=== alu_control_mc_flat ===
**alu_control_mc_flat: I/O pins on the die edge**

Drawn at 3 px/um. Pins as bars across the die edge, other pins in gray.
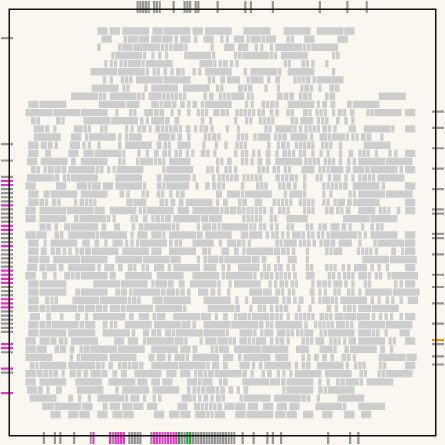

==> config.mk <==
export PLATFORM = sky130hd
export DESIGN_NAME = alu_control_mc_flat
export DESIGN_NICKNAME = d
export VERILOG_FILES = /design/src/rtl/alu_ctrl_pkg.sv /design/src/rtl/alu_control_mc_if.sv /design/src/rtl/alu_sel_decode.sv /design/src/rtl/alu_control_mc.sv /design/src/flat_wrapper.sv
export SDC_FILE = /design/constraint.sdc
export NUM_CORES = 1
export LEC_CHECK = 0
export ABC_AREA = 1
export CAP_MARGIN = 10
export CORE_MARGIN = 5
export CORE_UTILIZATION = 54
export DETAILED_ROUTE_END_ITERATION = 6
export GPL_TIMING_DRIVEN = 1
export HOLD_SLACK_MARGIN = 0.06
export PLACE_DENSITY = 0.79
export SYNTH_ARGS = -nofsm -noshare
export SYNTH_HDL_FRONTEND = slang
export SYNTH_HIERARCHICAL = 1
export SYNTH_SLANG_ARGS = --single-unit
==> constraint.sdc <==
create_clock -name clk -period 3.6 [get_ports clk]
set_clock_uncertainty 0.2 [all_clocks]
set_input_delay 0.72 -clock clk [delete_from_list [all_inputs] [get_ports clk]]
set_output_delay 0.72 -clock clk [all_outputs]
set_load 0.02 [all_outputs]
==> src/rtl/alu_ctrl_pkg.sv <==
// Shared decode constants and FSM state type for the ALU control block.
package alu_ctrl_pkg;

    localparam logic [2:0] RTYPE_OP = 3'b011;

    localparam logic [2:0] FUNC_AND = 3'b000;
    localparam logic [2:0] FUNC_ADD = 3'b001;
    localparam logic [2:0] FUNC_SUB = 3'b010;
    localparam logic [2:0] FUNC_XOR = 3'b011;
    localparam logic [2:0] FUNC_OR  = 3'b101;
    localparam logic [2:0] FUNC_MUL = 3'b110;

    localparam logic [2:0] SEL_AND = 3'b110;
    localparam logic [2:0] SEL_ADD = 3'b000;
    localparam logic [2:0] SEL_SUB = 3'b010;
    localparam logic [2:0] SEL_XOR = 3'b001;
    localparam logic [2:0] SEL_OR  = 3'b111;
    localparam logic [2:0] SEL_DEF = 3'b100;

    typedef enum logic [1:0] {
        IDLE     = 2'd0,
        MUL_RUN  = 2'd1,
        MUL_DONE = 2'd2
    } state_t;

endpackage

==> src/rtl/alu_control_mc_if.sv <==
// Request/result bus between decode stage, ALU control and writeback.
interface alu_control_mc_if #(parameter int DATA_W = 32);
    logic              in_valid;
    logic              in_ready;
    logic [2:0]        func;
    logic [2:0]        alu_op;
    logic [DATA_W-1:0] op_a;
    logic [DATA_W-1:0] op_b;
    logic              out_valid;
    logic [2:0]        sel;
    logic              is_mul;
    logic [DATA_W-1:0] prod_hi;
    logic [DATA_W-1:0] prod_lo;

    modport master (
        output in_valid, func, alu_op, op_a, op_b,
        input  in_ready, out_valid, sel, is_mul, prod_hi, prod_lo
    );

    modport slave (
        input  in_valid, func, alu_op, op_a, op_b,
        output in_ready, out_valid, sel, is_mul, prod_hi, prod_lo
    );
endinterface

==> src/rtl/alu_sel_decode.sv <==
// Combinational func/alu_op to ALU select decode; shared with the single-cycle datapath.
module alu_sel_decode
    import alu_ctrl_pkg::*;
(
    input  logic [2:0] func,
    input  logic [2:0] alu_op,
    output logic [2:0] sel,
    output logic       is_mul_op
);

    always_comb begin
        sel       = alu_op;
        is_mul_op = 1'b0;
        if (alu_op == RTYPE_OP) begin
            case (func)
                FUNC_AND: sel = SEL_AND;
                FUNC_ADD: sel = SEL_ADD;
                FUNC_SUB: sel = SEL_SUB;
                FUNC_XOR: sel = SEL_XOR;
                FUNC_OR:  sel = SEL_OR;
                FUNC_MUL: begin
                    sel       = SEL_ADD;
                    is_mul_op = 1'b1;
                end
                default:  sel = SEL_DEF;
            endcase
        end
    end

endmodule

==> src/rtl/alu_control_mc.sv <==
// Registered ALU select decode plus an iterative shift-add unsigned multiplier.
module alu_control_mc
    import alu_ctrl_pkg::*;
#(
    parameter int DATA_W = 32
) (
    input  logic                     clk,
    input  logic                     rst_n,
    alu_control_mc_if.slave          bus
);

    localparam int CNT_W = $clog2(DATA_W + 1);

    state_t              state_q, state_d;
    logic [CNT_W-1:0]    cnt_q, cnt_d;
    logic [DATA_W-1:0]   hi_q, hi_d;
    logic [DATA_W-1:0]   lo_q, lo_d;
    logic [DATA_W-1:0]   mcand_q, mcand_d;
    logic                out_valid_q, out_valid_d;
    logic [2:0]          sel_q, sel_d;
    logic                is_mul_q, is_mul_d;
    logic [DATA_W-1:0]   prod_hi_q, prod_hi_d;
    logic [DATA_W-1:0]   prod_lo_q, prod_lo_d;

    logic [2:0]          dec_sel;
    logic                dec_is_mul;
    logic                accept;
    logic [DATA_W:0]     sum;
    logic [2*DATA_W-1:0] shifted;

    alu_sel_decode u_dec (
        .func      (bus.func),
        .alu_op    (bus.alu_op),
        .sel       (dec_sel),
        .is_mul_op (dec_is_mul)
    );

    assign bus.in_ready  = (state_q != MUL_RUN);
    assign accept        = bus.in_valid && bus.in_ready;

    // Carry out of the partial add becomes the top bit shifted into hi.
    assign sum     = {1'b0, hi_q} + (lo_q[0] ? {1'b0, mcand_q} : {(DATA_W+1){1'b0}});
    assign shifted = {sum, lo_q[DATA_W-1:1]};

    always_comb begin
        state_d     = state_q;
        cnt_d       = cnt_q;
        hi_d        = hi_q;
        lo_d        = lo_q;
        mcand_d     = mcand_q;
        out_valid_d = 1'b0;
        sel_d       = sel_q;
        is_mul_d    = is_mul_q;
        prod_hi_d   = prod_hi_q;
        prod_lo_d   = prod_lo_q;

        case (state_q)
            MUL_RUN: begin
                hi_d  = shifted[2*DATA_W-1:DATA_W];
                lo_d  = shifted[DATA_W-1:0];
                cnt_d = cnt_q - CNT_W'(1);
                if (cnt_q == CNT_W'(1)) begin
                    state_d     = MUL_DONE;
                    out_valid_d = 1'b1;
                    is_mul_d    = 1'b1;
                    sel_d       = SEL_ADD;
                    prod_hi_d   = shifted[2*DATA_W-1:DATA_W];
                    prod_lo_d   = shifted[DATA_W-1:0];
                end
            end
            default: begin
                state_d = IDLE;
                if (accept) begin
                    if (dec_is_mul) begin
                        mcand_d = bus.op_a;
                        hi_d    = '0;
                        lo_d    = bus.op_b;
                        cnt_d   = CNT_W'(DATA_W);
                        state_d = MUL_RUN;
                    end else begin
                        out_valid_d = 1'b1;
                        sel_d       = dec_sel;
                        is_mul_d    = 1'b0;
                    end
                end
            end
        endcase
    end

    always_ff @(posedge clk or negedge rst_n) begin
        if (!rst_n) begin
            state_q     <= IDLE;
            cnt_q       <= '0;
            hi_q        <= '0;
            lo_q        <= '0;
            mcand_q     <= '0;
            out_valid_q <= 1'b0;
            sel_q       <= 3'b000;
            is_mul_q    <= 1'b0;
            prod_hi_q   <= '0;
            prod_lo_q   <= '0;
        end else begin
            state_q     <= state_d;
            cnt_q       <= cnt_d;
            hi_q        <= hi_d;
            lo_q        <= lo_d;
            mcand_q     <= mcand_d;
            out_valid_q <= out_valid_d;
            sel_q       <= sel_d;
            is_mul_q    <= is_mul_d;
            prod_hi_q   <= prod_hi_d;
            prod_lo_q   <= prod_lo_d;
        end
    end

    assign bus.out_valid = out_valid_q;
    assign bus.sel       = sel_q;
    assign bus.is_mul    = is_mul_q;
    assign bus.prod_hi   = prod_hi_q;
    assign bus.prod_lo   = prod_lo_q;

endmodule
==> src/flat_wrapper.sv <==
// flat-port wrapper written by rule: the top's interface ports become plain ports
module alu_control_mc_flat import alu_ctrl_pkg::*;
#(
    parameter int DATA_W = 32
)
  (clk, rst_n, bus_in_valid, bus_func, bus_alu_op, bus_op_a, bus_op_b, bus_in_ready, bus_out_valid, bus_sel, bus_is_mul, bus_prod_hi, bus_prod_lo);
  alu_control_mc_if #(.DATA_W(DATA_W)) bus_i ();
  input  logic clk;
  input  logic rst_n;
  input wire logic [$bits(bus_i.in_valid)-1:0] bus_in_valid;
  input wire logic [$bits(bus_i.func)-1:0] bus_func;
  input wire logic [$bits(bus_i.alu_op)-1:0] bus_alu_op;
  input wire logic [$bits(bus_i.op_a)-1:0] bus_op_a;
  input wire logic [$bits(bus_i.op_b)-1:0] bus_op_b;
  output wire logic [$bits(bus_i.in_ready)-1:0] bus_in_ready;
  output wire logic [$bits(bus_i.out_valid)-1:0] bus_out_valid;
  output wire logic [$bits(bus_i.sel)-1:0] bus_sel;
  output wire logic [$bits(bus_i.is_mul)-1:0] bus_is_mul;
  output wire logic [$bits(bus_i.prod_hi)-1:0] bus_prod_hi;
  output wire logic [$bits(bus_i.prod_lo)-1:0] bus_prod_lo;
  assign bus_i.in_valid = bus_in_valid;
  assign bus_i.func = bus_func;
  assign bus_i.alu_op = bus_alu_op;
  assign bus_i.op_a = bus_op_a;
  assign bus_i.op_b = bus_op_b;
  assign bus_in_ready = bus_i.in_ready;
  assign bus_out_valid = bus_i.out_valid;
  assign bus_sel = bus_i.sel;
  assign bus_is_mul = bus_i.is_mul;
  assign bus_prod_hi = bus_i.prod_hi;
  assign bus_prod_lo = bus_i.prod_lo;
  alu_control_mc #(.DATA_W(DATA_W)) u_core (.clk(clk), .rst_n(rst_n), .bus(bus_i));
endmodule
=== uart_tx ===
**src/rtl/uart_tx.sv**
```systemverilog
// uart_tx: oversampled UART transmitter with configurable data length, parity
// and stop bits. A request is accepted only while idle and clear-to-send; the
// frame is then shifted out on tx, one bit per OVERSAMPLE tick pulses.
module uart_tx #(
  parameter int OVERSAMPLE = 16
) (
  input  logic       clk,
  input  logic       rst_n,
  input  logic       tick,
  input  logic       tx_valid,
  input  logic [7:0] tx_data,
  input  logic [1:0] data_bit_num,
  input  logic       stop_bit_num,
  input  logic       parity_en,
  input  logic       parity_type,
  input  logic       cts_n,
  output logic       tx_ready,
  output logic       tx,
  output logic       tx_busy,
  output logic       tx_done
);

  localparam int CW = $clog2(OVERSAMPLE);
  typedef logic [CW-1:0] cnt_t;
  localparam cnt_t LAST_TICK = cnt_t'(OVERSAMPLE - 1);

  typedef enum logic [2:0] {
    IDLE,
    START,
    DATA,
    PARITY,
    STOP
  } state_t;

  state_t     state, state_next;
  cnt_t       tick_cnt, tick_cnt_next;
  logic [2:0] bit_cnt, bit_cnt_next;
  logic       stop_cnt, stop_cnt_next;
  logic [7:0] data_q, data_q_next;
  logic [1:0] len_q, len_q_next;
  logic       stop_q, stop_q_next;
  logic       pe_q, pe_q_next;
  logic       pt_q, pt_q_next;
  logic       tx_next, tx_busy_next, tx_done_next;

  logic       bit_end;
  logic       last_data;
  logic [7:0] data_mask;
  logic       parity_bit;

  assign tx_ready   = (state == IDLE) && !cts_n;
  assign bit_end    = tick && (tick_cnt == LAST_TICK);
  // Index of the final data bit is N-1 = 4 + encoded length.
  assign last_data  = (bit_cnt == (3'd4 + {1'b0, len_q}));
  // Only the N transmitted bits take part in the parity.
  assign data_mask  = ~(8'hFF << (4'd5 + {2'b00, len_q}));
  assign parity_bit = (^(data_q & data_mask)) ^ pt_q;

  // Next-state and next-output computation for every register.
  always_comb begin
    // NOTE: every signal gets a default first so no path leaves it unassigned,
    // which would otherwise infer a latch.
    state_next    = state;
    tick_cnt_next = tick_cnt;
    bit_cnt_next  = bit_cnt;
    stop_cnt_next = stop_cnt;
    data_q_next   = data_q;
    len_q_next    = len_q;
    stop_q_next   = stop_q;
    pe_q_next     = pe_q;
    pt_q_next     = pt_q;
    tx_next       = tx;
    tx_busy_next  = tx_busy;
    tx_done_next  = 1'b0;

    if (state != IDLE && tick) begin
      tick_cnt_next = bit_end ? '0 : cnt_t'(tick_cnt + 1'b1);
    end

    case (state)
      IDLE: begin
        tick_cnt_next = '0;
        if (tx_valid && tx_ready) begin
          data_q_next  = tx_data;
          len_q_next   = data_bit_num;
          stop_q_next  = stop_bit_num;
          pe_q_next    = parity_en;
          pt_q_next    = parity_type;
          state_next   = START;
          tx_next      = 1'b0;
          tx_busy_next = 1'b1;
        end
      end
      START: begin
        if (bit_end) begin
          state_next   = DATA;
          bit_cnt_next = '0;
          tx_next      = data_q[0];
        end
      end
      DATA: begin
        if (bit_end) begin
          if (last_data) begin
            if (pe_q) begin
              state_next = PARITY;
              tx_next    = parity_bit;
            end else begin
              state_next    = STOP;
              stop_cnt_next = 1'b0;
              tx_next       = 1'b1;
            end
          end else begin
            bit_cnt_next = bit_cnt + 3'd1;
            tx_next      = data_q[bit_cnt + 3'd1];
          end
        end
      end
      PARITY: begin
        if (bit_end) begin
          state_next    = STOP;
          stop_cnt_next = 1'b0;
          tx_next       = 1'b1;
        end
      end
      STOP: begin
        if (bit_end) begin
          if (stop_q && !stop_cnt) begin
            stop_cnt_next = 1'b1;
          end else begin
            state_next   = IDLE;
            tx_done_next = 1'b1;
            tx_busy_next = 1'b0;
            tx_next      = 1'b1;
          end
        end
      end
      default: begin
        state_next   = IDLE;
        tx_next      = 1'b1;
        tx_busy_next = 1'b0;
      end
    endcase
  end

  // State register with asynchronous reset to an idle, high line.
  always_ff @(posedge clk or negedge rst_n) begin
    if (!rst_n) begin
      state    <= IDLE;
      tick_cnt <= '0;
      bit_cnt  <= '0;
      stop_cnt <= 1'b0;
      // NOTE: the latched frame fields are reset too, so a reset mid-frame
      // leaves no stale payload or configuration behind.
      data_q   <= '0;
      len_q    <= '0;
      stop_q   <= 1'b0;
      pe_q     <= 1'b0;
      pt_q     <= 1'b0;
      tx       <= 1'b1;
      tx_busy  <= 1'b0;
      tx_done  <= 1'b0;
    end else begin
      // NOTE: non-blocking assignments here so every register updates from
      // the same pre-edge values; the comb block above uses blocking ones.
      state    <= state_next;
      tick_cnt <= tick_cnt_next;
      bit_cnt  <= bit_cnt_next;
      stop_cnt <= stop_cnt_next;
      data_q   <= data_q_next;
      len_q    <= len_q_next;
      stop_q   <= stop_q_next;
      pe_q     <= pe_q_next;
      pt_q     <= pt_q_next;
      tx       <= tx_next;
      tx_busy  <= tx_busy_next;
      tx_done  <= tx_done_next;
    end
  end

endmodule

```
**config.mk**
```make
export PLATFORM = sky130hd
export DESIGN_NAME = uart_tx
export DESIGN_NICKNAME = d
export VERILOG_FILES = /design/src/rtl/uart_tx.sv
export SDC_FILE = /design/constraint.sdc
export NUM_CORES = 1
export LEC_CHECK = 0
export ABC_AREA = 1
export CELL_PAD_IN_SITES_DETAIL_PLACEMENT = 1
export CELL_PAD_IN_SITES_GLOBAL_PLACEMENT = 2
export CORE_UTILIZATION = 30
export DETAILED_ROUTE_END_ITERATION = 8
export PLACE_DENSITY_LB_ADDON = 0.15
export SYNTH_ARGS = -nofsm -noshare
export SYNTH_HDL_FRONTEND = slang
export SYNTH_SLANG_ARGS = --single-unit
export TNS_END_PERCENT = 1
```
**constraint.sdc**
```tcl
create_clock -name clk -period 2.1 [get_ports clk]
set_input_delay 0.315 -clock clk [delete_from_list [all_inputs] [get_ports clk]]
set_output_delay 0.315 -clock clk [all_outputs]
set_load 0.02 [all_outputs]
```

==> notes/layouts.md <==
Pictures saved along the way, in no particular order.

Clock nets.
image #1
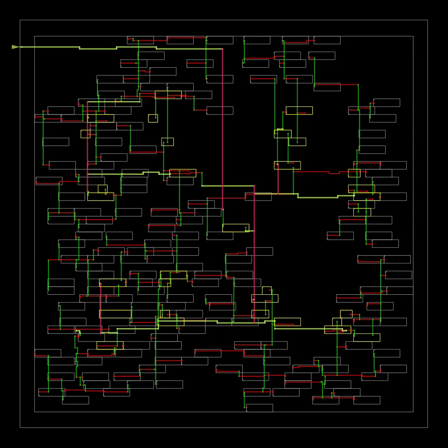
image #2
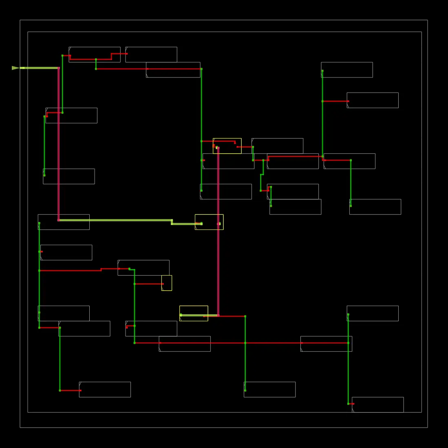
- most sequential cells: image #1
- most clock buffers: image #1
uart_tx -> image #2
alu_control_mc_flat -> image #1

**alu_control_mc_flat: zoomed window**

Window x 81 to 131, y 81 to 131 um. Cells in gray, sequential cells in the stronger gray; small squares are vias.
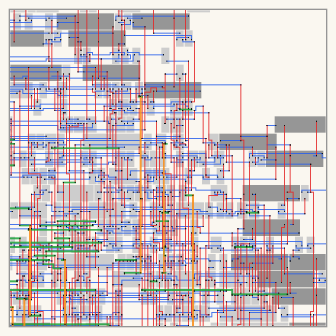
- blue: met1
- red: met2
- orange: met4
- green: met3
- cells with their middle in the window: 223
- netlist names of flops here include: u_core/hi_q (7), u_core/bus.prod_hi (6), u_core/mcand_q (3)
- most frequent: nand2_1 (109), inv_1 (39), nand3_1 (25)
- sequential cells in the window: 16

## Picture notes: 'I/O pins on the die edge' of alu_control_mc_flat
- magenta: bus_prod_lo (pins 32; direction output; edge 17 west, 15 south)
- orange: bus_in_ready (pins 1; direction output; edge east)
- green: bus_alu_op (pins 3; direction input; edge south)

==> flow_metrics.env, alu_control_mc_flat <==
# source this file to load flow results
export IMPL_post_cts_repair_setup_buffers=0
export IMPL_nFlopsAndLatches=173
export IMPL_drt_first_iter_violations=691
export IMPL_met3RoutedLength_um=1605
export IMPL_mostFrequentLayoutCells="sky130_fd_sc_hd__nand2_1, sky130_fd_sc_hd__inv_1, sky130_fd_sc_hd__dfrtp_1"
export IMPL_met1_usage=0.3452
export IMPL_post_place_cells=1608
export IMPL_io_pins=143
export IMPL_syn_cell_area_um2=9356
export IMPL_irDropWorstVdd_uv=361.9
export IMPL_number_of_standard_cells_after_synthesis=1272
export IMPL_detailed_place_area_um2=10970
export IMPL_enable_flop_cells=0
export IMPL_drt_met1_wl_um=10890
export IMPL_final_comb_area_um2=4089
export IMPL_ys_cells=1272
export IMPL_timing_final_hold_violations=0
export IMPL_power_leader="registers"
export IMPL_critical_path_arrival_ns=3.04
export IMPL_yosys_top_cell_by_instances="sky130_fd_sc_hd__nand2_1"
export IMPL_post_synth_fa_ha_maj_area_fraction=0.04761
export IMPL_num_antenna_cells=1
export IMPL_run_status="complete, no violations"
export IMPL_yosys_stat_chipArea_um2=9356
export IMPL_cp_cell_sequence="buf_4 > nand2_1 > inv_1 > ha_1 > nand2_1 > inv_1 > a21oi_1 > nand2_1 > a21oi_1 > nand3_1 > nand3_1 > nand2_1"
export IMPL_worstReg2RegStart="u_core/lo_q[0]"
export IMPL_top_area_cell="sky130_fd_sc_hd__dfrtp_1"
export IMPL_top_usage_layer="met2"
export IMPL_muxShareOfSynthArea=0.001070
export IMPL_cts_max_path_buffers=2
**uart_tx: I/O pins on the die edge**

Drawn at 4 px/um. Pins as bars across the die edge, other pins in gray.
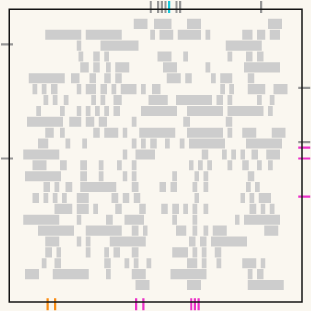
- magenta: tx_data (pins 8; direction input; edge 5 south, 3 east)
- cyan: cts_n (pins 1; direction input; edge north)
- orange: data_bit_num (pins 2; direction input; edge south)
- all pins by edge: 8 north, 7 south, 5 east, 2 west

==> flow_metrics.env, uart_tx <==
# source this file to load flow results
export IMPL_regMostFlops="data_q"
export IMPL_fin_nets=248
export IMPL_switching_share=0.4426
export IMPL_run_status="complete, no violations"
export IMPL_drt_wirelength_per_cell_um=13.44
export IMPL_cp_max_fo=2
export IMPL_critical_path_slowest_cell="sky130_fd_sc_hd__clkdlybuf4s50_1"
export IMPL_postSynthRegisterBits=27
export IMPL_worstReg2RegStart="tick_cnt[0]"
export IMPL_cp_num_buf_inv=1
export IMPL_cp_cell_sequence="clkdlybuf4s50_1"
export IMPL_cts_inserted_buffers=3
export IMPL_cap_violations=0
export IMPL_grt_util_met3=0.02072
export IMPL_seq_area_frac_synth=0.4497
export IMPL_top_cells_by_instance_count_after_synthesis="sky130_fd_sc_hd__nand2_1, sky130_fd_sc_hd__dfrtp_1, sky130_fd_sc_hd__inv_1, sky130_fd_sc_hd__o21ai_0, sky130_fd_sc_hd__nand3_1"
export IMPL_yosysUniqueCellTypes=31
export IMPL_power_leader="combinational cells"
export IMPL_drt_drc_violations_left=0
export IMPL_cts_htree_levels=1
export IMPL_clock_buffer_count=3
export IMPL_irDropWorstVdd_uv=361.1
export IMPL_dieArea_um2=5304
export IMPL_timing_setup_tns_ns=0
export IMPL_powerSeq_uw=863
export IMPL_yosys_area_share_xor_xnor=0.01746
export IMPL_synth_async_sr_flop_share=1.000

=== iter_accum_flat ===
**iter_accum_flat: signal wires on met4**

Drawn at 2 px/um. Supply wires on this layer in gray.
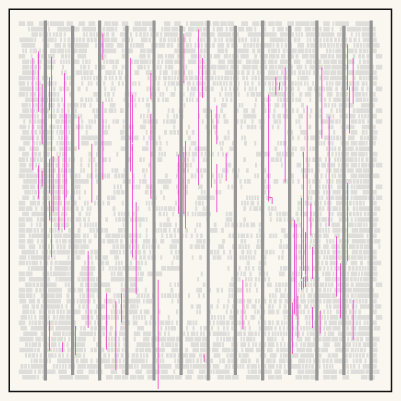

===== src/rtl/iter_accum_if.sv =====
// Handshake/data bundle for iter_accum: start/done framing, sample valid/ready, result and status.
interface iter_accum_if #(
    parameter int W     = 100,
    parameter int CNT_W = 7,
    parameter int SH_W  = 3
) ();
    logic             start;
    logic [CNT_W-1:0] n_iter;
    logic [SH_W-1:0]  shift;
    logic             r_valid;
    logic [W-1:0]     r;
    logic             r_ready;
    logic [W-1:0]     y;
    logic             busy;
    logic             done;
    logic             ovf;

    modport master (
        output start, n_iter, shift, r_valid, r,
        input  r_ready, y, busy, done, ovf
    );

    modport slave (
        input  start, n_iter, shift, r_valid, r,
        output r_ready, y, busy, done, ovf
    );
endinterface


===== src/rtl/iter_accum.sv =====
// Iterative shift-accumulator: y <= (y << shift) + r per accepted sample, n_iter samples per run.
// Define ITER_ACCUM_SAT_EN to saturate y to all ones on an overflowing accept instead of wrapping.
module iter_accum #(
    parameter int W     = 100,
    parameter int CNT_W = 7,
    parameter int SH_W  = 3
) (
    input  logic         clk,
    input  logic         rst,
    iter_accum_if.slave  bus
);
    localparam int EXT  = (1 << SH_W) - 1;
    localparam int WIDE = W + EXT + 1;

    typedef enum logic [1:0] {
        IDLE,
        RUN,
        DONE
    } state_t;

    state_t           r_state;
    state_t           w_nextState;
    logic [W-1:0]     r_y;
    logic [CNT_W-1:0] r_cnt;
    logic [CNT_W-1:0] r_nIter;
    logic [SH_W-1:0]  r_shift;
    logic             r_ovf;

    logic             w_accept;
    logic             w_startRun;
    logic             w_startEmpty;
    logic             w_ovfNow;
    logic [WIDE-1:0]  w_shifted;
    logic [WIDE-1:0]  w_sum;
    logic [W-1:0]     w_yNext;

    // Exact sum is kept wide enough that any bit above W means overflow (shifted-out bits or carry).
    assign w_shifted = {{(EXT + 1){1'b0}}, r_y} << r_shift;
    assign w_sum     = w_shifted + {{(EXT + 1){1'b0}}, bus.r};
    assign w_ovfNow  = |w_sum[WIDE-1:W];

`ifdef ITER_ACCUM_SAT_EN
    assign w_yNext = w_ovfNow ? {W{1'b1}} : w_sum[W-1:0];
`else
    assign w_yNext = w_sum[W-1:0];
`endif

    assign bus.y   = r_y;
    assign bus.ovf = r_ovf;

    always_ff @(posedge clk) begin
        if (rst) begin
            r_state <= IDLE;
        end else begin
            r_state <= w_nextState;
        end
    end

    always_comb begin
        w_nextState  = r_state;
        bus.r_ready  = 1'b0;
        bus.busy     = 1'b0;
        bus.done     = 1'b0;
        w_accept     = 1'b0;
        w_startRun   = 1'b0;
        w_startEmpty = 1'b0;
        case (r_state)
            IDLE: begin
                if (bus.start) begin
                    if (bus.n_iter == '0) begin
                        w_startEmpty = 1'b1;
                        w_nextState  = DONE;
                    end else begin
                        w_startRun  = 1'b1;
                        w_nextState = RUN;
                    end
                end
            end
            RUN: begin
                bus.r_ready = 1'b1;
                bus.busy    = 1'b1;
                w_accept    = bus.r_valid;
                if (bus.r_valid && (r_cnt == r_nIter - CNT_W'(1))) begin
                    w_nextState = DONE;
                end
            end
            DONE: begin
                bus.busy    = 1'b1;
                bus.done    = 1'b1;
                w_nextState = IDLE;
            end
            default: begin
                w_nextState = IDLE;
            end
        endcase
    end

    always_ff @(posedge clk) begin
        if (rst) begin
            r_y     <= '0;
            r_cnt   <= '0;
            r_nIter <= '0;
            r_shift <= '0;
            r_ovf   <= 1'b0;
        end else if (w_startRun) begin
            r_y     <= '0;
            r_cnt   <= '0;
            r_nIter <= bus.n_iter;
            r_shift <= bus.shift;
            r_ovf   <= 1'b0;
        end else if (w_startEmpty) begin
            r_y   <= '0;
            r_ovf <= 1'b0;
        end else if (w_accept) begin
            r_y   <= w_yNext;
            r_cnt <= r_cnt + CNT_W'(1);
            if (w_ovfNow) begin
                r_ovf <= 1'b1;
            end
        end
    end
endmodule


===== src/flat_wrapper.sv =====
// flat-port wrapper written by rule: the top's interface ports become plain ports
module iter_accum_flat 
#(
    parameter int W     = 100,
    parameter int CNT_W = 7,
    parameter int SH_W  = 3
)
  (clk, rst, bus_start, bus_n_iter, bus_shift, bus_r_valid, bus_r, bus_r_ready, bus_y, bus_busy, bus_done, bus_ovf);
  iter_accum_if #(.W(W), .CNT_W(CNT_W), .SH_W(SH_W)) bus_i ();
  input  logic clk;
  input  logic rst;
  input wire logic [$bits(bus_i.start)-1:0] bus_start;
  input wire logic [$bits(bus_i.n_iter)-1:0] bus_n_iter;
  input wire logic [$bits(bus_i.shift)-1:0] bus_shift;
  input wire logic [$bits(bus_i.r_valid)-1:0] bus_r_valid;
  input wire logic [$bits(bus_i.r)-1:0] bus_r;
  output wire logic [$bits(bus_i.r_ready)-1:0] bus_r_ready;
  output wire logic [$bits(bus_i.y)-1:0] bus_y;
  output wire logic [$bits(bus_i.busy)-1:0] bus_busy;
  output wire logic [$bits(bus_i.done)-1:0] bus_done;
  output wire logic [$bits(bus_i.ovf)-1:0] bus_ovf;
  assign bus_i.start = bus_start;
  assign bus_i.n_iter = bus_n_iter;
  assign bus_i.shift = bus_shift;
  assign bus_i.r_valid = bus_r_valid;
  assign bus_i.r = bus_r;
  assign bus_r_ready = bus_i.r_ready;
  assign bus_y = bus_i.y;
  assign bus_busy = bus_i.busy;
  assign bus_done = bus_i.done;
  assign bus_ovf = bus_i.ovf;
  iter_accum #(.W(W), .CNT_W(CNT_W), .SH_W(SH_W)) u_core (.clk(clk), .rst(rst), .bus(bus_i));
endmodule

===== config.mk =====
export PLATFORM = sky130hd
export DESIGN_NAME = iter_accum_flat
export DESIGN_NICKNAME = d
export VERILOG_FILES = /design/src/rtl/iter_accum_if.sv /design/src/rtl/iter_accum.sv /design/src/flat_wrapper.sv
export SDC_FILE = /design/constraint.sdc
export NUM_CORES = 1
export LEC_CHECK = 0
export ABC_AREA = 1
export ABC_CLOCK_PERIOD_IN_PS = 4100
export CORE_MARGIN = 4
export CORE_UTILIZATION = 50
export DETAILED_ROUTE_END_ITERATION = 6
export PLACE_DENSITY = 0.69
export SYNTH_ARGS = -nofsm -noshare
export SYNTH_HDL_FRONTEND = slang
export SYNTH_SLANG_ARGS = --single-unit

===== constraint.sdc =====
create_clock -name clk -period 4.1 [get_ports clk]
set_input_delay 0.41 -clock clk [delete_from_list [all_inputs] [get_ports clk]]
set_output_delay 0.41 -clock clk [all_outputs]
set_load 0.01 [all_outputs]

=== imm_ext_pipe ===
[config.mk]
export PLATFORM = sky130hd
export DESIGN_NAME = imm_ext_pipe
export DESIGN_NICKNAME = d
export VERILOG_FILES = /design/src/rtl/imm_ext_pkg.sv /design/src/rtl/imm_ext_core.sv /design/src/rtl/imm_ext_pipe.sv
export SDC_FILE = /design/constraint.sdc
export NUM_CORES = 1
export LEC_CHECK = 0
export ABC_AREA = 1
export CORE_MARGIN = 4
export CORE_UTILIZATION = 57
export DETAILED_ROUTE_END_ITERATION = 10
export PLACE_DENSITY = 0.94
export SLEW_MARGIN = 20
export SYNTH_ARGS = -nofsm -noshare
export SYNTH_HDL_FRONTEND = slang
export SYNTH_SLANG_ARGS = --single-unit
[constraint.sdc]
create_clock -name clk -period 2.57 [get_ports clk]
set_clock_uncertainty 0.1 [all_clocks]
set_input_delay 0.3855 -clock clk [delete_from_list [all_inputs] [get_ports clk]]
set_output_delay 0.3855 -clock clk [all_outputs]
set_load 0.005 [all_outputs]
[src/rtl/imm_ext_pkg.sv]
// Shared definitions for the decode-path immediate-extension stage:
// extension mode encoding used by the core and the pipeline top.
package imm_ext_pkg;

    typedef enum logic [1:0] {
        EXT_ZERO   = 2'd0,
        EXT_SIGN   = 2'd1,
        EXT_UPPER  = 2'd2,
        EXT_BRANCH = 2'd3
    } ext_mode_t;

endpackage

[src/rtl/imm_ext_core.sv]
// Combinational immediate extender: widens an IMM_WIDTH immediate to
// DATA_WIDTH according to the selected extension mode.
module imm_ext_core #(
    parameter int IMM_WIDTH  = 16,
    parameter int DATA_WIDTH = 32
) (
    input  logic [IMM_WIDTH-1:0]  imm,
    input  logic [1:0]            mode,
    output logic [DATA_WIDTH-1:0] data
);
    import imm_ext_pkg::*;

    localparam int PAD = DATA_WIDTH - IMM_WIDTH;

    logic [DATA_WIDTH-1:0] sext;

    assign sext = {{PAD{imm[IMM_WIDTH-1]}}, imm};

    always_comb begin
        data = '0;
        case (ext_mode_t'(mode))
            EXT_ZERO:   data = {{PAD{1'b0}}, imm};
            EXT_SIGN:   data = sext;
            EXT_UPPER:  data = {imm, {PAD{1'b0}}};
            // Branch offsets are word-scaled; the top two sign bits fall off.
            EXT_BRANCH: data = {sext[DATA_WIDTH-3:0], 2'b00};
            default:    data = '0;
        endcase
    end

endmodule

[src/rtl/imm_ext_pipe.sv]
// One-cycle immediate-extension stage with valid/ready on both sides and a
// two-entry (output + skid) register file so in_ready comes straight from a flop.
module imm_ext_pipe #(
    parameter int IMM_WIDTH  = 16,
    parameter int DATA_WIDTH = 32,
    parameter int TAG_WIDTH  = 5
) (
    input  logic                  clk,
    input  logic                  rst_n,
    input  logic                  flush,
    input  logic                  in_valid,
    output logic                  in_ready,
    input  logic [IMM_WIDTH-1:0]  in_imm,
    input  logic [1:0]            in_mode,
    input  logic [TAG_WIDTH-1:0]  in_tag,
    output logic                  out_valid,
    input  logic                  out_ready,
    output logic [DATA_WIDTH-1:0] out_data,
    output logic [TAG_WIDTH-1:0]  out_tag
);
    import imm_ext_pkg::*;

    if (IMM_WIDTH < 2) begin : g_bad_imm_width
        $error("imm_ext_pipe: IMM_WIDTH must be at least 2");
    end
    if (DATA_WIDTH < IMM_WIDTH + 2) begin : g_bad_data_width
        $error("imm_ext_pipe: DATA_WIDTH must be at least IMM_WIDTH + 2");
    end

    logic [DATA_WIDTH-1:0] ext_data;

    logic                  out_valid_reg, out_valid_next;
    logic [DATA_WIDTH-1:0] out_data_reg,  out_data_next;
    logic [TAG_WIDTH-1:0]  out_tag_reg,   out_tag_next;
    logic                  skid_valid_reg, skid_valid_next;
    logic [DATA_WIDTH-1:0] skid_data_reg,  skid_data_next;
    logic [TAG_WIDTH-1:0]  skid_tag_reg,   skid_tag_next;

    logic accept;
    logic xfer;

    imm_ext_core #(
        .IMM_WIDTH  (IMM_WIDTH),
        .DATA_WIDTH (DATA_WIDTH)
    ) u_core (
        .imm  (in_imm),
        .mode (in_mode),
        .data (ext_data)
    );

    assign in_ready  = !skid_valid_reg;
    assign out_valid = out_valid_reg;
    assign out_data  = out_data_reg;
    assign out_tag   = out_tag_reg;

    assign accept = in_valid && in_ready;
    assign xfer   = out_valid_reg && out_ready;

    always_comb begin
        out_valid_next  = out_valid_reg;
        out_data_next   = out_data_reg;
        out_tag_next    = out_tag_reg;
        skid_valid_next = skid_valid_reg;
        skid_data_next  = skid_data_reg;
        skid_tag_next   = skid_tag_reg;

        // Flush only drops valid bits; data stays so the outputs hold steady.
        if (flush) begin
            out_valid_next  = 1'b0;
            skid_valid_next = 1'b0;
        end else if (skid_valid_reg && xfer) begin
            out_data_next   = skid_data_reg;
            out_tag_next    = skid_tag_reg;
            skid_valid_next = 1'b0;
        end else if (accept && (!out_valid_reg || out_ready)) begin
            out_valid_next = 1'b1;
            out_data_next  = ext_data;
            out_tag_next   = in_tag;
        end else if (accept) begin
            skid_valid_next = 1'b1;
            skid_data_next  = ext_data;
            skid_tag_next   = in_tag;
        end else if (xfer) begin
            out_valid_next = 1'b0;
        end
    end

    always_ff @(posedge clk or negedge rst_n) begin
        if (!rst_n) begin
            out_valid_reg  <= 1'b0;
            out_data_reg   <= '0;
            out_tag_reg    <= '0;
            skid_valid_reg <= 1'b0;
            skid_data_reg  <= '0;
            skid_tag_reg   <= '0;
        end else begin
            out_valid_reg  <= out_valid_next;
            out_data_reg   <= out_data_next;
            out_tag_reg    <= out_tag_next;
            skid_valid_reg <= skid_valid_next;
            skid_data_reg  <= skid_data_next;
            skid_tag_reg   <= skid_tag_next;
        end
    end

endmodule

=== mem_arbiter ===
File: src/rtl/mem_arbiter.sv
// Byte-wide RAM/IO port arbiter: serialises ICache refills and LSB loads/stores
// into single-byte beats, assembles little-endian read words, honours IO write
// back-pressure, mispredict flushes and the global rdy freeze.
module mem_arbiter #(
  parameter int         IC_BYTES  = 4,
  parameter logic [1:0] IO_SEL_HI = 2'b11
) (
  input  logic        clk,
  input  logic        rst,
  input  logic        rdy,
  input  logic [7:0]  mem_din,
  output logic [7:0]  mem_dout,
  output logic [31:0] mem_a,
  output logic        mem_wr,
  input  logic        io_buffer_full,
  input  logic        IC_req,
  input  logic [31:0] IC_addr,
  output logic        IC_done,
  output logic [31:0] IC_data,
  input  logic        LSB_req,
  input  logic        LSB_wr,
  input  logic [31:0] LSB_addr,
  input  logic [1:0]  LSB_size,
  input  logic [31:0] LSB_wdata,
  output logic        LSB_done,
  output logic [31:0] LSB_rdata,
  input  logic        ROB_jp_wrong
);

  typedef enum logic [1:0] {IDLE, IC_RD, LS_RD, LS_WR} state_t;

  localparam logic [2:0] IC_N = 3'(IC_BYTES);

  // Beat count for an LSB access; the illegal size code behaves as a word.
  function automatic logic [2:0] size_beats(input logic [1:0] size);
    case (size)
      2'b00:   return 3'd1;
      2'b01:   return 3'd2;
      default: return 3'd4;
    endcase
  endfunction

  state_t      state, state_nx;
  logic [2:0]  cnt, cnt_nx;
  logic [2:0]  n_q, n_nx;
  logic        io_q, io_nx;
  logic [31:0] mem_a_q, mem_a_nx;
  logic [7:0]  mem_dout_nx;
  logic [31:0] ic_data_nx, lsb_rdata_nx;
  logic        ic_done_q, ic_done_nx;
  logic        lsb_done_q, lsb_done_nx;
  logic        lsb_done_rd, lsb_done_rd_nx;
  logic [31:0] wdata_q, wdata_nx;
  logic [31:0] buf_q, buf_nx;
  logic [2:0]  cnt_p1, cnt_m1;
  logic        stall;
  logic        rd_state;
  logic        rewind;

  assign cnt_p1   = cnt + 3'd1;
  assign cnt_m1   = cnt - 3'd1;
  assign stall    = io_q & io_buffer_full;
  assign rd_state = (state == IC_RD) || (state == LS_RD);

  // While frozen mid-read, the byte still owed by the RAM belongs to the
  // previous beat; re-presenting that address keeps it on mem_din so the
  // capture on the first enabled cycle sees the same byte as without a freeze.
  assign rewind = !rdy && rd_state && (cnt != 3'd0) && (cnt != n_q);
  assign mem_a  = rewind ? (mem_a_q - 32'd1) : mem_a_q;

  assign mem_wr   = rdy && (state == LS_WR) && !stall;
  // A flush in the done cycle cancels read completions; store completions stand.
  assign IC_done  = ic_done_q & ~ROB_jp_wrong;
  assign LSB_done = lsb_done_q & ~(ROB_jp_wrong & lsb_done_rd);

  // Next-state, beat sequencing and read-byte assembly.
  always_comb begin
    state_nx       = state;
    cnt_nx         = cnt;
    n_nx           = n_q;
    io_nx          = io_q;
    mem_a_nx       = mem_a_q;
    mem_dout_nx    = mem_dout;
    ic_data_nx     = IC_data;
    lsb_rdata_nx   = LSB_rdata;
    ic_done_nx     = 1'b0;
    lsb_done_nx    = 1'b0;
    lsb_done_rd_nx = lsb_done_rd;
    wdata_nx       = wdata_q;
    buf_nx         = buf_q;
    case (state)
      IDLE: begin
        // The done cycle is never a grant cycle, so a requester cannot be
        // re-granted on the req it is about to drop.
        if (!ic_done_q && !lsb_done_q) begin
          if (LSB_req && (LSB_wr || !ROB_jp_wrong)) begin
            state_nx    = LSB_wr ? LS_WR : LS_RD;
            cnt_nx      = 3'd0;
            n_nx        = size_beats(LSB_size);
            io_nx       = (LSB_addr[17:16] == IO_SEL_HI);
            mem_a_nx    = LSB_addr;
            mem_dout_nx = LSB_wdata[7:0];
            wdata_nx    = LSB_wdata;
            buf_nx      = '0;
          end else if (IC_req && !ROB_jp_wrong) begin
            state_nx = IC_RD;
            cnt_nx   = 3'd0;
            n_nx     = IC_N;
            io_nx    = 1'b0;
            mem_a_nx = IC_addr;
            buf_nx   = '0;
          end
        end
      end
      IC_RD, LS_RD: begin
        if (ROB_jp_wrong) begin
          state_nx = IDLE;
        end else begin
          if (cnt != 3'd0)
            buf_nx[{cnt_m1[1:0], 3'b000} +: 8] = mem_din;
          if (cnt == n_q) begin
            state_nx = IDLE;
            if (state == IC_RD) begin
              ic_data_nx = buf_nx;
              ic_done_nx = 1'b1;
            end else begin
              lsb_rdata_nx   = buf_nx;
              lsb_done_nx    = 1'b1;
              lsb_done_rd_nx = 1'b1;
            end
          end else begin
            cnt_nx = cnt_p1;
            if (cnt_p1 < n_q)
              mem_a_nx = mem_a_q + 32'd1;
          end
        end
      end
      LS_WR: begin
        if (!stall) begin
          if (cnt_p1 == n_q) begin
            state_nx       = IDLE;
            lsb_done_nx    = 1'b1;
            lsb_done_rd_nx = 1'b0;
          end else begin
            cnt_nx      = cnt_p1;
            mem_a_nx    = mem_a_q + 32'd1;
            mem_dout_nx = wdata_q[{cnt_p1[1:0], 3'b000} +: 8];
          end
        end
      end
      default: state_nx = IDLE;
    endcase
  end

  // Control and visible outputs: async reset, frozen while rdy is low.
  always_ff @(posedge clk or posedge rst) begin
    if (rst) begin
      state       <= IDLE;
      cnt         <= 3'd0;
      n_q         <= 3'd0;
      io_q        <= 1'b0;
      mem_a_q     <= '0;
      mem_dout    <= '0;
      IC_data     <= '0;
      LSB_rdata   <= '0;
      ic_done_q   <= 1'b0;
      lsb_done_q  <= 1'b0;
      lsb_done_rd <= 1'b0;
    end else if (rdy) begin
      state       <= state_nx;
      cnt         <= cnt_nx;
      n_q         <= n_nx;
      io_q        <= io_nx;
      mem_a_q     <= mem_a_nx;
      mem_dout    <= mem_dout_nx;
      IC_data     <= ic_data_nx;
      LSB_rdata   <= lsb_rdata_nx;
      ic_done_q   <= ic_done_nx;
      lsb_done_q  <= lsb_done_nx;
      lsb_done_rd <= lsb_done_rd_nx;
    end
  end

  // Internal data holding: store data and the read assembly buffer.
  always_ff @(posedge clk) begin
    if (rdy) begin
      wdata_q <= wdata_nx;
      buf_q   <= buf_nx;
    end
  end

endmodule
File: config.mk
export PLATFORM = sky130hd
export DESIGN_NAME = mem_arbiter
export DESIGN_NICKNAME = d
export VERILOG_FILES = /design/src/rtl/mem_arbiter.sv
export SDC_FILE = /design/constraint.sdc
export NUM_CORES = 1
export LEC_CHECK = 0
export CAP_MARGIN = 10
export CORE_ASPECT_RATIO = 1.2
export CORE_MARGIN = 4
export CORE_UTILIZATION = 35
export DETAILED_ROUTE_END_ITERATION = 16
export MAX_ROUTING_LAYER = met4
export PLACE_DENSITY = 0.65
export SLEW_MARGIN = 25
export SYNTH_ARGS = -nofsm -noshare
export SYNTH_HDL_FRONTEND = slang
export SYNTH_SLANG_ARGS = --single-unit
File: constraint.sdc
create_clock -name clk -period 4.9 [get_ports clk]
set_input_delay 0.735 -clock clk [delete_from_list [all_inputs] [get_ports clk]]
set_output_delay 0.735 -clock clk [all_outputs]
set_load 0.1 [all_outputs]
**iter_accum_flat: clock nets**

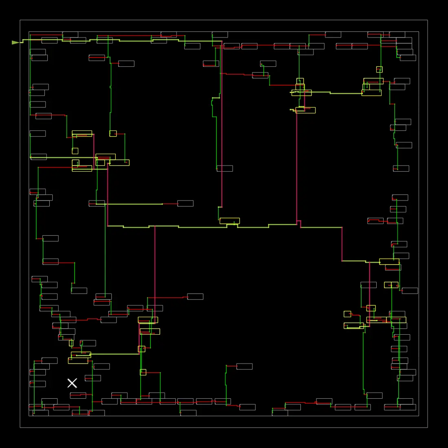
worst skew pair latency: 0.47 ns
Max Clock Skew: 0.01560 ns
# clk buffers: 17
clock tree sinks: 120
number of sequential cells in the layout: 120

**iter_accum_flat: met3 routing**

Drawn at 2 px/um.
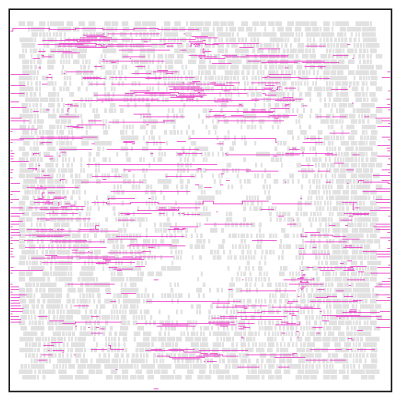
- main direction: horizontal
- wire length on this layer: 5250 um
- longest straight run: 92.9 um

Notes on 'signal wires on met4' of iter_accum_flat above:
- main direction: vertical
- share of all routed wire: 3.2%
- nets with wire on the layer: 60
- wire length on this layer: 2170 um
- longest straight run: 100 um

==> flow_metrics.env, iter_accum_flat <==
# source this file to load flow results
export IMPL_violations="design-rule violations"
export IMPL_top_regs="u_core.bus.y (100), u_core.r_cnt (7), u_core.r_nIter (7)"
export IMPL_tightest_slew_ns=0.7596
export IMPL_globalRouteTotalUtil=0.3550
export IMPL_worstRegToRegCells=17
export IMPL_endpoint="u_core.bus.y[74]"
export IMPL_min_to="u_core.r_cnt[6]"
export IMPL_num_nonclk_buffers=285
export IMPL_grt_max_degree=82
export IMPL_finalClockPeriodUsage=0.9672
export IMPL_syn_cell_area_um2=16640
export IMPL_drt_drc_violations_left=7
export IMPL_syn_avg_cell_area_um2=5.791
export IMPL_clkSlewWorstSetupHoldPaths_ns=0.07
export IMPL_grt_util_met3=0.04980
export IMPL_yosys_area_share_xor_xnor=0.04633
export IMPL_final_setup_worst_slack_ns=0.1344
export IMPL_met1_usage=0.4759
export IMPL_run_status="finished, violations left"
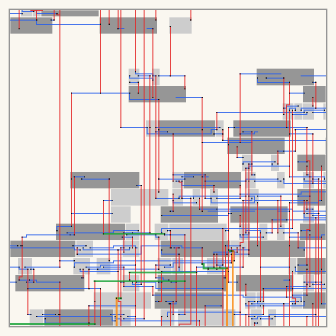
**Above:** mem_arbiter (zoomed window).
Window x 94 to 144, y 117 to 167 um. Cells in gray, sequential cells in the stronger gray; small squares are vias.
- orange: met4
- red: met2
- green: met3
- blue: met1
- most frequent: dfrtp_1 (15)
- cells with their middle in the window: 73
- sequential cells in the window: 23
- netlist names of flops here include: IC_data (9), buf_q (8), LSB_rdata (6)

==> flow_metrics.env, mem_arbiter <==
# source this file to load flow results
export IMPL_run_status="complete, no violations"
export IMPL_launch_point_of_the_critical_path="state[0]"
export IMPL_timing_max_slew_rel_slack=0.3023
export IMPL_dr_pass1_iters=4
export IMPL_post_cts_resized_instances=0
export IMPL_cts_tree="built"
export IMPL_seq_area_frac_synth=0.5042
export IMPL_cap_violations=0
export IMPL_grt_antenna_before_repair=0
export IMPL_antenna_violating_nets_post_route=0
export IMPL_vias=7892
export IMPL_grt_max_degree=66
export IMPL_grt_pass1_vias=7652
export IMPL_post_synth_and_or_nand_nor_area_fraction=0.1676
export IMPL_clock_insertion_delay_worst_skew_ns=0.43
export IMPL_die_height_um=189.1
export IMPL_top_cells_by_instance_count_after_synthesis="sky130_fd_sc_hd__dfrtp_1, sky130_fd_sc_hd__clkbuf_1, sky130_fd_sc_hd__edfxtp_1, sky130_fd_sc_hd__nand2_1, sky130_fd_sc_hd__nor2_1"
export IMPL_ff_latch_area_um2=4825
**imm_ext_pipe: met3 routing**

Drawn at 6 px/um.
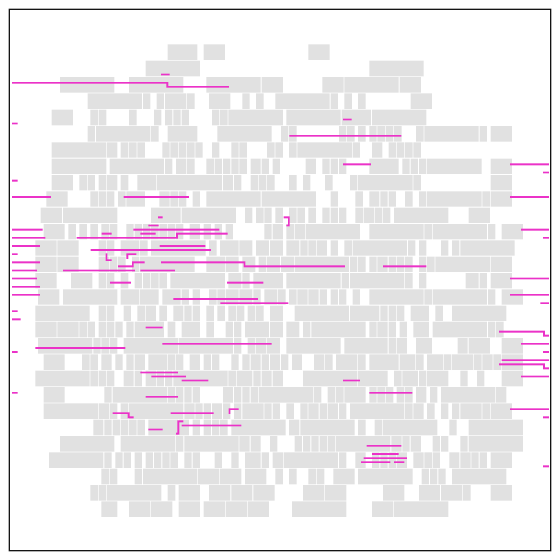
- share of all routed wire: 5.3%
- longest straight run: 25.8 um
- main direction: horizontal
- wire length on this layer: 480 um

==> flow_metrics.env, imm_ext_pipe <==
# source this file to load flow results
export IMPL_yosys_top_cell_by_instances="sky130_fd_sc_hd__nand2_1"
export IMPL_initial_core_util=0.5965
export IMPL_yosysUniqueCellTypes=22
export IMPL_cp_cell_sequence="clkdlybuf4s50_1 > nand3_1 > a21oi_2 > inv_2 > nand2_1 > nand2_1"
export IMPL_setup_repair_after_global_routing_missed_its_margin="false"
export IMPL_num_tap_cells=77
export IMPL_num_nonclk_buffers=72
export IMPL_top_layer="met4"
export IMPL_sh_comb_area=0.3314
export IMPL_synth_top_cell_area_share=0.4964
export IMPL_ff_latch_area_um2=1902
export IMPL_finalClockPeriodUsage=0.7353
export IMPL_synth_async_sr_flop_share=1.000
export IMPL_syn_avg_cell_area_um2=7.311
export IMPL_final_layout_size_suffix_gt1_frac=0.08748
export IMPL_run_status="complete, no violations"

=== rr_mux_wide ===
**rr_mux_wide: met3 routing**

Drawn at 4 px/um.
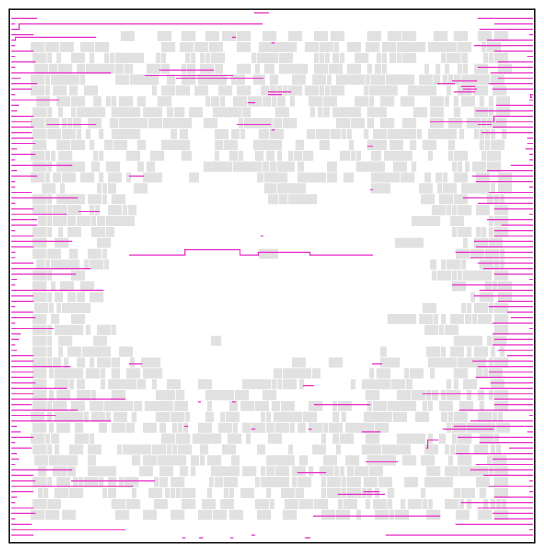

File: config.mk
export PLATFORM = sky130hd
export DESIGN_NAME = rr_mux_wide
export DESIGN_NICKNAME = d
export VERILOG_FILES = /design/src/rtl/rr_mux_wide.sv
export SDC_FILE = /design/constraint.sdc
export NUM_CORES = 1
export LEC_CHECK = 0
export CAP_MARGIN = 30
export CORE_AREA = 5 5 126 128
export CTS_BUF_LIST = sky130_fd_sc_hd__clkbuf_8
export DETAILED_ROUTE_END_ITERATION = 8
export DIE_AREA = 0 0 131 133
export MAX_ROUTING_LAYER = met4
export PLACE_DENSITY = 0.77
export REMOVE_ABC_BUFFERS = 1
export SYNTH_ARGS = -nofsm -noshare
export SYNTH_HDL_FRONTEND = slang
export SYNTH_SLANG_ARGS = --single-unit
File: constraint.sdc
create_clock -name clk -period 3.3 [get_ports clk]
set_input_delay 0.495 -clock clk [delete_from_list [all_inputs] [get_ports clk]]
set_output_delay 0.495 -clock clk [all_outputs]
set_load 0.05 [all_outputs]
File: src/rtl/rr_mux_wide.sv
// rr_mux_wide: registered CHANNELS:1 wide multiplexer with valid/ready
// handshaking and round-robin arbitration. Each output word is tagged with
// the index of the channel that supplied it.
//
// Build option: define RR_MUX_ZERO_IDLE_EN to force out/out_sel to zero
// whenever the output register is (or becomes) empty. Without it the last
// accepted word stays on out/out_sel while idle. Handshake and arbitration
// behaviour are identical in both builds.
module rr_mux_wide #(
  parameter int WIDTH    = 64,
  parameter int CHANNELS = 4,
  parameter int SELW     = $clog2(CHANNELS)
) (
  input  logic                clk,
  input  logic                reset,
  input  logic [WIDTH-1:0]    in [0:CHANNELS-1],
  input  logic [CHANNELS-1:0] in_valid,
  output logic [CHANNELS-1:0] in_ready,
  output logic [WIDTH-1:0]    out,
  output logic [SELW-1:0]     out_sel,
  output logic                out_valid,
  input  logic                out_ready
);

  logic [SELW-1:0] ptr;
  logic [SELW-1:0] winner;
  logic [SELW-1:0] ptr_next;
  logic            found;
  logic            free;
  logic            accept;

  // Channel index base+off folded back into 0..CHANNELS-1 (off < CHANNELS).
  function automatic logic [SELW-1:0] wrap_idx(input logic [SELW-1:0] base,
                                               input int unsigned     off);
    int unsigned s;
    s = {{(32-SELW){1'b0}}, base} + off;
    if (s >= CHANNELS) s = s - CHANNELS;
    return SELW'(s);
  endfunction

  assign free   = !out_valid || out_ready;
  assign accept = found && free && !reset;

  // Round-robin scan starting at ptr; first valid channel wins.
  always_comb begin
    found  = 1'b0;
    winner = '0;
    for (int unsigned k = 0; k < CHANNELS; k++) begin
      if (!found && in_valid[wrap_idx(ptr, k)]) begin
        found  = 1'b1;
        winner = wrap_idx(ptr, k);
      end
    end
  end

  // One-hot accept strobe back to the winning producer.
  always_comb begin
    in_ready = '0;
    if (accept) in_ready[winner] = 1'b1;
  end

  // Pointer advances past the winner, wrapping at the last channel.
  always_comb begin
    ptr_next = winner + 1'b1;
    if (winner == SELW'(CHANNELS - 1)) ptr_next = '0;
  end

  // Output register and arbitration pointer.
  always_ff @(posedge clk) begin
    if (reset) begin
      out       <= '0;
      out_sel   <= '0;
      out_valid <= 1'b0;
      ptr       <= '0;
    end else if (accept) begin
      out       <= in[winner];
      out_sel   <= winner;
      out_valid <= 1'b1;
      ptr       <= ptr_next;
    end else if (free) begin
      // Register empty or just consumed with nothing new to load.
      out_valid <= 1'b0;
`ifdef RR_MUX_ZERO_IDLE_EN
      out       <= '0;
      out_sel   <= '0;
`endif
    end
  end

endmodule

=== clause_literal_streamer ===
$ cat src/rtl/clause_literal_streamer_pkg.sv
// Shared solver definitions for the clause literal streamer: FSM state,
// literal-kind encoding and the index output width helper.
package clause_literal_streamer_pkg;

  // Streamer FSM states.
  typedef enum logic [1:0] {
    StIdle = 2'd0,
    StInt  = 2'd1,
    StBool = 2'd2,
    StDone = 2'd3
  } state_e;

  // Literal kind as driven on out_is_boolean.
  localparam logic KIND_INTEGER = 1'b0;
  localparam logic KIND_BOOLEAN = 1'b1;

  // Width of the shared index output: the wider of the two kinds, at least 1.
  function automatic int unsigned index_width(input int unsigned int_index_bits,
                                              input int unsigned bool_index_bits);
    int unsigned w;
    w = (int_index_bits > bool_index_bits) ? int_index_bits : bool_index_bits;
    if (w < 1) w = 1;
    return w;
  endfunction

endpackage

$ cat src/rtl/lowest_set_bit_finder.sv
// Priority encoder: reports whether any bit of the mask is set and the
// position of the lowest set bit.
module lowest_set_bit_finder #(
  parameter int unsigned WIDTH       = 2,
  parameter int unsigned INDEX_WIDTH = 1
) (
  input  logic [WIDTH-1:0]       mask,
  output logic                   found,
  output logic [INDEX_WIDTH-1:0] index
);

  // Scan from the top down so the lowest set bit is the last one written.
  always_comb begin
    found = |mask;
    index = '0;
    for (int i = int'(WIDTH) - 1; i >= 0; i--) begin
      if (mask[i]) index = INDEX_WIDTH'(i);
    end
  end

endmodule

$ cat src/rtl/clause_literal_streamer.sv
// Clause literal streamer: loads one packed clause and serialises its nonzero
// integer then boolean coefficients as (kind, index, coefficient) literals over
// a valid/ready handshake. Zero-coefficient variables are skipped.
//
// Optional feature macro: CLAUSE_LITERAL_STREAMER_COUNT_EN adds out_literal_count,
// the number of literals in the clause, captured on the load edge.
module clause_literal_streamer
  import clause_literal_streamer_pkg::*;
#(
  parameter int unsigned MAXIMUM_BIT_WIDTH_OF_INTEGER_VARIABLE_INDEX = 1,
  parameter int unsigned MAXIMUM_BIT_WIDTH_OF_BOOLEAN_VARIABLE_INDEX = 1,
  parameter int unsigned MAXIMUM_BIT_WIDTH_OF_INTEGER_COEFFICIENT    = 4,
  parameter int unsigned MAXIMUM_BIT_WIDTH_OF_BOOLEAN_COEFFICIENT    = 2
) (
  input  logic in_clk,
  input  logic in_reset,
  input  logic in_start,
  input  logic [(2**MAXIMUM_BIT_WIDTH_OF_INTEGER_VARIABLE_INDEX)*
                MAXIMUM_BIT_WIDTH_OF_INTEGER_COEFFICIENT-1:0] in_integer_coefficients,
  input  logic [(2**MAXIMUM_BIT_WIDTH_OF_BOOLEAN_VARIABLE_INDEX)*
                MAXIMUM_BIT_WIDTH_OF_BOOLEAN_COEFFICIENT-1:0] in_boolean_coefficients,
  input  logic in_ready,
  output logic out_valid,
  output logic out_is_boolean,
  output logic [index_width(MAXIMUM_BIT_WIDTH_OF_INTEGER_VARIABLE_INDEX,
                            MAXIMUM_BIT_WIDTH_OF_BOOLEAN_VARIABLE_INDEX)-1:0] out_index,
  output logic [MAXIMUM_BIT_WIDTH_OF_INTEGER_COEFFICIENT-1:0] out_coefficient,
  output logic out_busy,
`ifdef CLAUSE_LITERAL_STREAMER_COUNT_EN
  output logic [$clog2((2**MAXIMUM_BIT_WIDTH_OF_INTEGER_VARIABLE_INDEX) +
                       (2**MAXIMUM_BIT_WIDTH_OF_BOOLEAN_VARIABLE_INDEX) + 1)-1:0]
               out_literal_count,
`endif
  output logic out_done
);

  localparam int unsigned IW   = MAXIMUM_BIT_WIDTH_OF_INTEGER_VARIABLE_INDEX;
  localparam int unsigned BW   = MAXIMUM_BIT_WIDTH_OF_BOOLEAN_VARIABLE_INDEX;
  localparam int unsigned CI   = MAXIMUM_BIT_WIDTH_OF_INTEGER_COEFFICIENT;
  localparam int unsigned CB   = MAXIMUM_BIT_WIDTH_OF_BOOLEAN_COEFFICIENT;
  localparam int unsigned NI   = 2 ** IW;
  localparam int unsigned NB   = 2 ** BW;
  localparam int unsigned IDXW = index_width(IW, BW);
  // Finder index widths; a single-slot kind still gets a 1-bit index.
  localparam int unsigned IFW  = (IW > 0) ? IW : 1;
  localparam int unsigned BFW  = (BW > 0) ? BW : 1;

  state_e state_q, state_d;

  logic [NI-1:0]    int_present, int_mask_q, int_mask_rest;
  logic [NB-1:0]    bool_present, bool_mask_q, bool_mask_rest;
  logic [NI*CI-1:0] int_coef_q;
  logic [NB*CB-1:0] bool_coef_q;

  logic           int_found, bool_found;
  logic [IFW-1:0] int_idx;
  logic [BFW-1:0] bool_idx;
  logic [CI-1:0]  int_coef_sel;
  logic [CB-1:0]  bool_coef_sel;

  logic load, accept;

  assign load   = (state_q == StIdle) && in_start;
  // out_valid is decoded from registered state only, so accept never loops.
  assign accept = out_valid && in_ready;

  // Presence masks built straight from the inputs for capture on the load edge.
  always_comb begin
    int_present  = '0;
    bool_present = '0;
    for (int unsigned i = 0; i < NI; i++) begin
      int_present[i] = |in_integer_coefficients[i*CI +: CI];
    end
    for (int unsigned j = 0; j < NB; j++) begin
      bool_present[j] = |in_boolean_coefficients[j*CB +: CB];
    end
  end

  // Remaining masks once the current (lowest) literal is accepted.
  always_comb begin
    int_mask_rest  = int_mask_q & (int_mask_q - NI'(1));
    bool_mask_rest = bool_mask_q & (bool_mask_q - NB'(1));
  end

  lowest_set_bit_finder #(
    .WIDTH       (NI),
    .INDEX_WIDTH (IFW)
  ) u_int_finder (
    .mask  (int_mask_q),
    .found (int_found),
    .index (int_idx)
  );

  lowest_set_bit_finder #(
    .WIDTH       (NB),
    .INDEX_WIDTH (BFW)
  ) u_bool_finder (
    .mask  (bool_mask_q),
    .found (bool_found),
    .index (bool_idx)
  );

  // Coefficient multiplexers keyed by the finder indices.
  always_comb begin
    int_coef_sel  = '0;
    bool_coef_sel = '0;
    for (int unsigned i = 0; i < NI; i++) begin
      if (int_idx == IFW'(i)) int_coef_sel = int_coef_q[i*CI +: CI];
    end
    for (int unsigned j = 0; j < NB; j++) begin
      if (bool_idx == BFW'(j)) bool_coef_sel = bool_coef_q[j*CB +: CB];
    end
  end

  // Clause storage: captured on load, mask bits retired on acceptance.
  always_ff @(posedge in_clk) begin
    if (in_reset) begin
      int_mask_q  <= '0;
      bool_mask_q <= '0;
      int_coef_q  <= '0;
      bool_coef_q <= '0;
    end else if (load) begin
      int_mask_q  <= int_present;
      bool_mask_q <= bool_present;
      int_coef_q  <= in_integer_coefficients;
      bool_coef_q <= in_boolean_coefficients;
    end else if (accept) begin
      if (state_q == StInt) begin
        int_mask_q <= int_mask_rest;
      end else begin
        bool_mask_q <= bool_mask_rest;
      end
    end
  end

  // FSM state register.
  always_ff @(posedge in_clk) begin
    if (in_reset) begin
      state_q <= StIdle;
    end else begin
      state_q <= state_d;
    end
  end

  // FSM next state: empty kinds are skipped in the same transition, no bubble.
  always_comb begin
    state_d = state_q;
    unique case (state_q)
      StIdle: begin
        if (in_start) begin
          if (|int_present) begin
            state_d = StInt;
          end else if (|bool_present) begin
            state_d = StBool;
          end else begin
            state_d = StDone;
          end
        end
      end
      StInt: begin
        if (accept && (int_mask_rest == '0)) begin
          state_d = (bool_mask_q != '0) ? StBool : StDone;
        end
      end
      StBool: begin
        if (accept && (bool_mask_rest == '0)) state_d = StDone;
      end
      StDone: begin
        state_d = StIdle;
      end
      default: begin
        state_d = StIdle;
      end
    endcase
  end

  // FSM outputs: literal fields are zero whenever no literal is offered.
  always_comb begin
    out_valid       = 1'b0;
    out_is_boolean  = KIND_INTEGER;
    out_index       = '0;
    out_coefficient = '0;
    unique case (state_q)
      StInt: begin
        if (int_found) begin
          out_valid       = 1'b1;
          out_index       = IDXW'(int_idx);
          out_coefficient = int_coef_sel;
        end
      end
      StBool: begin
        if (bool_found) begin
          out_valid       = 1'b1;
          out_is_boolean  = KIND_BOOLEAN;
          out_index       = IDXW'(bool_idx);
          out_coefficient = CI'(bool_coef_sel);
        end
      end
      default: ;
    endcase
    out_busy = (state_q != StIdle);
    out_done = (state_q == StDone);
  end

`ifdef CLAUSE_LITERAL_STREAMER_COUNT_EN
  localparam int unsigned CNTW = $clog2(NI + NB + 1);

  logic [CNTW-1:0] load_count, count_q;

  // Literal count of the clause being loaded.
  always_comb begin
    load_count = '0;
    for (int unsigned i = 0; i < NI; i++) begin
      load_count = load_count + CNTW'(int_present[i]);
    end
    for (int unsigned j = 0; j < NB; j++) begin
      load_count = load_count + CNTW'(bool_present[j]);
    end
  end

  // Count register, held until the next load.
  always_ff @(posedge in_clk) begin
    if (in_reset) begin
      count_q <= '0;
    end else if (load) begin
      count_q <= load_count;
    end
  end

  assign out_literal_count = count_q;
`endif

endmodule

$ cat config.mk
export PLATFORM = sky130hd
export DESIGN_NAME = clause_literal_streamer
export DESIGN_NICKNAME = d
export VERILOG_FILES = /design/src/rtl/clause_literal_streamer_pkg.sv /design/src/rtl/lowest_set_bit_finder.sv /design/src/rtl/clause_literal_streamer.sv
export SDC_FILE = /design/constraint.sdc
export NUM_CORES = 1
export LEC_CHECK = 0
export CORE_ASPECT_RATIO = 0.9
export CORE_MARGIN = 2
export CORE_UTILIZATION = 40
export DETAILED_ROUTE_END_ITERATION = 8
export PLACE_DENSITY = 0.7
export SLEW_MARGIN = 20
export SYNTH_ARGS = -nofsm -noshare
export SYNTH_HDL_FRONTEND = slang
export SYNTH_SLANG_ARGS = --single-unit
$ cat constraint.sdc
create_clock -name in_clk -period 1.52 [get_ports in_clk]
set_input_delay 0.228 -clock in_clk [delete_from_list [all_inputs] [get_ports in_clk]]
set_output_delay 0.228 -clock in_clk [all_outputs]
set_load 0.005 [all_outputs]
=== mem_port_arbiter_flat ===
File: config.mk
export PLATFORM = sky130hd
export DESIGN_NAME = mem_port_arbiter_flat
export DESIGN_NICKNAME = d
export VERILOG_FILES = /design/src/rtl/mem_port_arbiter_if.sv /design/src/rtl/mem_port_arbiter.sv /design/src/flat_wrapper.sv
export SDC_FILE = /design/constraint.sdc
export NUM_CORES = 1
export LEC_CHECK = 0
export ABC_AREA = 1
export CAP_MARGIN = 20
export CORE_ASPECT_RATIO = 1.4
export CORE_MARGIN = 2
export CORE_UTILIZATION = 44
export DETAILED_ROUTE_END_ITERATION = 10
export GPL_TIMING_DRIVEN = 0
export PLACE_DENSITY = 0.85
export SKIP_CTS_REPAIR_TIMING = 1
export SLEW_MARGIN = 0
export SYNTH_ARGS = -nofsm -noshare
export SYNTH_HDL_FRONTEND = slang
export SYNTH_SLANG_ARGS = --single-unit
File: constraint.sdc
create_clock -name clk -period 4 [get_ports clk]
set_clock_uncertainty 0.2 [all_clocks]
set_input_delay 0.6 -clock clk [delete_from_list [all_inputs] [get_ports clk]]
set_output_delay 0.6 -clock clk [all_outputs]
set_load 0.05 [all_outputs]
File: src/rtl/mem_port_arbiter_if.sv
// rtl/mem_port_arbiter_if.sv - fetch/data/memory port bundle for the unified memory port arbiter
interface mem_port_arbiter_if;
    // instruction-fetch requester
    logic        if_req;
    logic [31:0] if_addr;
    logic        if_grant;
    logic        if_valid;
    logic [31:0] if_rdata;

    // data-access requester
    logic        dc_req;
    logic        dc_write;
    logic        dc_byte;
    logic [31:0] dc_addr;
    logic [31:0] dc_wdata;
    logic        dc_grant;
    logic        dc_valid;
    logic [31:0] dc_rdata;

    // memory side
    logic        mem_req;
    logic        mem_we;
    logic        mem_byte;
    logic [31:0] mem_addr;
    logic [31:0] mem_wdata;
    logic [31:0] mem_rdata;

    // arbiter view
    modport slave (
        input  if_req, if_addr,
        output if_grant, if_valid, if_rdata,
        input  dc_req, dc_write, dc_byte, dc_addr, dc_wdata,
        output dc_grant, dc_valid, dc_rdata,
        output mem_req, mem_we, mem_byte, mem_addr, mem_wdata,
        input  mem_rdata
    );

    // requester / memory-model view
    modport master (
        output if_req, if_addr,
        input  if_grant, if_valid, if_rdata,
        output dc_req, dc_write, dc_byte, dc_addr, dc_wdata,
        input  dc_grant, dc_valid, dc_rdata,
        input  mem_req, mem_we, mem_byte, mem_addr, mem_wdata,
        output mem_rdata
    );
endinterface

File: src/rtl/mem_port_arbiter.sv
// rtl/mem_port_arbiter.sv - fixed-latency arbiter for the shared fetch/data memory port
module mem_port_arbiter #(
    parameter int MEM_LATENCY = 3
) (
    input  logic              clk,
    input  logic              reset,
    mem_port_arbiter_if.slave bus
);
    localparam int CNT_W = $clog2(MEM_LATENCY + 1);
    localparam logic [CNT_W-1:0] CNT_LOAD = CNT_W'(MEM_LATENCY);
    localparam logic [CNT_W-1:0] CNT_ONE  = CNT_W'(1);

    typedef enum logic {
        ST_IDLE = 1'b0,
        ST_BUSY = 1'b1
    } state_t;

    state_t           r_state;
    state_t           w_next_state;
    logic [CNT_W-1:0] r_cnt;
    logic [CNT_W-1:0] w_cnt_next;
    logic             r_last_dc;
    logic             w_last_dc_next;
    logic             w_grant_if;
    logic             w_grant_dc;
    logic             w_done;

    // latched transaction
    logic             r_owner_dc;
    logic [31:0]      r_addr;
    logic             r_we;
    logic             r_byte;
    logic [31:0]      r_wdata;

    // handshake pulses and returned data
    logic             r_if_grant;
    logic             r_dc_grant;
    logic             r_if_valid;
    logic             r_dc_valid;
    logic [31:0]      r_if_rdata;
    logic [31:0]      r_dc_rdata;

    // next-state: arbitrate in IDLE (DC first unless it won last time), count down in BUSY
    always_comb begin
        w_next_state   = r_state;
        w_cnt_next     = r_cnt;
        w_last_dc_next = r_last_dc;
        w_grant_if     = 1'b0;
        w_grant_dc     = 1'b0;
        w_done         = 1'b0;
        case (r_state)
            ST_IDLE: begin
                if (bus.dc_req && !(bus.if_req && r_last_dc)) begin
                    w_grant_dc = 1'b1;
                end else if (bus.if_req) begin
                    w_grant_if = 1'b1;
                end
                if (w_grant_dc || w_grant_if) begin
                    w_next_state   = ST_BUSY;
                    w_cnt_next     = CNT_LOAD;
                    w_last_dc_next = w_grant_dc;
                end
            end
            ST_BUSY: begin
                w_cnt_next = r_cnt - CNT_ONE;
                if (r_cnt == CNT_ONE) begin
                    w_done       = 1'b1;
                    w_next_state = ST_IDLE;
                end
            end
            default: begin
                w_next_state = ST_IDLE;
            end
        endcase
    end

    // state register; reset abandons any transaction in flight
    always_ff @(posedge clk) begin
        if (reset) begin
            r_state   <= ST_IDLE;
            r_cnt     <= '0;
            r_last_dc <= 1'b0;
        end else begin
            r_state   <= w_next_state;
            r_cnt     <= w_cnt_next;
            r_last_dc <= w_last_dc_next;
        end
    end

    // capture the winner's operands; they keep driving mem_* after the transaction ends
    always_ff @(posedge clk) begin
        if (reset) begin
            r_owner_dc <= 1'b0;
            r_addr     <= '0;
            r_we       <= 1'b0;
            r_byte     <= 1'b0;
            r_wdata    <= '0;
        end else if (w_grant_dc) begin
            r_owner_dc <= 1'b1;
            r_addr     <= bus.dc_addr;
            r_we       <= bus.dc_write;
            r_byte     <= bus.dc_byte;
            r_wdata    <= bus.dc_wdata;
        end else if (w_grant_if) begin
            r_owner_dc <= 1'b0;
            r_addr     <= bus.if_addr;
            r_we       <= 1'b0;
            r_byte     <= 1'b0;
            r_wdata    <= '0;
        end
    end

    // one-cycle grant and completion pulses to the owning requester
    always_ff @(posedge clk) begin
        if (reset) begin
            r_if_grant <= 1'b0;
            r_dc_grant <= 1'b0;
            r_if_valid <= 1'b0;
            r_dc_valid <= 1'b0;
        end else begin
            r_if_grant <= w_grant_if;
            r_dc_grant <= w_grant_dc;
            r_if_valid <= w_done && !r_owner_dc;
            r_dc_valid <= w_done && r_owner_dc;
        end
    end

    // register read data in the last memory cycle; stores return zero
    always_ff @(posedge clk) begin
        if (reset) begin
            r_if_rdata <= '0;
            r_dc_rdata <= '0;
        end else if (w_done) begin
            if (r_owner_dc) begin
                r_dc_rdata <= r_we ? 32'h0 : bus.mem_rdata;
            end else begin
                r_if_rdata <= bus.mem_rdata;
            end
        end
    end

    assign bus.if_grant  = r_if_grant;
    assign bus.if_valid  = r_if_valid;
    assign bus.if_rdata  = r_if_rdata;
    assign bus.dc_grant  = r_dc_grant;
    assign bus.dc_valid  = r_dc_valid;
    assign bus.dc_rdata  = r_dc_rdata;
    assign bus.mem_req   = (r_state == ST_BUSY);
    assign bus.mem_we    = (r_state == ST_BUSY) && r_we;
    assign bus.mem_byte  = r_byte;
    assign bus.mem_addr  = r_addr;
    assign bus.mem_wdata = r_wdata;
endmodule

File: src/flat_wrapper.sv
// flat-port wrapper written by rule: the top's interface ports become plain ports
module mem_port_arbiter_flat 
#(
    parameter int MEM_LATENCY = 3
)
  (clk, reset, bus_if_req, bus_if_addr, bus_if_grant, bus_if_valid, bus_if_rdata, bus_dc_req, bus_dc_write, bus_dc_byte, bus_dc_addr, bus_dc_wdata, bus_dc_grant, bus_dc_valid, bus_dc_rdata, bus_mem_req, bus_mem_we, bus_mem_byte, bus_mem_addr, bus_mem_wdata, bus_mem_rdata);
  mem_port_arbiter_if bus_i ();
  input  logic clk;
  input  logic reset;
  input wire logic [$bits(bus_i.if_req)-1:0] bus_if_req;
  input wire logic [$bits(bus_i.if_addr)-1:0] bus_if_addr;
  output wire logic [$bits(bus_i.if_grant)-1:0] bus_if_grant;
  output wire logic [$bits(bus_i.if_valid)-1:0] bus_if_valid;
  output wire logic [$bits(bus_i.if_rdata)-1:0] bus_if_rdata;
  input wire logic [$bits(bus_i.dc_req)-1:0] bus_dc_req;
  input wire logic [$bits(bus_i.dc_write)-1:0] bus_dc_write;
  input wire logic [$bits(bus_i.dc_byte)-1:0] bus_dc_byte;
  input wire logic [$bits(bus_i.dc_addr)-1:0] bus_dc_addr;
  input wire logic [$bits(bus_i.dc_wdata)-1:0] bus_dc_wdata;
  output wire logic [$bits(bus_i.dc_grant)-1:0] bus_dc_grant;
  output wire logic [$bits(bus_i.dc_valid)-1:0] bus_dc_valid;
  output wire logic [$bits(bus_i.dc_rdata)-1:0] bus_dc_rdata;
  output wire logic [$bits(bus_i.mem_req)-1:0] bus_mem_req;
  output wire logic [$bits(bus_i.mem_we)-1:0] bus_mem_we;
  output wire logic [$bits(bus_i.mem_byte)-1:0] bus_mem_byte;
  output wire logic [$bits(bus_i.mem_addr)-1:0] bus_mem_addr;
  output wire logic [$bits(bus_i.mem_wdata)-1:0] bus_mem_wdata;
  input wire logic [$bits(bus_i.mem_rdata)-1:0] bus_mem_rdata;
  assign bus_i.if_req = bus_if_req;
  assign bus_i.if_addr = bus_if_addr;
  assign bus_if_grant = bus_i.if_grant;
  assign bus_if_valid = bus_i.if_valid;
  assign bus_if_rdata = bus_i.if_rdata;
  assign bus_i.dc_req = bus_dc_req;
  assign bus_i.dc_write = bus_dc_write;
  assign bus_i.dc_byte = bus_dc_byte;
  assign bus_i.dc_addr = bus_dc_addr;
  assign bus_i.dc_wdata = bus_dc_wdata;
  assign bus_dc_grant = bus_i.dc_grant;
  assign bus_dc_valid = bus_i.dc_valid;
  assign bus_dc_rdata = bus_i.dc_rdata;
  assign bus_mem_req = bus_i.mem_req;
  assign bus_mem_we = bus_i.mem_we;
  assign bus_mem_byte = bus_i.mem_byte;
  assign bus_mem_addr = bus_i.mem_addr;
  assign bus_mem_wdata = bus_i.mem_wdata;
  assign bus_i.mem_rdata = bus_mem_rdata;
  mem_port_arbiter #(.MEM_LATENCY(MEM_LATENCY)) u_core (.clk(clk), .reset(reset), .bus(bus_i));
endmodule
=== branch_control_flat ===
### config.mk
export PLATFORM = sky130hd
export DESIGN_NAME = branch_control_flat
export DESIGN_NICKNAME = d
export VERILOG_FILES = /design/src/rtl/asm18_pkg.sv /design/src/rtl/branch_control_if.sv /design/src/rtl/return_stack.sv /design/src/rtl/branch_control.sv /design/src/flat_wrapper.sv
export SDC_FILE = /design/constraint.sdc
export NUM_CORES = 1
export LEC_CHECK = 0
export ABC_AREA = 1
export CORE_UTILIZATION = 64
export DETAILED_ROUTE_END_ITERATION = 10
export DONT_BUFFER_PORTS = 1
export GPL_TIMING_DRIVEN = 0
export MAX_ROUTING_LAYER = met4
export PLACE_DENSITY = 0.91
export SLEW_MARGIN = 10
export SYNTH_ARGS = -nofsm -noshare
export SYNTH_HDL_FRONTEND = slang
export SYNTH_SLANG_ARGS = --single-unit
### constraint.sdc
create_clock -name clock -period 3.8 [get_ports clock]
set_input_delay 0.76 -clock clock [delete_from_list [all_inputs] [get_ports clock]]
set_output_delay 0.76 -clock clock [all_outputs]
set_load 0.05 [all_outputs]
### src/rtl/asm18_pkg.sv
`default_nettype none
// ============================================================================
//  Module      : asm18_pkg
//  Description : Shared asm18 core definitions: branch kinds and the condition
//                opcodes consumed by the condition evaluator.
//  Revision    : 1.0  initial release
// ============================================================================
package asm18_pkg;

   // Core-wide defaults
   localparam int WORD_SIZE_DEFAULT   = 18;
   localparam int ADDR_SIZE_DEFAULT   = 16;
   localparam int STACK_DEPTH_DEFAULT = 8;

   // Branch kind carried with a branch-class instruction
   typedef logic [1:0] br_kind_t;

   localparam br_kind_t BR_JUMP = 2'd0;
   localparam br_kind_t BR_CALL = 2'd1;
   localparam br_kind_t BR_RET  = 2'd2;
   localparam br_kind_t BR_RSVD = 2'd3;

   // Condition opcodes evaluated upstream to produce if_ok
   typedef logic [2:0] if_op_t;

   localparam if_op_t IF_ALWAYS = 3'd0;
   localparam if_op_t IF_EQ     = 3'd1;
   localparam if_op_t IF_NE     = 3'd2;
   localparam if_op_t IF_LT     = 3'd3;
   localparam if_op_t IF_GE     = 3'd4;
   localparam if_op_t IF_CARRY  = 3'd5;
   localparam if_op_t IF_NCARRY = 3'd6;
   localparam if_op_t IF_NEVER  = 3'd7;

endpackage
`default_nettype wire

### src/rtl/branch_control_if.sv
`default_nettype none
// ============================================================================
//  Module      : branch_control_if
//  Description : Branch request bundle from execute and PC / status bundle
//                back to fetch. master = execute/fetch side, slave = sequencer.
//  Revision    : 1.0  initial release
// ============================================================================
interface branch_control_if
   import asm18_pkg::*;
#(
   parameter int ADDR_SIZE   = 16,
   parameter int STACK_DEPTH = 8
);
   localparam int DEPTH_W = $clog2(STACK_DEPTH) + 1;

   // Requests from execute
   logic                 stall;
   logic                 br_valid;
   br_kind_t             br_kind;
   logic [ADDR_SIZE-1:0] br_pc;
   logic [ADDR_SIZE-1:0] br_target;
   logic                 if_ok;

   // Results to fetch and status
   logic [ADDR_SIZE-1:0] pc;
   logic                 flush;
   logic [DEPTH_W-1:0]   stack_depth;
   logic                 stack_overflow;
   logic                 stack_underflow;
   logic                 bad_kind;

   modport master (
      output stall, br_valid, br_kind, br_pc, br_target, if_ok,
      input  pc, flush, stack_depth, stack_overflow, stack_underflow, bad_kind
   );

   modport slave (
      input  stall, br_valid, br_kind, br_pc, br_target, if_ok,
      output pc, flush, stack_depth, stack_overflow, stack_underflow, bad_kind
   );

endinterface
`default_nettype wire

### src/rtl/return_stack.sv
`default_nettype none
// ============================================================================
//  Module      : return_stack
//  Description : LIFO of return addresses. Push when full and pop when empty
//                are silently ignored. dout always shows the top entry.
//  Revision    : 1.0  initial release
// ============================================================================
module return_stack #(
   parameter int ADDR_SIZE   = 16,
   parameter int STACK_DEPTH = 8,
   localparam int DEPTH_W    = $clog2(STACK_DEPTH) + 1
) (
   input  logic                 clock,
   input  logic                 reset,
   input  logic                 push,
   input  logic                 pop,
   input  logic [ADDR_SIZE-1:0] din,
   output logic [ADDR_SIZE-1:0] dout,
   output logic                 full,
   output logic                 empty,
   output logic [DEPTH_W-1:0]   depth
);
   localparam int PTR_W = $clog2(STACK_DEPTH);

   logic [ADDR_SIZE-1:0] mem [STACK_DEPTH];
   logic [DEPTH_W-1:0]   count;
   logic [PTR_W-1:0]     top_idx;
   logic                 do_push;
   logic                 do_pop;

   assign full    = (count == DEPTH_W'(STACK_DEPTH));
   assign empty   = (count == '0);
   assign do_push = push && !full;
   assign do_pop  = pop && !empty;
   assign top_idx = PTR_W'(count - DEPTH_W'(1));
   assign dout    = mem[top_idx];
   assign depth   = count;

   // Occupancy counter; reset empties the stack even if a push/pop is pending
   always_ff @(posedge clock) begin
      if (reset) begin
         count <= '0;
      end else if (do_push) begin
         count <= count + DEPTH_W'(1);
      end else if (do_pop) begin
         count <= count - DEPTH_W'(1);
      end
   end

   // Storage write at the slot just above the current top; contents need no reset
   always_ff @(posedge clock) begin
      if (!reset && do_push) begin
         mem[count[PTR_W-1:0]] <= din;
      end
   end

endmodule
`default_nettype wire

### src/rtl/branch_control.sv
`default_nettype none
// ============================================================================
//  Module      : branch_control
//  Description : Fetch PC sequencer for the asm18 core. Resolves taken
//                JUMP/CALL/RET branches from execute, redirects the PC one
//                cycle later with a flush pulse, and keeps a return stack.
//  Revision    : 1.0  initial release
// ============================================================================
module branch_control
   import asm18_pkg::*;
#(
   parameter int                   WORD_SIZE   = 18,
   parameter int                   ADDR_SIZE   = 16,
   parameter int                   STACK_DEPTH = 8,
   parameter logic [ADDR_SIZE-1:0] RESET_PC    = '0
) (
   input logic             clock,
   input logic             reset,
   branch_control_if.slave bus
);
   localparam int DEPTH_W = $clog2(STACK_DEPTH) + 1;

   // Addresses must fit in a core word and the stack must be a power of two
   if ((ADDR_SIZE > WORD_SIZE) || (STACK_DEPTH < 2) ||
       ((STACK_DEPTH & (STACK_DEPTH - 1)) != 0)) begin : g_param_check
      $error("branch_control: unsupported parameter combination");
   end

   logic [ADDR_SIZE-1:0] pc_reg;
   logic                 flush_reg;
   logic                 overflow_reg;
   logic                 underflow_reg;
   logic                 bad_kind_reg;

   logic                 accept;
   logic                 take;
   logic                 jump_take;
   logic                 call_take;
   logic                 ret_take;
   logic                 rsvd_seen;
   logic                 push;
   logic                 pop;
   logic                 redirect;
   logic                 full;
   logic                 empty;
   logic [ADDR_SIZE-1:0] ret_addr;
   logic [ADDR_SIZE-1:0] link_addr;
   logic [ADDR_SIZE-1:0] pc_next;
   logic [DEPTH_W-1:0]   depth;

   // Branch acceptance, stack control and next-PC selection
   always_comb begin
      accept    = bus.br_valid && !bus.stall && !flush_reg;
      take      = accept && bus.if_ok;
      jump_take = take && (bus.br_kind == BR_JUMP);
      call_take = take && (bus.br_kind == BR_CALL);
      ret_take  = take && (bus.br_kind == BR_RET);
      rsvd_seen = accept && (bus.br_kind == BR_RSVD);
      push      = call_take && !full;
      pop       = ret_take && !empty;
      // A CALL with a full stack still redirects; a RET with an empty one does not
      redirect  = jump_take || call_take || pop;
      link_addr = bus.br_pc + ADDR_SIZE'(1);
      pc_next   = pc_reg + ADDR_SIZE'(1);
      if (pop) begin
         pc_next = ret_addr;
      end else if (redirect) begin
         pc_next = bus.br_target;
      end
   end

   // PC, flush pulse and sticky error flags; stall freezes everything but flush
   always_ff @(posedge clock) begin
      if (reset) begin
         pc_reg        <= RESET_PC;
         flush_reg     <= 1'b0;
         overflow_reg  <= 1'b0;
         underflow_reg <= 1'b0;
         bad_kind_reg  <= 1'b0;
      end else if (bus.stall) begin
         flush_reg     <= 1'b0;
      end else begin
         pc_reg        <= pc_next;
         flush_reg     <= redirect;
         overflow_reg  <= overflow_reg  | (call_take && full);
         underflow_reg <= underflow_reg | (ret_take && empty);
         bad_kind_reg  <= bad_kind_reg  | rsvd_seen;
      end
   end

   return_stack #(
      .ADDR_SIZE   (ADDR_SIZE),
      .STACK_DEPTH (STACK_DEPTH)
   ) u_return_stack (
      .clock (clock),
      .reset (reset),
      .push  (push),
      .pop   (pop),
      .din   (link_addr),
      .dout  (ret_addr),
      .full  (full),
      .empty (empty),
      .depth (depth)
   );

   assign bus.pc              = pc_reg;
   assign bus.flush           = flush_reg;
   assign bus.stack_depth     = depth;
   assign bus.stack_overflow  = overflow_reg;
   assign bus.stack_underflow = underflow_reg;
   assign bus.bad_kind        = bad_kind_reg;

endmodule
`default_nettype wire

### src/flat_wrapper.sv
// flat-port wrapper written by rule: the top's interface ports become plain ports
module branch_control_flat import asm18_pkg::*;
#(
   parameter int                   WORD_SIZE   = 18,
   parameter int                   ADDR_SIZE   = 16,
   parameter int                   STACK_DEPTH = 8,
   parameter logic [ADDR_SIZE-1:0] RESET_PC    = '0
)
  (clock, reset, bus_stall, bus_br_valid, bus_br_kind, bus_br_pc, bus_br_target, bus_if_ok, bus_pc, bus_flush, bus_stack_depth, bus_stack_overflow, bus_stack_underflow, bus_bad_kind);
  branch_control_if #(.ADDR_SIZE(ADDR_SIZE), .STACK_DEPTH(STACK_DEPTH)) bus_i ();
  input logic clock;
  input logic reset;
  input wire logic [$bits(bus_i.stall)-1:0] bus_stall;
  input wire logic [$bits(bus_i.br_valid)-1:0] bus_br_valid;
  input wire logic [$bits(bus_i.br_kind)-1:0] bus_br_kind;
  input wire logic [$bits(bus_i.br_pc)-1:0] bus_br_pc;
  input wire logic [$bits(bus_i.br_target)-1:0] bus_br_target;
  input wire logic [$bits(bus_i.if_ok)-1:0] bus_if_ok;
  output wire logic [$bits(bus_i.pc)-1:0] bus_pc;
  output wire logic [$bits(bus_i.flush)-1:0] bus_flush;
  output wire logic [$bits(bus_i.stack_depth)-1:0] bus_stack_depth;
  output wire logic [$bits(bus_i.stack_overflow)-1:0] bus_stack_overflow;
  output wire logic [$bits(bus_i.stack_underflow)-1:0] bus_stack_underflow;
  output wire logic [$bits(bus_i.bad_kind)-1:0] bus_bad_kind;
  assign bus_i.stall = bus_stall;
  assign bus_i.br_valid = bus_br_valid;
  assign bus_i.br_kind = bus_br_kind;
  assign bus_i.br_pc = bus_br_pc;
  assign bus_i.br_target = bus_br_target;
  assign bus_i.if_ok = bus_if_ok;
  assign bus_pc = bus_i.pc;
  assign bus_flush = bus_i.flush;
  assign bus_stack_depth = bus_i.stack_depth;
  assign bus_stack_overflow = bus_i.stack_overflow;
  assign bus_stack_underflow = bus_i.stack_underflow;
  assign bus_bad_kind = bus_i.bad_kind;
  branch_control #(.WORD_SIZE(WORD_SIZE), .ADDR_SIZE(ADDR_SIZE), .STACK_DEPTH(STACK_DEPTH), .RESET_PC(RESET_PC)) u_core (.clock(clock), .reset(reset), .bus(bus_i));
endmodule
**rr_mux_wide: zoomed window**

Window x 73 to 123, y 75 to 125 um. Cells in gray, sequential cells in the stronger gray; small squares are vias.
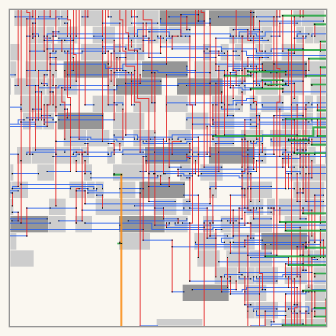
- orange: met4
- red: met2
- green: met3
- blue: met1
- cells with their middle in the window: 180
- netlist names of flops here include: out (14), ptr (1)
- sequential cells in the window: 15
- most frequent: nand2_1 (67), clkdlybuf4s50_1 (54), dfxtp_1 (15)

Notes on 'met3 routing' of rr_mux_wide above:
- nets with wire on the layer: 222
- wire length on this layer: 2010 um
- longest straight run: 60.7 um
- main direction: horizontal
- share of all routed wire: 11%

==> flow_metrics.env, rr_mux_wide <==
# source this file to load flow results
export IMPL_timing_setup_tns_ns=0
export IMPL_fin_nets=1176
export IMPL_dr_wl_met2_um=8887
export IMPL_crit_path_start_kind="input pin"
export IMPL_final_instance_count_excl_fill=1105
export IMPL_path_class="input pin to output pin"
export IMPL_tightest_slew_ns=0.7080
export IMPL_critical_path_arrival_ns=2.46
export IMPL_post_place_cells=1089
export IMPL_final_slew_viol_count=0
export IMPL_layout_nonclk_buf_frac=0.4463
export IMPL_dr_pass1_iters=4
export IMPL_timing_max_slew_rel_slack=0.5280
export IMPL_power_share_combinational=0.548
export IMPL_mostFrequentLayoutCells="sky130_fd_sc_hd__clkdlybuf4s50_1, sky130_fd_sc_hd__nand2_1, sky130_fd_sc_hd__dfxtp_1"
export IMPL_post_cts_repair_setup_buffers=0
export IMPL_area_growth_synth_to_final_pct=87.62
export IMPL_post_synth_and_or_nand_nor_area_fraction=0.3418
export IMPL_run_status="complete, no violations"
export IMPL_ys_sh_aoi=0.2563
export IMPL_rows=45
export IMPL_inverters_excl_clock=2
export IMPL_grt_antenna_before_repair=0
export IMPL_cts_htree_levels=3
export IMPL_drt_met1_wl_um=7341
export IMPL_top_area_cell="sky130_fd_sc_hd__dfxtp_1"
export IMPL_ff_latch_area_um2=1381
export IMPL_top_logic_kind="simple AND/OR/NAND/NOR gates"
export IMPL_cap_violations=0
export IMPL_setup_viol=0
export IMPL_endpoint_kind="output pin"
export IMPL_timing_hold_worst_path_depth=2
export IMPL_cts_root_buffer_cell="sky130_fd_sc_hd__clkbuf_8"
export IMPL_enable_flop_cells=0
export IMPL_grt_max_degree=67
export IMPL_post_synth_fa_ha_maj_area_fraction=0.002990
**mem_port_arbiter_flat: signal wires on met4**

Drawn at 3 px/um. Supply wires on this layer in gray.
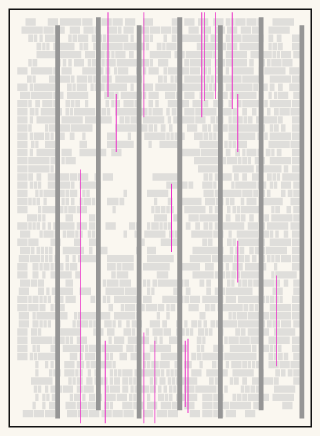
- share of all routed wire: 2.7%
- nets with wire on the layer: 14
- longest straight run: 84.3 um
- wire length on this layer: 506 um
- main direction: vertical

==> flow_metrics.env, mem_port_arbiter_flat <==
# source this file to load flow results
export IMPL_mostFrequentLayoutCells="sky130_fd_sc_hd__clkdlybuf4s50_1, sky130_fd_sc_hd__nand2_1, sky130_fd_sc_hd__dfxtp_1"
export IMPL_timing_fmax_mhz=378.3
export IMPL_post_place_cells=1197
export IMPL_dr_wl_met2_um=9494
export IMPL_drt_vias_per_instance=5.040
export IMPL_vias=6189
export IMPL_sh_comb_area=0.2659
export IMPL_seq_area_frac_synth=0.4885
export IMPL_tightest_slew_ns=0.5855
export IMPL_final_area_um2=9135
export IMPL_clock_insertion_delay_worst_skew_ns=0.41
export IMPL_grt_met2_usage=0.4832
export IMPL_drt_drc_violations_left=0
export IMPL_nFlopsAndLatches=139
export IMPL_critical_path_arrival_ns=1.84
export IMPL_largestClassByArea="non-clock buffers"
export IMPL_pwr_group_combinational_uw=924
export IMPL_sequentialPowerShare=0.375
export IMPL_top_layer="met4"
export IMPL_timing_max_slew_rel_slack=0.6084
export IMPL_synth_async_sr_flop_share=0
export IMPL_crit_required_ns=3.20
export IMPL_worstRegToRegCells=7
export IMPL_inverters_excl_clock=45
export IMPL_cp_cell_sequence="nand2_1 > inv_1 > clkdlybuf4s50_1"
export IMPL_cts_max_path_buffers=2
export IMPL_grt_max_degree=17
export IMPL_run_status="complete, no violations"
export IMPL_reg2reg_setup_slack_ns=2.08
export IMPL_endpoint_kind="output pin"
**clause_literal_streamer: placement by cell class**

Drawn at 10 px/um.
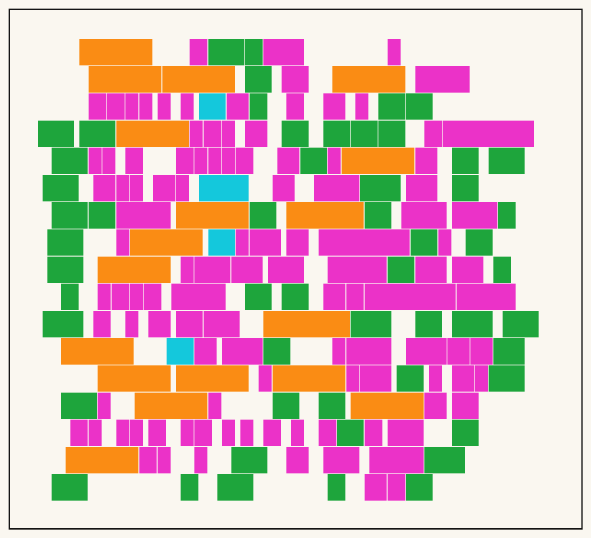
- cyan: clock drivers and dummy loads (cells 4; share of their area 2.3%)
- green: other buffers and delay cells (cells 54; share of their area 28%)
- orange: flip-flops (cells 18; share of their area 23%)
- magenta: all other logic (cells 109; share of their area 47%)

==> flow_metrics.env, clause_literal_streamer <==
# source this file to load flow results
export IMPL_run_status="finished, violations left"
export IMPL_violations="negative setup slack"
export IMPL_tritoncts_num_sinks=18
export IMPL_reg2reg_setup_slack_ns=-0.18
export IMPL_vias=1164
export IMPL_dr_wl_met2_um=1573
export IMPL_synthTopCellsByArea="sky130_fd_sc_hd__dfxtp_1, sky130_fd_sc_hd__nand2_1, sky130_fd_sc_hd__a21oi_1"
export IMPL_worstReg2RegStart="state_q[1]"
export IMPL_clock_buffer_count=4
export IMPL_grt_max_degree=17
export IMPL_timing_final_hold_violations=0
export IMPL_sequentialPowerShare=0.298
export IMPL_cp_cell_sequence="inv_2 > ha_4 > and2_4 > a32o_1 > a221oi_2 > nor2b_1 > buf_2"
export IMPL_log_warning_count=33
export IMPL_met3RoutedLength_um=140
export IMPL_setup_viol=11
export IMPL_grt_antenna_before_repair=0
export IMPL_io_pins=25
export IMPL_powerSeq_uw=686
export IMPL_dr_pass1_iters=4
export IMPL_share_clk_of_total_power=0.129
export IMPL_syn_avg_cell_area_um2=7.526
export IMPL_critical_path_slowest_cell="sky130_fd_sc_hd__dfxtp_2"
export IMPL_setup_repair_after_global_routing_missed_its_margin="true"
export IMPL_detailed_place_hpwl_um=2166
export IMPL_totalPowerFinal_mw=2.300
export IMPL_path_class="register to output pin"
export IMPL_finalClockPeriodUsage=1.222
export IMPL_timing_setup_tns_ns=-1.943
export IMPL_syn_nets=156
export IMPL_layout_cells_most_common="sky130_fd_sc_hd__nand2_1"
export IMPL_final_setup_worst_slack_ns=-0.3368
export IMPL_yosys_top_cell_by_instances="sky130_fd_sc_hd__nand2_1"
export IMPL_endpoint="out_coefficient[0]"
export IMPL_internal_power_mw=1.407
export IMPL_worstHoldStart="int_coef_q[6]"
export IMPL_regMostFlops="int_coef_q"
export IMPL_cts_tree="built"
export IMPL_drt_vias_per_instance=5.465
**branch_control_flat: I/O pins on the die edge**

Drawn at 3 px/um. Pins as bars across the die edge, other pins in gray.
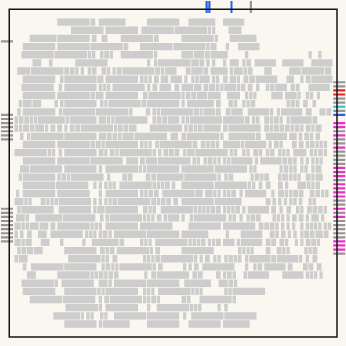
- red: bus_br_kind (pins 2; direction input; edge east)
- blue: bus_stack_depth (pins 4; direction output; edge 3 north, 1 east)
- cyan: bus_br_valid (pins 1; direction input; edge east)
- magenta: bus_br_target (pins 16; direction input; edge east)
- all pins by edge: 42 east, 17 west, 4 north

==> flow_metrics.env, branch_control_flat <==
# source this file to load flow results
export IMPL_yosys_top_cell_by_instances="sky130_fd_sc_hd__nand2_1"
export IMPL_layout_filler_cells=674
export IMPL_top_usage_layer="met2"
export IMPL_post_cts_repair_setup_buffers=0
export IMPL_globalRouteTotalUtil=0.3620
export IMPL_cts_inserted_buffers=17
export IMPL_drt_wirelength_per_cell_um=19.93
export IMPL_synthTopCellsByArea="sky130_fd_sc_hd__edfxtp_1, sky130_fd_sc_hd__nand2_1, sky130_fd_sc_hd__dfxtp_1"
export IMPL_hold_worst_slack_ns=0.5107
export IMPL_ys_cells=790
export IMPL_comb_multi_in=519
export IMPL_drt_vias_per_instance=6.153
export IMPL_worstRegToRegCells=12
export IMPL_muxShareOfSynthArea=0
export IMPL_pwr_group_combinational_uw=184
export IMPL_fp_coreArea_um2=10980
export IMPL_area_growth_synth_to_final_pct=12.51
export IMPL_port_buffer_count=0
export IMPL_hold_buffer_count_at_cts=0
export IMPL_clock_insertion_delay_worst_skew_ns=0.43
export IMPL_run_status="complete, no violations"
export IMPL_num_tap_cells=140
export IMPL_final_layout_size_suffix_gt1_frac=0.1091
export IMPL_switching_share=0.2287


==> gallery <==
Clock nets.
picture 1
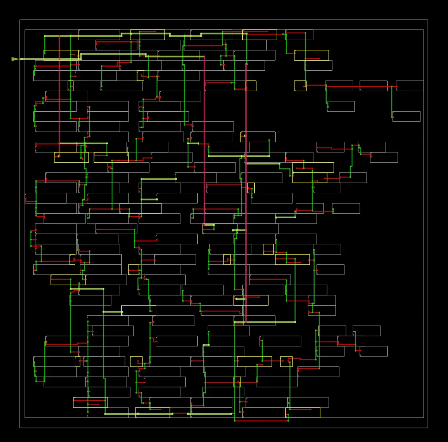
picture 2
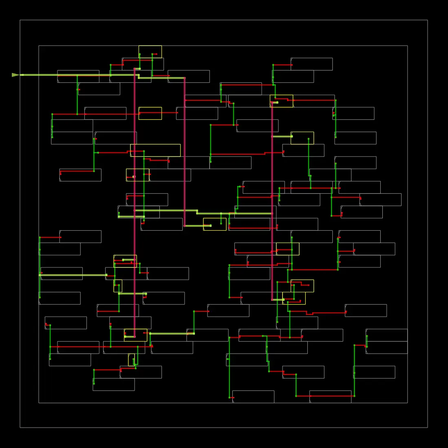
picture 3
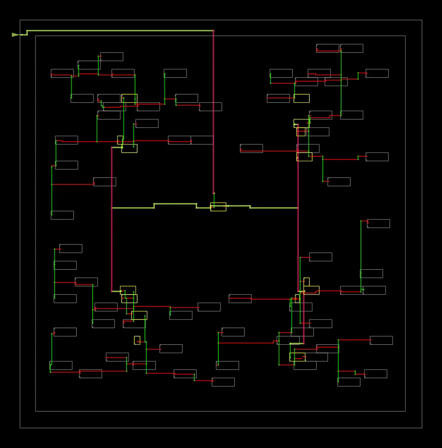
picture 4
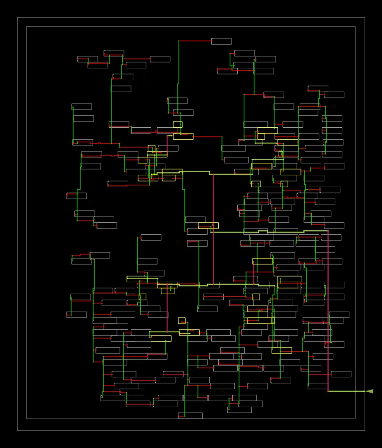
picture 5
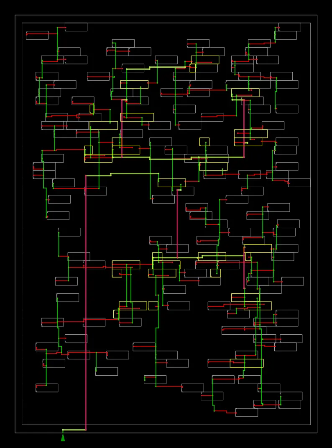
picture 6
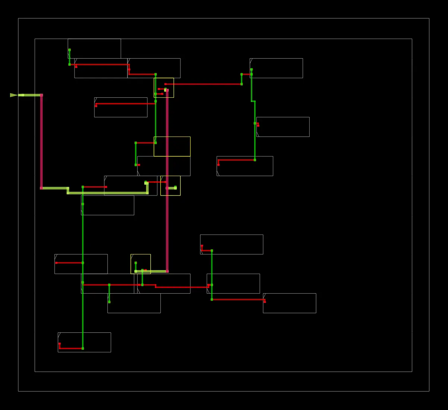
The one with the fewest clock buffers is picture 6.
- branch_control_flat = picture 1
- mem_port_arbiter_flat = picture 5
- imm_ext_pipe = picture 2
- clause_literal_streamer = picture 6
- mem_arbiter = picture 4
- rr_mux_wide = picture 3


==> layout pictures side by side <==
Signal wires on met4.
shot_01.png
Drawn at 4 px/um. Supply wires on this layer in gray.
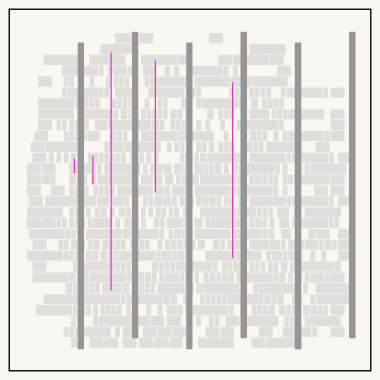
shot_02.png
Drawn at 3 px/um. Supply wires on this layer in gray.
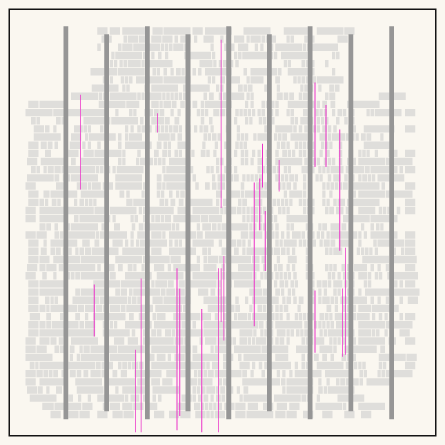
shot_03.png
Drawn at 3 px/um. Supply wires on this layer in gray.
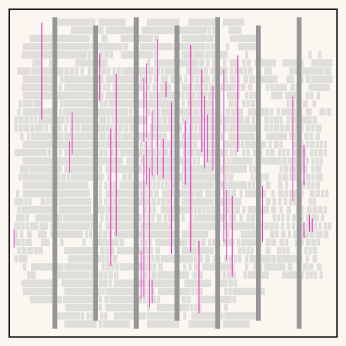
shot_04.png
Drawn at 3 px/um. Supply wires on this layer in gray.
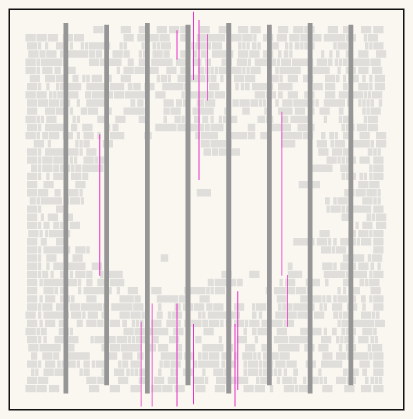
shot_05.png
Drawn at 2 px/um. Supply wires on this layer in gray.
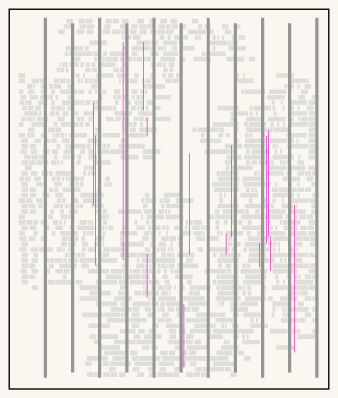
- shot_05.png = mem_arbiter
- shot_03.png = branch_control_flat
- shot_02.png = alu_control_mc_flat
- shot_04.png = rr_mux_wide
- shot_01.png = imm_ext_pipe
Of these, largest die: shot_05.png
Of these, smallest die: shot_01.png

